######## block 1 ########
[src/rtl/jk_excitation_driver_if.sv]
// Request/response bundle between a requester and jk_excitation_driver.
// The requester uses the master modport and the driver uses the slave modport.
interface jk_excitation_driver_if #(
    parameter int unsigned N = 4
);
    logic         req_valid;
    logic         req_ready;
    logic [1:0]   req_mode;
    logic [N-1:0] req_state;
    logic         resp_valid;
    logic         resp_ok;
    logic [N-1:0] mismatch;
    logic [2:0]   tries;

    modport master (
        output req_valid, req_mode, req_state,
        input  req_ready, resp_valid, resp_ok, mismatch, tries
    );

    modport slave (
        input  req_valid, req_mode, req_state,
        output req_ready, resp_valid, resp_ok, mismatch, tries
    );
endinterface

[src/rtl/jk_excitation_driver.sv]
// Drives J/K/preset/clear of a negedge JK flip-flop bank toward a requested target,
// checks the Q feedback on the following posedge, retries, and reports the outcome.
module jk_excitation_driver #(
    parameter int unsigned N         = 4,
    parameter int unsigned MAX_RETRY = 2
) (
    input  logic                  clk,
    input  logic                  rst,
    jk_excitation_driver_if.slave bus,
    input  logic [N-1:0]          q_fb,
    output logic [N-1:0]          j,
    output logic [N-1:0]          k,
    output logic                  pr_n,
    output logic                  clr_n
);
    typedef enum logic [1:0] {IDLE, DRIVE, RESP} state_e;
    typedef enum logic [1:0] {
        MODE_LOAD   = 2'b00,
        MODE_PRESET = 2'b01,
        MODE_CLEAR  = 2'b10,
        MODE_HOLD   = 2'b11
    } mode_e;

    state_e       state_q, state_d;
    mode_e        mode_q, mode_d, req_mode_e, drv_mode;
    logic [N-1:0] target_q, target_d, accept_target, drv_target;
    logic [3:0]   try_q, try_d;
    logic [N-1:0] j_d, k_d, ex_j, ex_k;
    logic         pr_n_d, clr_n_d, ex_pr_n, ex_clr_n;
    logic         resp_valid_q, resp_valid_d;
    logic         resp_ok_q, resp_ok_d;
    logic [N-1:0] mismatch_q, mismatch_d;
    logic [2:0]   tries_q, tries_d;

    assign bus.req_ready  = (state_q == IDLE);
    assign bus.resp_valid = resp_valid_q;
    assign bus.resp_ok    = resp_ok_q;
    assign bus.mismatch   = mismatch_q;
    assign bus.tries      = tries_q;

    assign req_mode_e = mode_e'(bus.req_mode);

    always_comb begin
        accept_target = q_fb;
        unique case (req_mode_e)
            MODE_LOAD:   accept_target = bus.req_state;
            MODE_PRESET: accept_target = '1;
            MODE_CLEAR:  accept_target = '0;
            default:     accept_target = q_fb;
        endcase
    end

    // Excitation shared by the first drive (request fields) and retries (latched fields).
    assign drv_mode   = (state_q == IDLE) ? req_mode_e : mode_q;
    assign drv_target = (state_q == IDLE) ? accept_target : target_q;

    always_comb begin
        ex_j     = '0;
        ex_k     = '0;
        ex_pr_n  = 1'b1;
        ex_clr_n = 1'b1;
        unique case (drv_mode)
            MODE_LOAD: begin
                ex_j = ~q_fb & drv_target;
                ex_k = q_fb & ~drv_target;
            end
            MODE_PRESET: ex_pr_n  = 1'b0;
            MODE_CLEAR:  ex_clr_n = 1'b0;
            default: ;
        endcase
    end

    always_ff @(posedge clk) begin
        if (rst) state_q <= IDLE;
        else     state_q <= state_d;
    end

    always_comb begin
        state_d      = state_q;
        mode_d       = mode_q;
        target_d     = target_q;
        try_d        = try_q;
        j_d          = '0;
        k_d          = '0;
        pr_n_d       = 1'b1;
        clr_n_d      = 1'b1;
        resp_valid_d = 1'b0;
        resp_ok_d    = resp_ok_q;
        mismatch_d   = mismatch_q;
        tries_d      = tries_q;
        unique case (state_q)
            IDLE: begin
                if (bus.req_valid) begin
                    state_d  = DRIVE;
                    mode_d   = req_mode_e;
                    target_d = accept_target;
                    try_d    = 4'd1;
                    j_d      = ex_j;
                    k_d      = ex_k;
                    pr_n_d   = ex_pr_n;
                    clr_n_d  = ex_clr_n;
                end
            end
            DRIVE: begin
                if (q_fb == target_q) begin
                    state_d      = RESP;
                    resp_valid_d = 1'b1;
                    resp_ok_d    = 1'b1;
                    mismatch_d   = '0;
                    tries_d      = try_q[2:0];
                end else if (try_q <= 4'(MAX_RETRY)) begin
                    try_d   = try_q + 4'd1;
                    j_d     = ex_j;
                    k_d     = ex_k;
                    pr_n_d  = ex_pr_n;
                    clr_n_d = ex_clr_n;
                end else begin
                    state_d      = RESP;
                    resp_valid_d = 1'b1;
                    resp_ok_d    = 1'b0;
                    mismatch_d   = q_fb ^ target_q;
                    // An 8-try count does not fit the 3-bit port and reads back as 0.
                    tries_d      = try_q[2:0];
                end
            end
            RESP:    state_d = IDLE;
            default: state_d = IDLE;
        endcase
    end

    always_ff @(posedge clk) begin
        if (rst) begin
            mode_q       <= MODE_LOAD;
            target_q     <= '0;
            try_q        <= '0;
            j            <= '0;
            k            <= '0;
            pr_n         <= 1'b1;
            clr_n        <= 1'b1;
            resp_valid_q <= 1'b0;
            resp_ok_q    <= 1'b0;
            mismatch_q   <= '0;
            tries_q      <= '0;
        end else begin
            mode_q       <= mode_d;
            target_q     <= target_d;
            try_q        <= try_d;
            j            <= j_d;
            k            <= k_d;
            pr_n         <= pr_n_d;
            clr_n        <= clr_n_d;
            resp_valid_q <= resp_valid_d;
            resp_ok_q    <= resp_ok_d;
            mismatch_q   <= mismatch_d;
            tries_q      <= tries_d;
        end
    end
endmodule
[src/flat_wrapper.sv]
// flat-port wrapper written by rule: the top's interface ports become plain ports
module jk_excitation_driver_flat 
#(
    parameter int unsigned N         = 4,
    parameter int unsigned MAX_RETRY = 2
)
  (clk, rst, q_fb, j, k, pr_n, clr_n, bus_req_valid, bus_req_mode, bus_req_state, bus_req_ready, bus_resp_valid, bus_resp_ok, bus_mismatch, bus_tries);
  jk_excitation_driver_if #(.N(N)) bus_i ();
  input  logic clk;
  input  logic rst;
  input  logic [N-1:0] q_fb;
  output logic [N-1:0] j;
  output logic [N-1:0] k;
  output logic pr_n;
  output logic clr_n;
  input wire logic [$bits(bus_i.req_valid)-1:0] bus_req_valid;
  input wire logic [$bits(bus_i.req_mode)-1:0] bus_req_mode;
  input wire logic [$bits(bus_i.req_state)-1:0] bus_req_state;
  output wire logic [$bits(bus_i.req_ready)-1:0] bus_req_ready;
  output wire logic [$bits(bus_i.resp_valid)-1:0] bus_resp_valid;
  output wire logic [$bits(bus_i.resp_ok)-1:0] bus_resp_ok;
  output wire logic [$bits(bus_i.mismatch)-1:0] bus_mismatch;
  output wire logic [$bits(bus_i.tries)-1:0] bus_tries;
  assign bus_i.req_valid = bus_req_valid;
  assign bus_i.req_mode = bus_req_mode;
  assign bus_i.req_state = bus_req_state;
  assign bus_req_ready = bus_i.req_ready;
  assign bus_resp_valid = bus_i.resp_valid;
  assign bus_resp_ok = bus_i.resp_ok;
  assign bus_mismatch = bus_i.mismatch;
  assign bus_tries = bus_i.tries;
  jk_excitation_driver #(.N(N), .MAX_RETRY(MAX_RETRY)) u_core (.clk(clk), .rst(rst), .bus(bus_i), .q_fb(q_fb), .j(j), .k(k), .pr_n(pr_n), .clr_n(clr_n));
endmodule
[config.mk]
export PLATFORM = sky130hd
export DESIGN_NAME = jk_excitation_driver_flat
export DESIGN_NICKNAME = d
export VERILOG_FILES = /design/src/rtl/jk_excitation_driver_if.sv /design/src/rtl/jk_excitation_driver.sv /design/src/flat_wrapper.sv
export SDC_FILE = /design/constraint.sdc
export NUM_CORES = 1
export LEC_CHECK = 0
export CORE_MARGIN = 1.5
export CORE_UTILIZATION = 48
export DETAILED_ROUTE_END_ITERATION = 12
export GPL_ROUTABILITY_DRIVEN = 0
export PLACE_DENSITY_LB_ADDON = 0.15
export RECOVER_POWER = 100
export SETUP_SLACK_MARGIN = 0.1
export SYNTH_ARGS = -nofsm -noshare
export SYNTH_HDL_FRONTEND = slang
export SYNTH_SLANG_ARGS = --single-unit
[constraint.sdc]
create_clock -name clk -period 2.3 [get_ports clk]
set_input_delay 0.23 -clock clk [delete_from_list [all_inputs] [get_ports clk]]
set_output_delay 0.23 -clock clk [all_outputs]
set_load 0.02 [all_outputs]
######## block 2 ########
--- src/rtl/axi_line_pkg.sv ---
// Shared types and constants for the AXI cache-line controller: FSM states,
// AXI burst/response encodings and small elaboration-time helpers.
package axi_line_pkg;

    typedef enum logic [2:0] {
        ST_IDLE  = 3'd0,
        ST_AR    = 3'd1,
        ST_RDATA = 3'd2,
        ST_FILL  = 3'd3,
        ST_AW    = 3'd4,
        ST_WDATA = 3'd5,
        ST_BRESP = 3'd6,
        ST_DONE  = 3'd7
    } line_state_e;

    localparam logic [1:0] BURST_INCR  = 2'b01;
    localparam logic [1:0] RESP_OKAY   = 2'b00;
    localparam logic [1:0] RESP_EXOKAY = 2'b01;
    localparam logic [1:0] RESP_SLVERR = 2'b10;
    localparam logic [1:0] RESP_DECERR = 2'b11;
    localparam int         ID_W        = 4;

    function automatic int clog2(input int value);
        int r;
        r = 0;
        while ((32'sd1 <<< r) < value) begin
            r = r + 1;
        end
        return r;
    endfunction

    function automatic logic resp_is_err(input logic [1:0] resp);
        logic e;
        case (resp)
            RESP_OKAY:   e = 1'b0;
            RESP_EXOKAY: e = 1'b0;
            RESP_SLVERR: e = 1'b1;
            RESP_DECERR: e = 1'b1;
            default:     e = 1'b0;
        endcase
        return e;
    endfunction

endpackage

--- src/rtl/axi_line_ctl_arb.sv ---
// NPORT requester arbiter. Fixed lowest-index priority by default;
// defining AXI_LINE_CTL_RR_EN rotates the search start after each completion.
module axi_line_arb
    import axi_line_pkg::*;
#(
    parameter  int NPORT = 2,
    localparam int PS_W  = clog2(NPORT)
) (
    input  logic             clk,
    input  logic             rst,
    input  logic [NPORT-1:0] req,
    input  logic             advance,
    input  logic [PS_W-1:0]  last_gnt,
    output logic [PS_W-1:0]  gnt_idx,
    output logic             gnt_valid
);

`ifdef AXI_LINE_CTL_RR_EN
    localparam bit RR_EN = 1'b1;
`else
    localparam bit RR_EN = 1'b0;
`endif

    logic [PS_W-1:0] ptr_r;
    logic [PS_W-1:0] base_s;
    logic [PS_W-1:0] cand_s;
    int              sum_s;

    assign base_s = RR_EN ? ptr_r : {PS_W{1'b0}};

    // Search downward so the candidate closest to the pointer overwrites the rest.
    always_comb begin
        gnt_idx   = {PS_W{1'b0}};
        gnt_valid = 1'b0;
        sum_s     = 0;
        cand_s    = {PS_W{1'b0}};
        for (int i = NPORT - 1; i >= 0; i--) begin
            sum_s     = int'(base_s) + i;
            cand_s    = (sum_s >= NPORT) ? PS_W'(sum_s - NPORT) : PS_W'(sum_s);
            gnt_idx   = req[cand_s] ? cand_s : gnt_idx;
            gnt_valid = gnt_valid | req[cand_s];
        end
    end

    // Pointer moves past the port that just finished.
    always_ff @(posedge clk or negedge rst) begin
        if (!rst) begin
            ptr_r <= {PS_W{1'b0}};
        end else if (advance) begin
            ptr_r <= (last_gnt == PS_W'(NPORT - 1)) ? {PS_W{1'b0}} : last_gnt + PS_W'(1);
        end
    end

endmodule

--- src/rtl/axi_line_ctl.sv ---
// AXI4 cache-line controller: arbitrates NPORT requesters onto one AXI master
// and moves whole lines through a shared line buffer. Arbitration policy is
// selected with AXI_LINE_CTL_RR_EN (round-robin) or left fixed-priority.
module axi_line_ctl
    import axi_line_pkg::*;
#(
    parameter  int NPORT      = 2,
    parameter  int ADDR_W     = 64,
    parameter  int DATA_W     = 64,
    parameter  int LINE_BEATS = 8,
    parameter  int ID         = 0,
    localparam int IDX_W      = clog2(LINE_BEATS),
    localparam int PS_W       = clog2(NPORT)
) (
    input  logic                    clk,
    input  logic                    rst,
    input  logic [NPORT-1:0]        req,
    input  logic [NPORT-1:0]        wr,
    input  logic [NPORT*ADDR_W-1:0] addr,
    output logic [NPORT-1:0]        done,
    output logic                    err,
    output logic [PS_W-1:0]         gnt_id,
    input  logic [IDX_W-1:0]        buf_idx,
    input  logic [DATA_W-1:0]       buf_wdata,
    input  logic                    buf_wen,
    output logic [DATA_W-1:0]       buf_rdata,
    input  logic                    buf_commit,
    input  logic                    buf_release,
    output logic                    aw_valid,
    input  logic                    aw_ready,
    output logic [ADDR_W-1:0]       aw_addr,
    output logic [7:0]              aw_len,
    output logic [2:0]              aw_size,
    output logic [1:0]              aw_burst,
    output logic [ID_W-1:0]         aw_id,
    output logic                    w_valid,
    input  logic                    w_ready,
    output logic [DATA_W-1:0]       w_data,
    output logic [DATA_W/8-1:0]     w_strb,
    output logic                    w_last,
    input  logic                    b_valid,
    output logic                    b_ready,
    input  logic [1:0]              b_resp,
    output logic                    ar_valid,
    input  logic                    ar_ready,
    output logic [ADDR_W-1:0]       ar_addr,
    output logic [7:0]              ar_len,
    output logic [2:0]              ar_size,
    output logic [1:0]              ar_burst,
    output logic [ID_W-1:0]         ar_id,
    input  logic                    r_valid,
    output logic                    r_ready,
    input  logic [DATA_W-1:0]       r_data,
    input  logic [1:0]              r_resp,
    input  logic                    r_last
);

    localparam int             CNT_W   = IDX_W + 1;
    localparam logic [CNT_W-1:0] BEATS_C = CNT_W'(LINE_BEATS);
    localparam logic [CNT_W-1:0] LAST_C  = CNT_W'(LINE_BEATS - 1);

    line_state_e       state_r, state_nxt_s;
    logic [CNT_W-1:0]  cnt_r, cnt_nxt_s;
    logic              err_r, err_nxt_s;
    logic [NPORT-1:0]  done_r, done_nxt_s;
    logic [PS_W-1:0]   gnt_r, arb_idx_s;
    logic              arb_valid_s;
    logic [ADDR_W-1:0] addr_r;
    logic [DATA_W-1:0] buf_r [LINE_BEATS];
    logic [DATA_W-1:0] w_data_r;
    logic              ar_valid_r, r_ready_r, aw_valid_r, w_valid_r, w_last_r, b_ready_r;
    logic              ar_hs_s, r_hs_s, aw_hs_s, w_hs_s, b_hs_s, release_s, r_in_line_s;

    assign ar_hs_s     = ar_valid_r & ar_ready;
    assign r_hs_s      = r_ready_r & r_valid;
    assign aw_hs_s     = aw_valid_r & aw_ready;
    assign w_hs_s      = w_valid_r & w_ready;
    assign b_hs_s      = b_ready_r & b_valid;
    assign release_s   = (state_r == ST_DONE) & buf_release;
    assign r_in_line_s = (cnt_r < BEATS_C);

    axi_line_arb #(.NPORT(NPORT)) u_arb (
        .clk       (clk),
        .rst       (rst),
        .req       (req),
        .advance   (release_s),
        .last_gnt  (gnt_r),
        .gnt_idx   (arb_idx_s),
        .gnt_valid (arb_valid_s)
    );

    // Next state, beat counter and sticky error.
    always_comb begin
        state_nxt_s = state_r;
        cnt_nxt_s   = cnt_r;
        err_nxt_s   = err_r;
        done_nxt_s  = {NPORT{1'b0}};
        case (state_r)
            ST_IDLE: begin
                cnt_nxt_s = {CNT_W{1'b0}};
                err_nxt_s = 1'b0;
                if (arb_valid_s) state_nxt_s = wr[arb_idx_s] ? ST_FILL : ST_AR;
                else             state_nxt_s = ST_IDLE;
            end
            ST_AR:    state_nxt_s = ar_hs_s ? ST_RDATA : ST_AR;
            ST_RDATA: begin
                if (r_hs_s) begin
                    // Beats past the line end are dropped but flagged.
                    cnt_nxt_s   = r_in_line_s ? cnt_r + CNT_W'(1) : cnt_r;
                    err_nxt_s   = err_r | resp_is_err(r_resp) | ~r_in_line_s
                                | (r_last & (cnt_r != LAST_C));
                    state_nxt_s = r_last ? ST_DONE : ST_RDATA;
                end else begin
                    state_nxt_s = ST_RDATA;
                end
            end
            ST_FILL:  state_nxt_s = buf_commit ? ST_AW : ST_FILL;
            ST_AW:    state_nxt_s = aw_hs_s ? ST_WDATA : ST_AW;
            ST_WDATA: begin
                if (w_hs_s) begin
                    cnt_nxt_s   = cnt_r + CNT_W'(1);
                    state_nxt_s = w_last_r ? ST_BRESP : ST_WDATA;
                end else begin
                    state_nxt_s = ST_WDATA;
                end
            end
            ST_BRESP: begin
                if (b_hs_s) begin
                    err_nxt_s   = err_r | resp_is_err(b_resp);
                    state_nxt_s = ST_DONE;
                end else begin
                    state_nxt_s = ST_BRESP;
                end
            end
            ST_DONE: begin
                if (buf_release) begin
                    cnt_nxt_s   = {CNT_W{1'b0}};
                    err_nxt_s   = 1'b0;
                    state_nxt_s = ST_IDLE;
                end else begin
                    state_nxt_s = ST_DONE;
                end
            end
            default: state_nxt_s = ST_IDLE;
        endcase
        for (int i = 0; i < NPORT; i++) begin
            done_nxt_s[i] = (state_nxt_s == ST_DONE) && (gnt_r == PS_W'(i));
        end
    end

    // State and all AXI/requester outputs registered from next-state decode.
    always_ff @(posedge clk or negedge rst) begin
        if (!rst) begin
            state_r    <= ST_IDLE;
            cnt_r      <= {CNT_W{1'b0}};
            err_r      <= 1'b0;
            done_r     <= {NPORT{1'b0}};
            gnt_r      <= {PS_W{1'b0}};
            addr_r     <= {ADDR_W{1'b0}};
            ar_valid_r <= 1'b0;
            r_ready_r  <= 1'b0;
            aw_valid_r <= 1'b0;
            w_valid_r  <= 1'b0;
            w_last_r   <= 1'b0;
            b_ready_r  <= 1'b0;
            w_data_r   <= {DATA_W{1'b0}};
        end else begin
            state_r    <= state_nxt_s;
            cnt_r      <= cnt_nxt_s;
            err_r      <= err_nxt_s;
            done_r     <= done_nxt_s;
            ar_valid_r <= (state_nxt_s == ST_AR);
            r_ready_r  <= (state_nxt_s == ST_RDATA);
            aw_valid_r <= (state_nxt_s == ST_AW);
            w_valid_r  <= (state_nxt_s == ST_WDATA);
            b_ready_r  <= (state_nxt_s == ST_BRESP);
            w_last_r   <= (state_nxt_s == ST_WDATA) && (cnt_nxt_s == LAST_C);
            w_data_r   <= buf_r[cnt_nxt_s[IDX_W-1:0]];
            if ((state_r == ST_IDLE) && arb_valid_s) begin
                gnt_r  <= arb_idx_s;
                addr_r <= addr[arb_idx_s*ADDR_W +: ADDR_W];
            end
        end
    end

    // Line buffer: filled by R beats on reads, by the requester in FILL on writes.
    always_ff @(posedge clk or negedge rst) begin
        if (!rst) begin
            for (int i = 0; i < LINE_BEATS; i++) buf_r[i] <= {DATA_W{1'b0}};
        end else if ((state_r == ST_RDATA) && r_hs_s && r_in_line_s) begin
            buf_r[cnt_r[IDX_W-1:0]] <= r_data;
        end else if ((state_r == ST_FILL) && buf_wen) begin
            buf_r[buf_idx] <= buf_wdata;
        end
    end

    assign buf_rdata = buf_r[buf_idx];
    assign done      = done_r;
    assign err       = err_r;
    assign gnt_id    = gnt_r;
    assign ar_valid  = ar_valid_r;
    assign ar_addr   = addr_r;
    assign ar_len    = 8'(LINE_BEATS - 1);
    assign ar_size   = 3'(clog2(DATA_W / 8));
    assign ar_burst  = BURST_INCR;
    assign ar_id     = ID_W'(ID);
    assign r_ready   = r_ready_r;
    assign aw_valid  = aw_valid_r;
    assign aw_addr   = addr_r;
    assign aw_len    = 8'(LINE_BEATS - 1);
    assign aw_size   = 3'(clog2(DATA_W / 8));
    assign aw_burst  = BURST_INCR;
    assign aw_id     = ID_W'(ID);
    assign w_valid   = w_valid_r;
    assign w_data    = w_data_r;
    assign w_strb    = {(DATA_W/8){1'b1}};
    assign w_last    = w_last_r;
    assign b_ready   = b_ready_r;

endmodule
--- config.mk ---
export PLATFORM = sky130hd
export DESIGN_NAME = axi_line_ctl
export DESIGN_NICKNAME = d
export VERILOG_FILES = /design/src/rtl/axi_line_pkg.sv /design/src/rtl/axi_line_ctl_arb.sv /design/src/rtl/axi_line_ctl.sv
export SDC_FILE = /design/constraint.sdc
export NUM_CORES = 2
export LEC_CHECK = 0
export CAP_MARGIN = 10
export CORE_UTILIZATION = 40
export DETAILED_ROUTE_END_ITERATION = 7
export GPL_ROUTABILITY_DRIVEN = 0
export HOLD_SLACK_MARGIN = 0.08
export PLACE_DENSITY = 0.66
export SETUP_SLACK_MARGIN = 0.1
export SLEW_MARGIN = 20
export SYNTH_ARGS = -nofsm -noshare
export SYNTH_HDL_FRONTEND = slang
export SYNTH_HIERARCHICAL = 1
export SYNTH_SLANG_ARGS = --single-unit
--- constraint.sdc ---
create_clock -name clk -period 2.1 [get_ports clk]
set_input_delay 0.21 -clock clk [delete_from_list [all_inputs] [get_ports clk]]
set_output_delay 0.21 -clock clk [all_outputs]
set_load 0.01 [all_outputs]
==> block_2/m2.png <==
(1 px per um) Cells faint in the background.
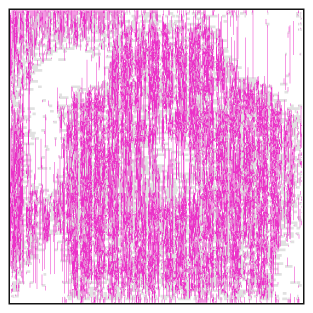
The layer holds 43% of the routed length. The longest straight run is 105 um. The wires run mostly vertical. 3912 nets have wire on it.

==> reports/metrics.yaml, block 2 <==
timing:
  fin_crit_ps: 2510
  setup_tns_ps: -132980
  rsz0062_at_grt: "yes"
  tightest_slew_ps: 772
  setup_viol: 583
  finalCritPeriodShare_pct: 120
  drv_slew: 0
  worst_slack_ps: -414
floorplan:
  die.size.x_um: 293
  io_pins: 586
  die-area_mm2: 0.0858
  fp_util_pct: 40.5
critical_path:
  worstPathCellList: "or3b_4 -> nand2b_4 -> buf_6 -> nor4b_4 -> buf_4 -> buf_6 -> o21ai_4 -> buf_12 -> clkbuf_16 -> o21ai_1"
  criticalPathCategory: "register to register"
  endpoint: "buf_r[243]"
  r2r-end: "buf_r[243]"
  slowest_stage: "or3b_4"
  startpoint: "state_r[0]"
  end_kind: "register"
logic_synthesis:
  top_logic_kind: "AND-OR/OR-AND gates"
  mux_share_pct: 3.82
  synthDistinctLibCells: 59
  numSynthFlops: 657
  postSynthSeqShare_pct: 48.5
  synthAoiAreaFrac_pct: 29.4
  xor_share_pct: 0
  most_common_cell: "a22oi_1"
  synth_adder_area_share_pct: 0.0739
  synth-async-reset-ratio_pct: 100
clock_network:
  cts_hold_buf: 3
  numClockSinks: 657
  cts-root-buf: "clkbuf_16"
  path_clk_slew_ps: 70
  cts_made_buffers: 74
job:
  cap_violations: 0
global_routing:
  grt_max_degree: 82
  busiest_layer: "met2"
  grt.overflow.total: 0
  antenna_found_initial: 11
drt:
  met2_length_um: 73400
  drc: 1
  highest_layer: "met5"
layout:
  insertedDiodeCount: 9
  comb_share_pct: 33.2
  syn2layout_area_growth_pct: 50.0
  inv_count: 11
  fillers: 6683
  largest_reg_flops: 512
  final_layout_size_suffix_gt1_share_pct: 23.8
  nonClkBufAreaFrac_pct: 26.4
run_status:
  failed_checks: "design-rule violations, negative setup slack"
  status: "finished with violations"
placement:
  port_buffers: 541
  dpl.cell_count: 5251
  placed_cell_area_mm2: 0.0436
power_and_ir_drop:
  ir_worst_vdd_mv: 0.917
  p_comb_share_pct: 39.3
  clkPwrFrac_pct: 23.7
  clock_power_w: 0.0139
min_path:
  worstHoldStart: "addr[21]"
  hold_class: "primary input to register"
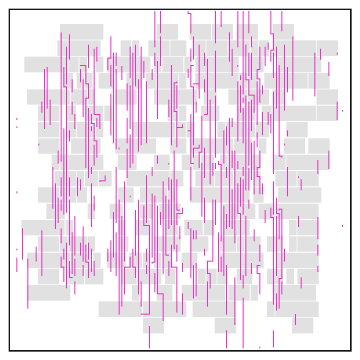
(block_1/m2.png)
(6 px per um) Cells faint in the background.
The layer carries 1530 um of wire. 179 nets have wire on it. The wires run mostly vertical. The longest straight run is 21.4 um. The layer holds 47% of the routed length.

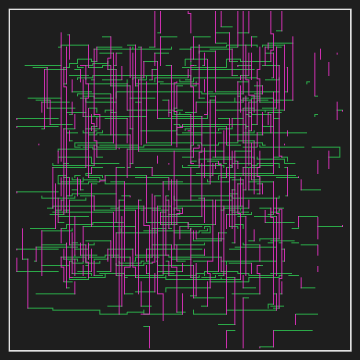
(block_1/layers.png)
(6 px per um) Two of the layers only.
Key: green = M1 [wire length 1540 um]; magenta = M2 [wire length 1530 um]

==> reports/metrics.yaml, block 1 <==
clock_network:
  cts_buffer_depth: 2
  ctsHtreeMaxLevel: 2
  numClockSinks: 31
  cts_tree: "built"
logic_synthesis:
  most_common_cell: "dfxtp_1"
  ff_type: "dfxtp_1"
  top_cells_by_count: "dfxtp_1 (31), nand2_1 (24), nor2_1 (14)"
  synthDistinctLibCells: 37
  mux_share_pct: 4.52
  synth_adder_area_share_pct: 1.81
  numSynthFlops: 31
  xor_share_pct: 2.53
  yosys_warnings: 0
  synth_top_area_share_pct: 44.9
  synthAoiAreaFrac_pct: 17.4
  syn_area_mm2: 0.00138
placement:
  dp_hpwl_um: 2360
  pre_cts_ws_ps: 65.7
  dpl.cell_count: 219
power_and_ir_drop:
  clkPwrFrac_pct: 25.9
  power_leader: "sequential cells"
  seq-power_w: 0.000592
drt:
  drc: 0
  drt-vias-per-instance: 5.59
  via_count: 1268
critical_path:
  crit_cells: 2
  worstPathCellList: "nor2_1 -> dlygate4sd3_1"
  startpoint: "u_core.state_q[1]"
  cp.arrival_ps: 1930
  critPathRequiredTime_ps: 2070
  criticalPathCategory: "register to primary output"
job:
  warnings: 27
layout:
  largest_class: "multi-input combinational cells"
  seqCellArea_um2: 621
  instances_no_fill: 227
  comb_share_pct: 38.1
  final_layout_size_suffix_gt1_share_pct: 8.16
  clock_buffers: 7
  fillers: 248
  fin_util_pct: 65.1
  insertedDiodeCount: 0
global_routing:
  gr-usage-met3_pct: 6.91
  grtUsageMet1_pct: 27.9
  grt.overflow.total: 0
timing:
  max_freq_mhz: 462
  finalCritPeriodShare_pct: 94.1
floorplan:
  rows: 19
  io_pins: 33
run_status:
  status: "completed"

## Gallery

Ports around the boundary.
picture 1
(8 px per um) Pins as bars across the die edge, other pins in gray.
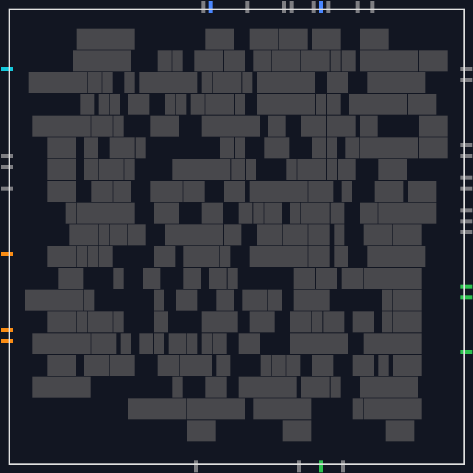
picture 2
(1.5 px per um) Pins as bars across the die edge, other pins in gray.
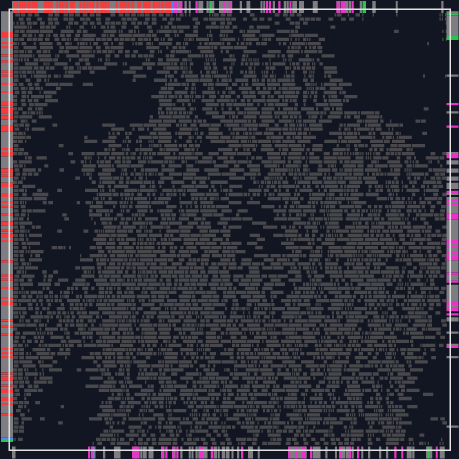
Of these, most pins: picture 2
Block 2 is picture 2.
Block 1 is picture 1.


######## block 3 ########
==> block_3/closeup.png <==
Window x 31 to 71, y 41 to 81 um. Cells in gray, sequential cells in the stronger gray; small squares are vias.
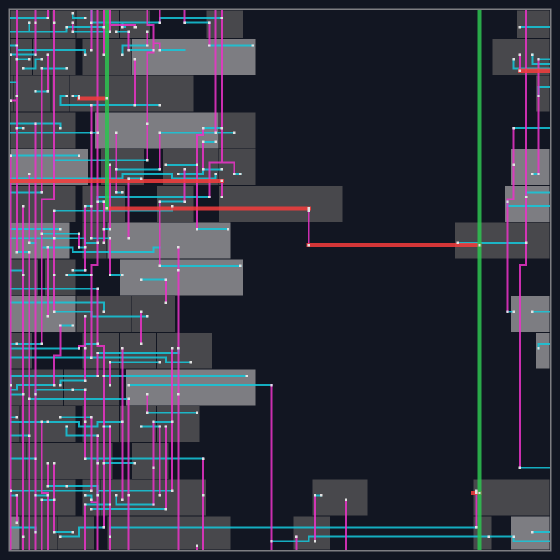

==> src/rtl/instr_fetch.sv <==
// rtl/instr_fetch.sv - instruction fetch stage: PC, single-outstanding imem request, instruction register
// Optional unsupported-instruction flag is built when IF_ILLEGAL_CHECK_EN is defined.
module instr_fetch #(
  parameter logic [31:0] RESET_PC = 32'h0000_0000
) (
  input  logic        clk,
  input  logic        rst_n,
  output logic        imem_req,
  output logic [31:0] imem_addr,
  input  logic        imem_rvalid,
  input  logic [31:0] imem_rdata,
  output logic        instr_valid,
  input  logic        instr_ready,
  output logic [31:0] instr,
  output logic [31:0] pc,
  output logic [6:0]  opcode,
  output logic [2:0]  func3,
  output logic [6:0]  func7,
  output logic [4:0]  rd,
  output logic [4:0]  rs1,
  output logic [4:0]  rs2,
  output logic        illegal_instr
);

  localparam logic [31:0] NOP = 32'h0000_0013;

  typedef enum logic [1:0] {
    REQ  = 2'd0,
    WAIT = 2'd1,
    HOLD = 2'd2
  } state_t;

  state_t      state;
  logic [31:0] pc_q;
  logic [31:0] instr_q;
  logic        valid_q;
  logic        req_q;

`ifdef IF_ILLEGAL_CHECK_EN
  logic illegal_q;

  // Only loads, stores and the add/sub/or/and register ops are supported by the core.
  function automatic logic is_unsupported(input logic [31:0] w);
    logic legal;
    legal = 1'b0;
    case (w[6:0])
      7'b0000011: legal = 1'b1;
      7'b0100011: legal = 1'b1;
      7'b0110011: begin
        if (w[14:12] == 3'b000 && (w[31:25] == 7'b0000000 || w[31:25] == 7'b0100000))
          legal = 1'b1;
        else if ((w[14:12] == 3'b110 || w[14:12] == 3'b111) && w[31:25] == 7'b0000000)
          legal = 1'b1;
        else
          legal = 1'b0;
      end
      default: legal = 1'b0;
    endcase
    return !legal;
  endfunction
`endif

  // Fetch FSM: request, wait for the memory response, hold until the core accepts.
  always_ff @(posedge clk or negedge rst_n) begin
    if (!rst_n) begin
      state   <= REQ;
      pc_q    <= RESET_PC;
      instr_q <= NOP;
      valid_q <= 1'b0;
      req_q   <= 1'b1;
`ifdef IF_ILLEGAL_CHECK_EN
      illegal_q <= 1'b0;
`endif
    end else begin
      case (state)
        REQ: begin
          // The request is a one-cycle pulse; a response in this same cycle is ignored.
          state <= WAIT;
          req_q <= 1'b0;
        end
        WAIT: begin
          if (imem_rvalid) begin
            instr_q <= imem_rdata;
            valid_q <= 1'b1;
            state   <= HOLD;
`ifdef IF_ILLEGAL_CHECK_EN
            illegal_q <= is_unsupported(imem_rdata);
`endif
          end
        end
        HOLD: begin
          // Stray responses here are dropped; only the accept edge moves things on.
          if (instr_ready) begin
            pc_q    <= pc_q + 32'd4;
            valid_q <= 1'b0;
            req_q   <= 1'b1;
            state   <= REQ;
`ifdef IF_ILLEGAL_CHECK_EN
            illegal_q <= 1'b0;
`endif
          end
        end
        default: begin
          state   <= REQ;
          valid_q <= 1'b0;
          req_q   <= 1'b1;
        end
      endcase
    end
  end

  assign imem_req    = req_q;
  assign imem_addr   = pc_q;
  assign pc          = pc_q;
  assign instr       = instr_q;
  assign instr_valid = valid_q;

  assign opcode = instr_q[6:0];
  assign rd     = instr_q[11:7];
  assign func3  = instr_q[14:12];
  assign rs1    = instr_q[19:15];
  assign rs2    = instr_q[24:20];
  assign func7  = instr_q[31:25];

`ifdef IF_ILLEGAL_CHECK_EN
  assign illegal_instr = illegal_q;
`else
  assign illegal_instr = 1'b0;
`endif

endmodule

==> config.mk <==
export PLATFORM = sky130hd
export DESIGN_NAME = instr_fetch
export DESIGN_NICKNAME = d
export VERILOG_FILES = /design/src/rtl/instr_fetch.sv
export SDC_FILE = /design/constraint.sdc
export NUM_CORES = 1
export LEC_CHECK = 0
export CAP_MARGIN = 40
export CORE_ASPECT_RATIO = 1.25
export CORE_MARGIN = 8
export CORE_UTILIZATION = 37
export DETAILED_ROUTE_END_ITERATION = 8
export HOLD_SLACK_MARGIN = 0.06
export PLACE_DENSITY = 0.78
export REMOVE_ABC_BUFFERS = 1
export SLEW_MARGIN = 5
export SYNTH_ARGS = -nofsm -noshare
export SYNTH_HDL_FRONTEND = slang
export SYNTH_SLANG_ARGS = --single-unit
==> constraint.sdc <==
create_clock -name clk -period 1.4 [get_ports clk]
set_input_delay 0.28 -clock clk [delete_from_list [all_inputs] [get_ports clk]]
set_output_delay 0.28 -clock clk [all_outputs]
set_load 0.01 [all_outputs]
######## block 4 ########
--- config.mk ---
export PLATFORM = sky130hd
export DESIGN_NAME = rgbw_pwm_engine_flat
export DESIGN_NICKNAME = d
export VERILOG_FILES = /design/src/rtl/rgbw_pwm_engine_pkg.sv /design/src/rtl/rgbw_pwm_engine_if.sv /design/src/rtl/rgbw_pwm_engine_compare_ch.sv /design/src/rtl/rgbw_pwm_engine.sv /design/src/flat_wrapper.sv
export SDC_FILE = /design/constraint.sdc
export NUM_CORES = 1
export LEC_CHECK = 0
export CAP_MARGIN = 0
export CORE_MARGIN = 2
export CORE_UTILIZATION = 41
export DETAILED_ROUTE_END_ITERATION = 8
export HOLD_SLACK_MARGIN = 0.06
export PLACE_DENSITY = 0.56
export SLEW_MARGIN = 20
export SYNTH_ARGS = -nofsm -noshare
export SYNTH_HDL_FRONTEND = slang
export SYNTH_HIERARCHICAL = 1
export SYNTH_SLANG_ARGS = --single-unit
--- constraint.sdc ---
create_clock -name clk -period 3.23 [get_ports clk]
set_input_delay 0.4845 -clock clk [delete_from_list [all_inputs] [get_ports clk]]
set_output_delay 0.4845 -clock clk [all_outputs]
set_load 0.05 [all_outputs]
--- src/rtl/rgbw_pwm_engine_pkg.sv ---
// Shared types and constants for the RGBW PWM engine: duty width, period
// length, channel indices and the per-channel phase offset table.
package rgbw_pkg;

  localparam int DUTY_W     = 8;
  localparam int PWM_PERIOD = 255;
  localparam int NUM_CH     = 4;

  localparam int CH_R = 0;
  localparam int CH_G = 1;
  localparam int CH_B = 2;
  localparam int CH_W = 3;

  typedef logic [DUTY_W-1:0] duty_t;

  // Quarter-period spacing of the channel phases (index = channel).
  localparam logic [NUM_CH-1:0][DUTY_W-1:0] STAGGER_OFF = {8'd192, 8'd128, 8'd64, 8'd0};

  // Offset for a channel, or zero when staggering is disabled.
  function automatic duty_t phase_offset(input bit stagger, input logic [1:0] ch);
    return stagger ? STAGGER_OFF[ch] : '0;
  endfunction

endpackage

--- src/rtl/rgbw_pwm_engine_if.sv ---
// Duty-update channel from the colour generation stage: four duty values
// qualified by a valid/ready handshake.
interface rgbw_pwm_engine_if;
  import rgbw_pkg::*;

  duty_t duty_r;
  duty_t duty_g;
  duty_t duty_b;
  duty_t duty_w;
  logic  duty_valid;
  logic  duty_ready;

  // Colour source side.
  modport master (
    output duty_r, duty_g, duty_b, duty_w, duty_valid,
    input  duty_ready
  );

  // PWM engine side.
  modport slave (
    input  duty_r, duty_g, duty_b, duty_w, duty_valid,
    output duty_ready
  );

endinterface

--- src/rtl/rgbw_pwm_engine_compare_ch.sv ---
// One PWM channel: active duty register, phase-shifted counter view,
// comparator and the registered, enable-gated output pin.
module pwm_compare_ch
  import rgbw_pkg::*;
#(
  parameter duty_t OFFSET = '0
) (
  input  logic  clk,
  input  logic  reset,
  input  duty_t cnt,
  input  logic  load,
  input  duty_t load_duty,
  input  logic  out_en,
  output logic  pwm
);

  localparam logic [DUTY_W:0] PERIOD_X = (DUTY_W+1)'(PWM_PERIOD);

  duty_t           active_reg;
  logic [DUTY_W:0] phase_sum;
  duty_t           phase;
  logic            pwm_reg;

  // Sum is at most 254 + 254, so one conditional subtract reduces it mod 255.
  assign phase_sum = {1'b0, cnt} + {1'b0, OFFSET};
  assign phase     = (phase_sum >= PERIOD_X) ? duty_t'(phase_sum - PERIOD_X)
                                             : phase_sum[DUTY_W-1:0];

  // Active duty only changes at a period boundary, so every period is whole.
  always_ff @(posedge clk) begin
    if (reset) begin
      active_reg <= '0;
    end else if (load) begin
      active_reg <= load_duty;
    end
  end

  // Phase never reaches 255, so duty 255 is constantly high and duty 0 constantly low.
  always_ff @(posedge clk) begin
    if (reset) begin
      pwm_reg <= 1'b0;
    end else begin
      pwm_reg <= out_en && (phase < active_reg);
    end
  end

  assign pwm = pwm_reg;

endmodule

--- src/rtl/rgbw_pwm_engine.sv ---
// Four-channel RGBW PWM generator. Holds the tick prescaler, the 255-tick
// period counter and the shadow duty registers with their handshake; the
// per-channel compare logic lives in pwm_compare_ch.
module rgbw_pwm_engine
  import rgbw_pkg::*;
#(
  parameter int PRESC_DIV     = 1,   // clk cycles per PWM tick, >= 1
  parameter bit PHASE_STAGGER = 1'b1 // spread channel phases by a quarter period
) (
  input  logic             clk,
  input  logic             reset,
  rgbw_pwm_engine_if.slave duty,
  input  logic             out_en,
  output logic             pwm_r,
  output logic             pwm_g,
  output logic             pwm_b,
  output logic             pwm_w,
  output logic             period_start
);

  localparam int                 PRESC_W    = (PRESC_DIV > 1) ? $clog2(PRESC_DIV) : 1;
  localparam logic [PRESC_W-1:0] PRESC_LAST = PRESC_W'(PRESC_DIV - 1);
  localparam duty_t              CNT_LAST   = duty_t'(PWM_PERIOD - 1);

  // IDLE: shadow free, ready high. PENDING: shadow holds data awaiting a boundary.
  typedef enum logic {
    HS_IDLE,
    HS_PENDING
  } hs_state_t;

  logic [PRESC_W-1:0] presc_cnt_reg;
  duty_t              cnt_reg;
  logic               period_start_reg;
  hs_state_t          hs_state_reg;
  hs_state_t          hs_state_next;
  logic               shadow_we;
  logic               active_load;
  duty_t              shadow_reg [NUM_CH];
  duty_t              duty_in    [NUM_CH];
  logic [NUM_CH-1:0]  pwm_vec;
  logic               tick;
  logic               boundary;

  assign tick     = (presc_cnt_reg == PRESC_LAST);
  assign boundary = tick && (cnt_reg == CNT_LAST);

  assign duty_in[CH_R] = duty.duty_r;
  assign duty_in[CH_G] = duty.duty_g;
  assign duty_in[CH_B] = duty.duty_b;
  assign duty_in[CH_W] = duty.duty_w;

  // Prescaler: wraps after PRESC_DIV cycles; with PRESC_DIV = 1 it stays 0 and tick is constant.
  always_ff @(posedge clk) begin
    if (reset) begin
      presc_cnt_reg <= '0;
    end else if (tick) begin
      presc_cnt_reg <= '0;
    end else begin
      presc_cnt_reg <= presc_cnt_reg + 1'b1;
    end
  end

  // Period counter 0..254 advancing on tick, with a one-cycle pulse at each wrap.
  always_ff @(posedge clk) begin
    if (reset) begin
      cnt_reg          <= '0;
      period_start_reg <= 1'b0;
    end else begin
      period_start_reg <= boundary;
      if (boundary) begin
        cnt_reg <= '0;
      end else if (tick) begin
        cnt_reg <= cnt_reg + 1'b1;
      end
    end
  end

  // Handshake state register.
  always_ff @(posedge clk) begin
    if (reset) begin
      hs_state_reg <= HS_IDLE;
    end else begin
      hs_state_reg <= hs_state_next;
    end
  end

  // Handshake next state: accept into shadow when idle, release to active at a boundary.
  // A transfer in a boundary cycle while idle only fills the shadow, so it waits one period.
  always_comb begin
    hs_state_next = hs_state_reg;
    shadow_we     = 1'b0;
    active_load   = 1'b0;
    case (hs_state_reg)
      HS_IDLE: begin
        if (duty.duty_valid) begin
          shadow_we     = 1'b1;
          hs_state_next = HS_PENDING;
        end
      end
      HS_PENDING: begin
        if (boundary) begin
          active_load   = 1'b1;
          hs_state_next = HS_IDLE;
        end
      end
      default: hs_state_next = HS_IDLE;
    endcase
  end

  assign duty.duty_ready = (hs_state_reg == HS_IDLE);

  // Shadow duty registers, written only on an accepted transfer.
  always_ff @(posedge clk) begin
    if (reset) begin
      for (int i = 0; i < NUM_CH; i++) begin
        shadow_reg[i] <= '0;
      end
    end else if (shadow_we) begin
      for (int i = 0; i < NUM_CH; i++) begin
        shadow_reg[i] <= duty_in[i];
      end
    end
  end

  for (genvar gi = 0; gi < NUM_CH; gi++) begin : g_ch
    pwm_compare_ch #(
      .OFFSET(phase_offset(PHASE_STAGGER, 2'(gi)))
    ) u_ch (
      .clk      (clk),
      .reset    (reset),
      .cnt      (cnt_reg),
      .load     (active_load),
      .load_duty(shadow_reg[gi]),
      .out_en   (out_en),
      .pwm      (pwm_vec[gi])
    );
  end

  assign pwm_r        = pwm_vec[CH_R];
  assign pwm_g        = pwm_vec[CH_G];
  assign pwm_b        = pwm_vec[CH_B];
  assign pwm_w        = pwm_vec[CH_W];
  assign period_start = period_start_reg;

endmodule

--- src/flat_wrapper.sv ---
// flat-port wrapper written by rule: the top's interface ports become plain ports
module rgbw_pwm_engine_flat import rgbw_pkg::*;
#(
  parameter int PRESC_DIV     = 1,                                   
  parameter bit PHASE_STAGGER = 1'b1                                             
)
  (clk, reset, out_en, pwm_r, pwm_g, pwm_b, pwm_w, period_start, duty_duty_r, duty_duty_g, duty_duty_b, duty_duty_w, duty_duty_valid, duty_duty_ready);
  rgbw_pwm_engine_if duty_i ();
  input  logic clk;
  input  logic reset;
  input  logic out_en;
  output logic pwm_r;
  output logic pwm_g;
  output logic pwm_b;
  output logic pwm_w;
  output logic period_start;
  input wire logic [$bits(duty_i.duty_r)-1:0] duty_duty_r;
  input wire logic [$bits(duty_i.duty_g)-1:0] duty_duty_g;
  input wire logic [$bits(duty_i.duty_b)-1:0] duty_duty_b;
  input wire logic [$bits(duty_i.duty_w)-1:0] duty_duty_w;
  input wire logic [$bits(duty_i.duty_valid)-1:0] duty_duty_valid;
  output wire logic [$bits(duty_i.duty_ready)-1:0] duty_duty_ready;
  assign duty_i.duty_r = duty_duty_r;
  assign duty_i.duty_g = duty_duty_g;
  assign duty_i.duty_b = duty_duty_b;
  assign duty_i.duty_w = duty_duty_w;
  assign duty_i.duty_valid = duty_duty_valid;
  assign duty_duty_ready = duty_i.duty_ready;
  rgbw_pwm_engine #(.PRESC_DIV(PRESC_DIV), .PHASE_STAGGER(PHASE_STAGGER)) u_core (.clk(clk), .reset(reset), .duty(duty_i), .out_en(out_en), .pwm_r(pwm_r), .pwm_g(pwm_g), .pwm_b(pwm_b), .pwm_w(pwm_w), .period_start(period_start));
endmodule
######## block 5 ########
**src/rtl/timer_counter.sv**
```systemverilog
// Memory-mapped countdown timer with CTRL/PRESET/COUNT registers and a masked IRQ.
// Optional build macro TC_PRESET_RESTART_EN: a PRESET write during CNT or INT restarts via LOAD.
module timer_counter (
  input  logic        clk,
  input  logic        reset,
  input  logic [29:0] Addr,
  input  logic        WE,
  input  logic [31:0] Din,
  output logic [31:0] Dout,
  output logic        IRQ
);

  typedef enum logic [1:0] {
    IDLE = 2'd0,
    LOAD = 2'd1,
    CNT  = 2'd2,
    INT  = 2'd3
  } state_t;

  localparam logic [1:0] REG_CTRL   = 2'd0;
  localparam logic [1:0] REG_PRESET = 2'd1;
  localparam logic [1:0] REG_COUNT  = 2'd2;

  state_t      state, state_nxt;
  logic        enable;
  logic [1:0]  mode;
  logic        im;
  logic [31:0] preset;
  logic [31:0] count, count_nxt;
  logic        irq_flag;
  logic        set_flag, clr_flag, clr_enable;
  logic        ctrl_wr, preset_wr;

  // Addr is the word address A[31:2], so byte-address bits [3:2] sit at Addr[1:0].
  logic [1:0]  reg_sel;
  logic        unused_addr_bits;
  assign reg_sel          = Addr[1:0];
  assign unused_addr_bits = ^Addr[29:2];

  assign ctrl_wr   = WE && (reg_sel == REG_CTRL);
  assign preset_wr = WE && (reg_sel == REG_PRESET);

  always_comb begin
    state_nxt  = state;
    count_nxt  = count;
    set_flag   = 1'b0;
    clr_flag   = 1'b0;
    clr_enable = 1'b0;
    case (state)
      IDLE: begin
        if (enable) state_nxt = LOAD;
      end
      LOAD: begin
        count_nxt = preset;
        state_nxt = enable ? CNT : IDLE;
      end
      CNT: begin
        if (!enable) begin
          state_nxt = IDLE;
`ifdef TC_PRESET_RESTART_EN
        end else if (preset_wr) begin
          state_nxt = LOAD;
`endif
        end else if (count > 32'd1) begin
          count_nxt = count - 32'd1;
        end else begin
          count_nxt = 32'd0;
          set_flag  = 1'b1;
          state_nxt = INT;
        end
      end
      INT: begin
        // Mode 1 auto-reloads; modes 0, 2 and 3 are one-shot.
        if (mode == 2'd1) begin
          clr_flag  = 1'b1;
          state_nxt = LOAD;
        end else begin
          clr_enable = 1'b1;
          state_nxt  = IDLE;
        end
`ifdef TC_PRESET_RESTART_EN
        if (preset_wr) state_nxt = LOAD;
`endif
      end
      default: state_nxt = IDLE;
    endcase
  end

  always_ff @(posedge clk) begin
    if (reset) begin
      state    <= IDLE;
      enable   <= 1'b0;
      mode     <= 2'd0;
      im       <= 1'b0;
      preset   <= 32'd0;
      count    <= 32'd0;
      irq_flag <= 1'b0;
    end else begin
      state <= state_nxt;
      count <= count_nxt;
      // A host CTRL write overrides the FSM's one-shot Enable clear.
      if (ctrl_wr) begin
        enable <= Din[0];
        mode   <= Din[2:1];
        im     <= Din[3];
      end else if (clr_enable) begin
        enable <= 1'b0;
      end
      if (preset_wr) preset <= Din;
      // An FSM expiry beats a same-edge CTRL-write clear.
      if (set_flag)                  irq_flag <= 1'b1;
      else if (ctrl_wr || clr_flag)  irq_flag <= 1'b0;
    end
  end

  always_comb begin
    Dout = 32'd0;
    case (reg_sel)
      REG_CTRL:   Dout = {28'd0, im, mode, enable};
      REG_PRESET: Dout = preset;
      REG_COUNT:  Dout = count;
      default:    Dout = 32'd0;
    endcase
  end

  assign IRQ = im & irq_flag;

endmodule

```
**config.mk**
```make
export PLATFORM = sky130hd
export DESIGN_NAME = timer_counter
export DESIGN_NICKNAME = d
export VERILOG_FILES = /design/src/rtl/timer_counter.sv
export SDC_FILE = /design/constraint.sdc
export NUM_CORES = 1
export LEC_CHECK = 0
export CORE_MARGIN = 2
export CORE_UTILIZATION = 35
export CTS_CLUSTER_DIAMETER = 150
export DETAILED_ROUTE_END_ITERATION = 8
export HOLD_SLACK_MARGIN = 0.1
export PLACE_DENSITY = 0.61
export SLEW_MARGIN = 0
export SYNTH_ARGS = -nofsm -noshare
export SYNTH_HDL_FRONTEND = slang
export SYNTH_SLANG_ARGS = --single-unit
export TNS_END_PERCENT = 100
```
**constraint.sdc**
```tcl
create_clock -name clk -period 4.61 [get_ports clk]
set_input_delay 0.922 -clock clk [delete_from_list [all_inputs] [get_ports clk]]
set_output_delay 0.922 -clock clk [all_outputs]
set_load 0.05 [all_outputs]
```
######## block 6 ########
$ cat config.mk
export PLATFORM = sky130hd
export DESIGN_NAME = fb_pixel_sink
export DESIGN_NICKNAME = d
export VERILOG_FILES = /design/src/rtl/fb_pixel_sink_pkg.sv /design/src/rtl/fb_pixel_sink_fifo.sv /design/src/rtl/fb_pixel_sink.sv
export SDC_FILE = /design/constraint.sdc
export NUM_CORES = 1
export LEC_CHECK = 0
export CAP_MARGIN = 20
export CORE_MARGIN = 2
export CORE_UTILIZATION = 32
export DETAILED_ROUTE_END_ITERATION = 6
export MAX_ROUTING_LAYER = met4
export SYNTH_ARGS = -nofsm -noshare
export SYNTH_HDL_FRONTEND = slang
export SYNTH_HIERARCHICAL = 1
export SYNTH_SLANG_ARGS = --single-unit
$ cat constraint.sdc
create_clock -name Clck -period 3.94 [get_ports Clck]
set_input_delay 0.985 -clock Clck [delete_from_list [all_inputs] [get_ports Clck]]
set_output_delay 0.985 -clock Clck [all_outputs]
set_load 0.02 [all_outputs]
$ cat src/rtl/fb_pixel_sink_pkg.sv
// Shared constants for the framebuffer pixel sink: default geometry, FSM state codes
// and a frame-size helper used by the sweep logic.
package fb_pixel_sink_pkg;

    localparam int DEF_SCR_WIDTH  = 160;
    localparam int DEF_SCR_HEIGHT = 120;
    localparam int DEF_COLOR_SIZE = 3;
    localparam int DEF_ADDR_BITS  = 15;
    localparam int DEF_FIFO_DEPTH = 4;

    localparam logic [1:0] ST_IDLE  = 2'd0;
    localparam logic [1:0] ST_WRITE = 2'd1;
    localparam logic [1:0] ST_CLEAR = 2'd2;

    function automatic int frame_size(input int width, input int height);
        return width * height;
    endfunction

endpackage

$ cat src/rtl/fb_pixel_sink_fifo.sv
// pixel_fifo: small synchronous FIFO with first-word-fall-through read, reset to empty.
module pixel_fifo #(
    parameter int WIDTH = 8,
    parameter int DEPTH = 4
) (
    input  logic             clk,
    input  logic             srst,
    input  logic             push,
    input  logic             pop,
    input  logic [WIDTH-1:0] din,
    output logic [WIDTH-1:0] dout,
    output logic             full,
    output logic             empty
);

    localparam int PTR_W = $clog2(DEPTH);

    logic [WIDTH-1:0] slot_reg [DEPTH];
    logic [PTR_W:0]   wr_ptr_reg;
    logic [PTR_W:0]   rd_ptr_reg;
    logic             do_push;
    logic             do_pop;

    assign empty = (wr_ptr_reg == rd_ptr_reg);
    assign full  = (wr_ptr_reg[PTR_W] != rd_ptr_reg[PTR_W]) &&
                   (wr_ptr_reg[PTR_W-1:0] == rd_ptr_reg[PTR_W-1:0]);

    // A push into a full FIFO is fine when the head leaves in the same cycle.
    assign do_pop  = pop && !empty;
    assign do_push = push && (!full || do_pop);

    assign dout = slot_reg[rd_ptr_reg[PTR_W-1:0]];

    always_ff @(posedge clk) begin
        if (do_push) begin
            slot_reg[wr_ptr_reg[PTR_W-1:0]] <= din;
        end
    end

    always_ff @(posedge clk) begin
        if (srst) begin
            wr_ptr_reg <= '0;
            rd_ptr_reg <= '0;
        end else begin
            if (do_push) begin
                wr_ptr_reg <= wr_ptr_reg + 1'b1;
            end
            if (do_pop) begin
                rd_ptr_reg <= rd_ptr_reg + 1'b1;
            end
        end
    end

endmodule

$ cat src/rtl/fb_pixel_sink.sv
// fb_pixel_sink: captures one pixel per print_enable pulse and drains it into the
// framebuffer write port; also runs a full-screen clear sweep. Optional macro: OOB_CHECK_EN.
module fb_pixel_sink
    import fb_pixel_sink_pkg::*;
#(
    parameter int SCR_WIDTH  = DEF_SCR_WIDTH,
    parameter int SCR_HEIGHT = DEF_SCR_HEIGHT,
    parameter int COLOR_SIZE = DEF_COLOR_SIZE,
    parameter int ADDR_BITS  = DEF_ADDR_BITS,
    parameter int FIFO_DEPTH = DEF_FIFO_DEPTH
) (
    input  logic                           Clck,
    input  logic                           Reset,
    input  logic [$clog2(SCR_WIDTH)-1:0]   paint_x_co,
    input  logic [$clog2(SCR_HEIGHT)-1:0]  paint_y_co,
    input  logic [COLOR_SIZE-1:0]          color,
    input  logic                           print_enable,
    input  logic                           clear_req,
    input  logic [COLOR_SIZE-1:0]          clear_color,
    output logic [ADDR_BITS-1:0]           mem_addr,
    output logic [COLOR_SIZE-1:0]          mem_data,
    output logic                           mem_we,
    input  logic                           mem_ready,
    output logic                           busy,
    output logic                           overflow,
    output logic                           oob_drop
);

    localparam int X_BITS       = $clog2(SCR_WIDTH);
    localparam int Y_BITS       = $clog2(SCR_HEIGHT);
    localparam int ENTRY_W      = X_BITS + Y_BITS + COLOR_SIZE;
    localparam int FRAME_PIXELS = frame_size(SCR_WIDTH, SCR_HEIGHT);
    localparam logic [ADDR_BITS-1:0] LAST_ADDR = ADDR_BITS'(FRAME_PIXELS - 1);

    logic [1:0]            state_reg;
    logic                  pe_reg;
    logic                  clear_pend_reg;
    logic [COLOR_SIZE-1:0] clear_color_reg;
    logic [ADDR_BITS-1:0]  mem_addr_reg;
    logic [COLOR_SIZE-1:0] mem_data_reg;
    logic                  mem_we_reg;
    logic                  overflow_reg;

    logic                  capture;
    logic                  in_bounds;
    logic                  fifo_push;
    logic                  fifo_pop;
    logic                  fifo_full;
    logic                  fifo_empty;
    logic                  drop;
    logic [ENTRY_W-1:0]    fifo_din;
    logic [ENTRY_W-1:0]    fifo_dout;
    logic [X_BITS-1:0]     head_x;
    logic [Y_BITS-1:0]     head_y;
    logic [COLOR_SIZE-1:0] head_color;
    logic [ADDR_BITS-1:0]  head_addr;
    logic                  accept;
    logic                  clear_take;
    logic                  start_clear;

    // Rising edge of the strobe: a pulse of any length captures once.
    assign capture = print_enable && !pe_reg;

`ifdef OOB_CHECK_EN
    logic oob_drop_reg;

    assign in_bounds = (32'(paint_x_co) < 32'(SCR_WIDTH)) && (32'(paint_y_co) < 32'(SCR_HEIGHT));
    assign oob_drop  = oob_drop_reg;

    always_ff @(posedge Clck) begin
        if (Reset) begin
            oob_drop_reg <= 1'b0;
        end else if (capture && !in_bounds) begin
            oob_drop_reg <= 1'b1;
        end
    end
`else
    assign in_bounds = 1'b1;
    assign oob_drop  = 1'b0;
`endif

    assign fifo_din  = {paint_x_co, paint_y_co, color};
    assign fifo_push = capture && in_bounds && (!fifo_full || fifo_pop);
    assign drop      = capture && in_bounds && fifo_full && !fifo_pop;

    pixel_fifo #(
        .WIDTH (ENTRY_W),
        .DEPTH (FIFO_DEPTH)
    ) u_fifo (
        .clk   (Clck),
        .srst  (Reset),
        .push  (fifo_push),
        .pop   (fifo_pop),
        .din   (fifo_din),
        .dout  (fifo_dout),
        .full  (fifo_full),
        .empty (fifo_empty)
    );

    assign head_x     = fifo_dout[ENTRY_W-1 -: X_BITS];
    assign head_y     = fifo_dout[COLOR_SIZE +: Y_BITS];
    assign head_color = fifo_dout[COLOR_SIZE-1:0];
    assign head_addr  = ADDR_BITS'(head_y) * ADDR_BITS'(SCR_WIDTH) + ADDR_BITS'(head_x);

    assign accept = mem_we_reg && mem_ready;

    // A clear_req seen directly in IDLE/WRITE starts the sweep without waiting for the latch.
    assign clear_take = clear_pend_reg || (clear_req && (state_reg != ST_CLEAR));

    always_comb begin
        fifo_pop    = 1'b0;
        start_clear = 1'b0;
        case (state_reg)
            ST_IDLE: begin
                if (clear_take) begin
                    start_clear = 1'b1;
                end else if (!fifo_empty) begin
                    fifo_pop = 1'b1;
                end
            end
            ST_WRITE: begin
                if (accept) begin
                    if (clear_take) begin
                        start_clear = 1'b1;
                    end else if (!fifo_empty) begin
                        fifo_pop = 1'b1;
                    end
                end
            end
            default: begin
            end
        endcase
    end

    always_ff @(posedge Clck) begin
        if (Reset) begin
            state_reg       <= ST_IDLE;
            pe_reg          <= 1'b0;
            clear_pend_reg  <= 1'b0;
            clear_color_reg <= '0;
            mem_addr_reg    <= '0;
            mem_data_reg    <= '0;
            mem_we_reg      <= 1'b0;
            overflow_reg    <= 1'b0;
        end else begin
            pe_reg <= print_enable;

            if (drop) begin
                overflow_reg <= 1'b1;
            end

            if (start_clear) begin
                clear_pend_reg <= 1'b0;
            end else if (clear_req && !clear_pend_reg && (state_reg != ST_CLEAR)) begin
                clear_pend_reg  <= 1'b1;
                clear_color_reg <= clear_color;
            end

            case (state_reg)
                ST_IDLE, ST_WRITE: begin
                    if (start_clear) begin
                        state_reg    <= ST_CLEAR;
                        mem_addr_reg <= '0;
                        mem_data_reg <= clear_pend_reg ? clear_color_reg : clear_color;
                        mem_we_reg   <= 1'b1;
                    end else if (fifo_pop) begin
                        state_reg    <= ST_WRITE;
                        mem_addr_reg <= head_addr;
                        mem_data_reg <= head_color;
                        mem_we_reg   <= 1'b1;
                    end else if ((state_reg == ST_WRITE) && accept) begin
                        state_reg  <= ST_IDLE;
                        mem_we_reg <= 1'b0;
                    end
                end
                ST_CLEAR: begin
                    if (accept) begin
                        if (mem_addr_reg == LAST_ADDR) begin
                            state_reg  <= ST_IDLE;
                            mem_we_reg <= 1'b0;
                        end else begin
                            mem_addr_reg <= mem_addr_reg + ADDR_BITS'(1);
                        end
                    end
                end
                default: begin
                    state_reg  <= ST_IDLE;
                    mem_we_reg <= 1'b0;
                end
            endcase
        end
    end

    assign mem_addr = mem_addr_reg;
    assign mem_data = mem_data_reg;
    assign mem_we   = mem_we_reg;
    assign overflow = overflow_reg;
    assign busy     = !fifo_empty || mem_we_reg || clear_pend_reg || (state_reg == ST_CLEAR);

endmodule

==> block_3/m2.png <==
(3 px per um) Cells faint in the background.
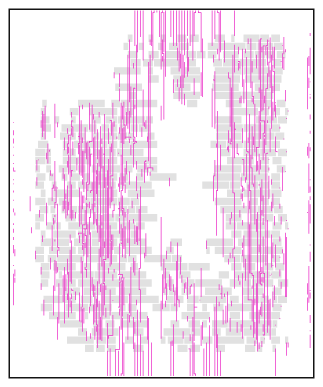
The layer holds 48% of the routed length. The wires run mostly vertical. 449 nets have wire on it.

## Picture notes: block_3/closeup.png
Key: red = M3; green = M4; magenta = M2; cyan = M1
Most frequent: buf_4 (14), xnor2_1 (6). 55 logic cells have their middle in the window. Sequential cells in the window: 7. Netlist names of flops here include imem_addr (7).

==> reports/metrics.yaml, block 3 <==
run_status:
  status: "finished with violations"
  failed_checks: "negative setup slack"
global_routing:
  busiest_layer: "met2"
  met2_usage_pct: 24.2
  antenna_found_initial: 0
  groute.usage.overall_pct: 14.1
  gr-usage-met3_pct: 5.16
  grt.overflow.total: 0
critical_path:
  rr_startpoint: "state[0]"
  r2r-end: "imem_addr[21]"
  slowest_stage: "dfrtp_1"
  endpoint: "imem_addr[21]"
power_and_ir_drop:
  ir_worst_vdd_mv: 0.654
  power_leader: "combinational cells"
  seq-power_w: 0.00300
  p_sw_w: 0.00294
  swShare_pct: 31.9
floorplan:
  die-area_mm2: 0.0124
  fp_util_pct: 37.2
  rows: 39
  nWellTaps: 123
layout:
  fin_util_pct: 60.1
  signal_buffers: 217
  comb_share_pct: 25.9
  logic_area_mm2: 0.00140
  largest_reg_flops: 32
  final_nets: 465
  inv_count: 1
timing:
  fin_skew_ps: 3.62
  worst_hold_slack_ps: 425
  setup_tns_ps: -1720
  worst_slack_ps: -79.3
  max_freq_mhz: 676
  setup_viol: 46
job:
  warnings: 27
placement:
  dpl.cell_count: 513
  placed_cell_area_mm2: 0.00481
  pre_cts_ws_ps: -515
  dp_hpwl_um: 6490
drt:
  wl_met3_um: 918
  drt_iter0_drc: 57
  met2_length_um: 4640
  drt-vias-per-instance: 4.64
logic_synthesis:
  syn_inst: 270
  xor_share_pct: 7.59
  synth-async-reset-ratio_pct: 100
  synthAoiAreaFrac_pct: 1.08
  most_common_cell: "buf_4"
  postSynthSeqShare_pct: 49.5
  synth_top_area_share_pct: 46.4
clock_network:
  cts_buffer_depth: 2
  cts_hold_buf: 1
  cts-root-buf: "clkbuf_16"
  cts.repair.resized: 205
  numClockSinks: 66
  path_clk_slew_ps: 50
  clk_latency_ps: 330
  cts_setup_buffers: 8
  cts_made_buffers: 9
min_path:
  worstHoldStart: "instr_ready"
  worstHoldEndpoint: "state[1]"
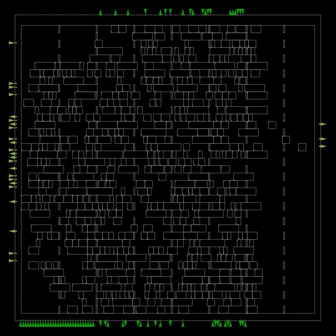
(block_5/placed.png)
Cell Count, Final, Fillers Out: 716
CORE AREA: 0.0115 mm2

==> reports/metrics.yaml, block 5 <==
logic_synthesis:
  syn_area_mm2: 0.00413
  avgSynthCellArea_um2: 7.72
  most_common_cell: "nand2_1"
  syn_inst: 535
clock_network:
  cts_setup_buffers: 0
critical_path:
  worstPathCellList: "clkdlybuf4s50_1 -> nor2b_2 -> buf_4 -> a22o_1 -> buf_4"
  crit_fanout: 28
  endpoint: "Dout[25]"
power_and_ir_drop:
  clock_power_w: 0.000637
  internal_power_w: 0.00108
timing:
  max_freq_mhz: 284
  tightest_slew_ps: 984
run_status:
  status: "completed"
drt:
  via_count: 4161
global_routing:
  grt_first_pass_wirelength_um: 20500
layout:
  fin_util_pct: 43.9
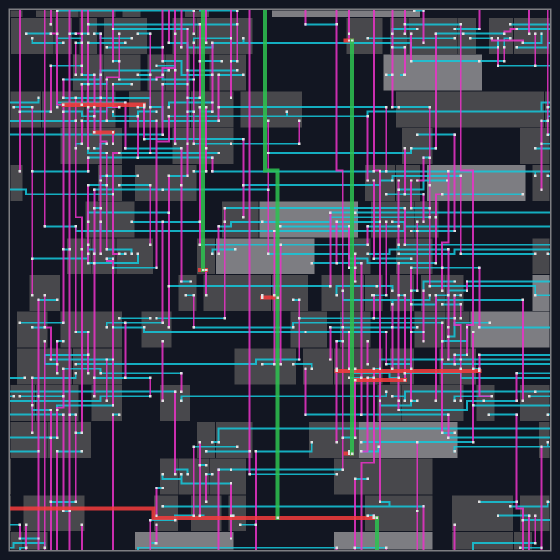
(block_4/closeup.png)
Window x 34 to 74, y 34 to 74 um. Cells in gray, sequential cells in the stronger gray; small squares are vias.
Key: cyan = M1; magenta = M2; green = M4; red = M3
Sequential cells in the window: 8. Most frequent: dfxtp_1 (8), ha_1 (7), buf_4 (7). Netlist names of flops here include u_core/cnt_reg (4), u_core/g_ch.u_ch/active_reg (2). 102 logic cells have their middle in the window.

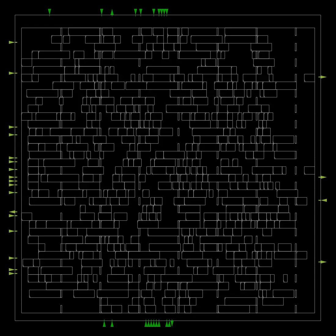
(block_4/placed.png)
Cell Count, Final, Fillers Out: 636
final core utilization: 50.9%

==> reports/metrics.yaml, block 4 <==
layout:
  syn2layout_area_growth_pct: 19.9
  seqCellArea_mm2: 0.00190
  fillers: 987
  clock_buffers: 10
  final_cell_area_mm2: 0.00531
  ff_count: 79
  logic_area_mm2: 0.00234
  clock_area_share_pct: 4.01
  seq_share_pct: 35.8
critical_path:
  startpoint_type: "register"
  end_kind: "register"
  cp.arrival_ps: 3050
  endpoint: "u_core/g_ch[3].u_ch/pwm"
  cpLargestDelayFamily: "AND-OR/OR-AND gates"
  r2r-end: "u_core/g_ch[3].u_ch/pwm"
  ff2ff_setup_slack_ps: 460
placement:
  dpl.cell_count: 620
  gp_congestion: 0.851
drt:
  first_pass_iters: 6
  met2_length_um: 4270
  routedWlPerCell_um: 14.4
power_and_ir_drop:
  power_leader: "sequential cells"
  clkPwrFrac_pct: 38.2
  power_w: 0.00210
  p_sw_w: 0.000492
  seq-power_w: 0.00109
global_routing:
  groute.usage.overall_pct: 17.1
  gr-usage-met3_pct: 3.27
  grt.overflow.total: 0
  busiest_layer: "met2"
floorplan:
  die.size.x_um: 108
  io_pins: 42
logic_synthesis:
  top_cells_by_count: "nor2_1 (52), dfxtp_1 (47), ha_1 (38), inv_1 (38)"
  yosysChipArea_mm2: 0.00443
  mux_share_pct: 8.59
  ff_type: "dfxtp_1"
  syn_inst: 439
  postSynthNetCount: 513
timing:
  drv_slew: 0
  tightest_slew_ps: 646
  finalCritPeriodShare_pct: 85.7
  fin_skew_ps: 9.61
  worst_slack_ps: 463
clock_network:
  cts_made_buffers: 9
  numClockSinks: 79
  cts_setup_buffers: 0
run_status:
  status: "completed"
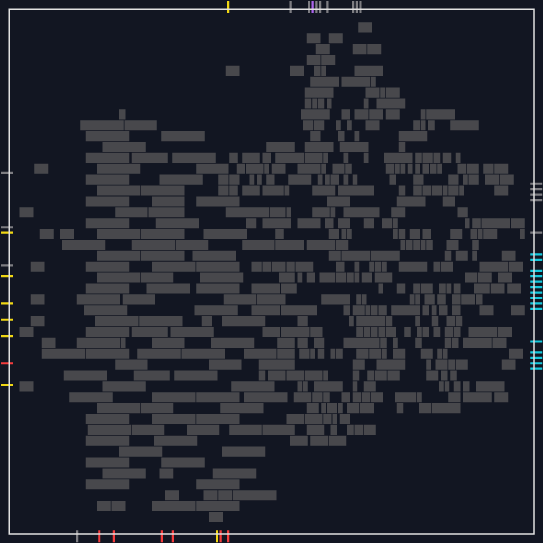
(block_6/pinout.png)
(4 px per um) Pins as bars across the die edge, other pins in gray.
Key: purple = overflow [pins 1, direction output, edge top]; cyan = mem_addr [pins 15, direction output, edge right]; red = paint_y_co [pins 7, direction input, edge 6 bottom, 1 left]; yellow = paint_x_co [pins 8, direction input, edge 6 left, 1 top, 1 bottom]

==> reports/metrics.yaml, block 6 <==
drt:
  wl_met1_um: 5120
  drc: 0
  wl_met3_um: 349
  via_count: 3308
  highest_layer: "met4"
layout:
  final_cell_area_mm2: 0.00614
  largest_class: "registers"
  nonClkBufAreaFrac_pct: 8.60
  fillers: 1487
  seqCellArea_mm2: 0.00286
  final_common_cell: "edfxtp_1"
global_routing:
  grt_max_degree: 27
  grtUsageMet1_pct: 18.5
  grt.overflow.total: 0
  gr-usage-met3_pct: 2.52
  busiest_layer: "met2"
  met2_usage_pct: 21.1
  grt_first_pass_wirelength_um: 17500
critical_path:
  endpoint: "mem_addr[13]"
  crit_fanout: 8
  end_kind: "register"
  startpoint_type: "register"
  rr_worst_depth: 11
  cp_num_buf_inv: 1
floorplan:
  die-area_mm2: 0.0171
  core_mm2: 0.0158
  io_pins: 48
power_and_ir_drop:
  p_comb_share_pct: 26.5
  power_leader: "sequential cells"
  clkPwrFrac_pct: 28.5
  p_seq_share_pct: 45.0
  swShare_pct: 30.4
  pg_comb_w: 0.000824
  power_w: 0.00310
logic_synthesis:
  synth_top_area_share_pct: 42.0
  most_common_cell: "edfxtp_1"
  top_logic_kind: "simple AND/OR/NAND/NOR gates"
  mux_share_pct: 10.4
  synthAoiAreaFrac_pct: 10.6
  syn_inst: 409
  synth.largest_area_cell: "edfxtp_1"
  synthDistinctLibCells: 59
  postSynthNetCount: 456
  yosys_warnings: 6
  synth_adder_area_share_pct: 5.40
clock_network:
  cts_made_buffers: 9
  cts.repair.resized: 0
  numClockSinks: 107
run_status:
  status: "completed"
placement:
  gp_congestion: 0.833
  pre_cts_ws_ps: 334
timing:
  timing.slew.headroom_pct: 43.1
  worst_hold_slack_ps: 457
  worst_slack_ps: 517
  finalCritPeriodShare_pct: 86.9
  max_freq_mhz: 292
min_path:
  worstHoldStart: "mem_data[2]"

==> notes/layouts.md <==
Pictures saved along the way, in no particular order.

Wiring by layer.
(3 px per um) Two of the layers only.
image #1
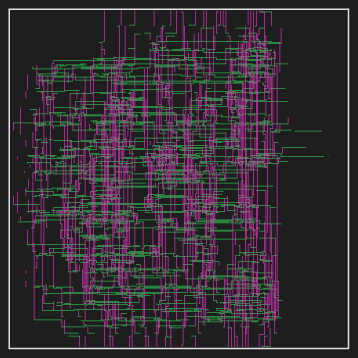
image #2
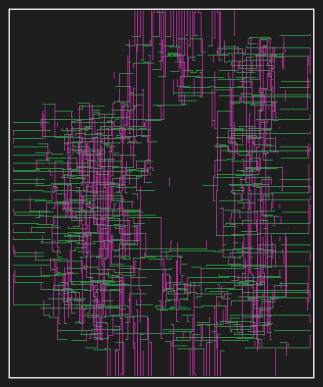
image #3
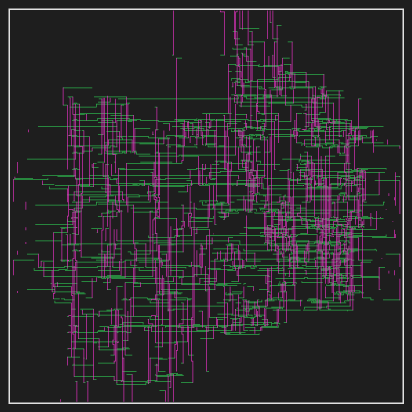
image #4
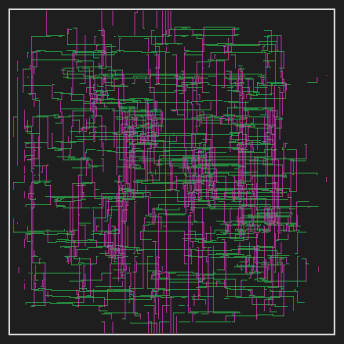
Block 6 is image #3.
Block 5 is image #1.
Block 4 is image #4.
Block 3 is image #2.
- largest die: image #3



## Gallery

Cell placement.
(a)
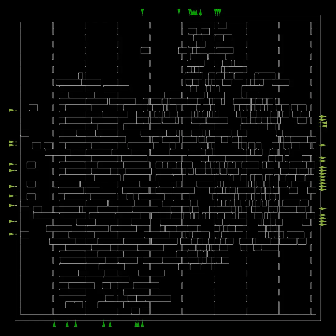
(b)
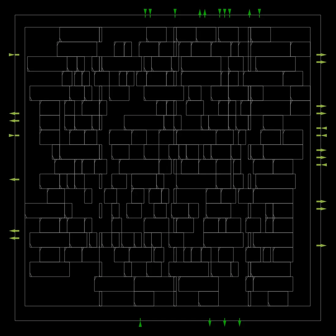
(c)
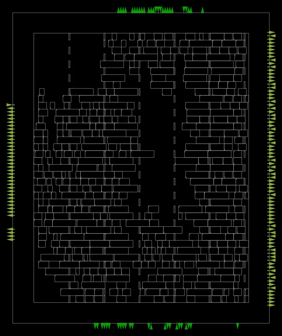
(d)
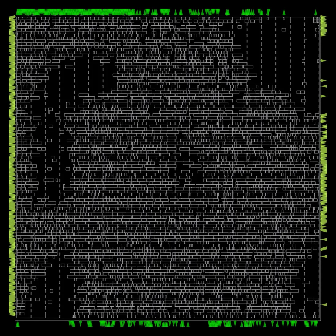
(b) comes from block 1.
(c) comes from block 3.
(d) comes from block 2.
(a) comes from block 6.


==> notes/layouts.md <==
Pictures saved along the way, in no particular order.

The metal 2 layer.
(3 px per um) Cells faint in the background.
shot_01.png
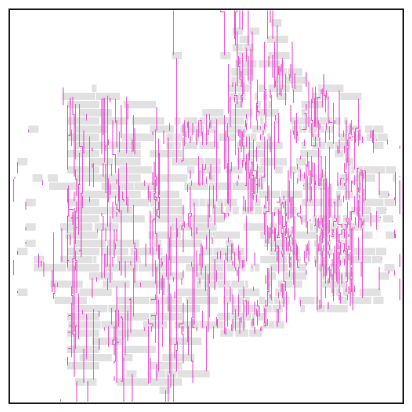
shot_02.png
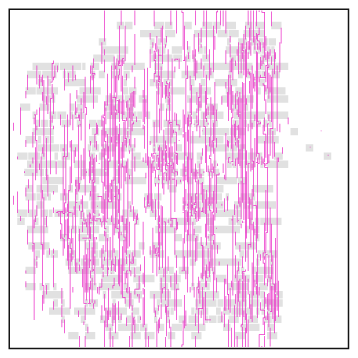
shot_03.png
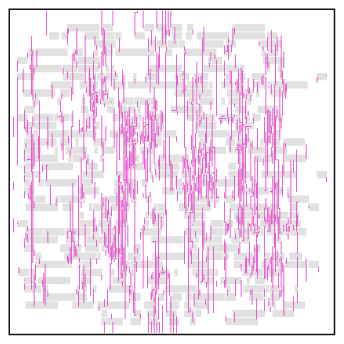
- largest die: shot_01.png
shot_02.png -> block 5
shot_01.png -> block 6
shot_03.png -> block 4

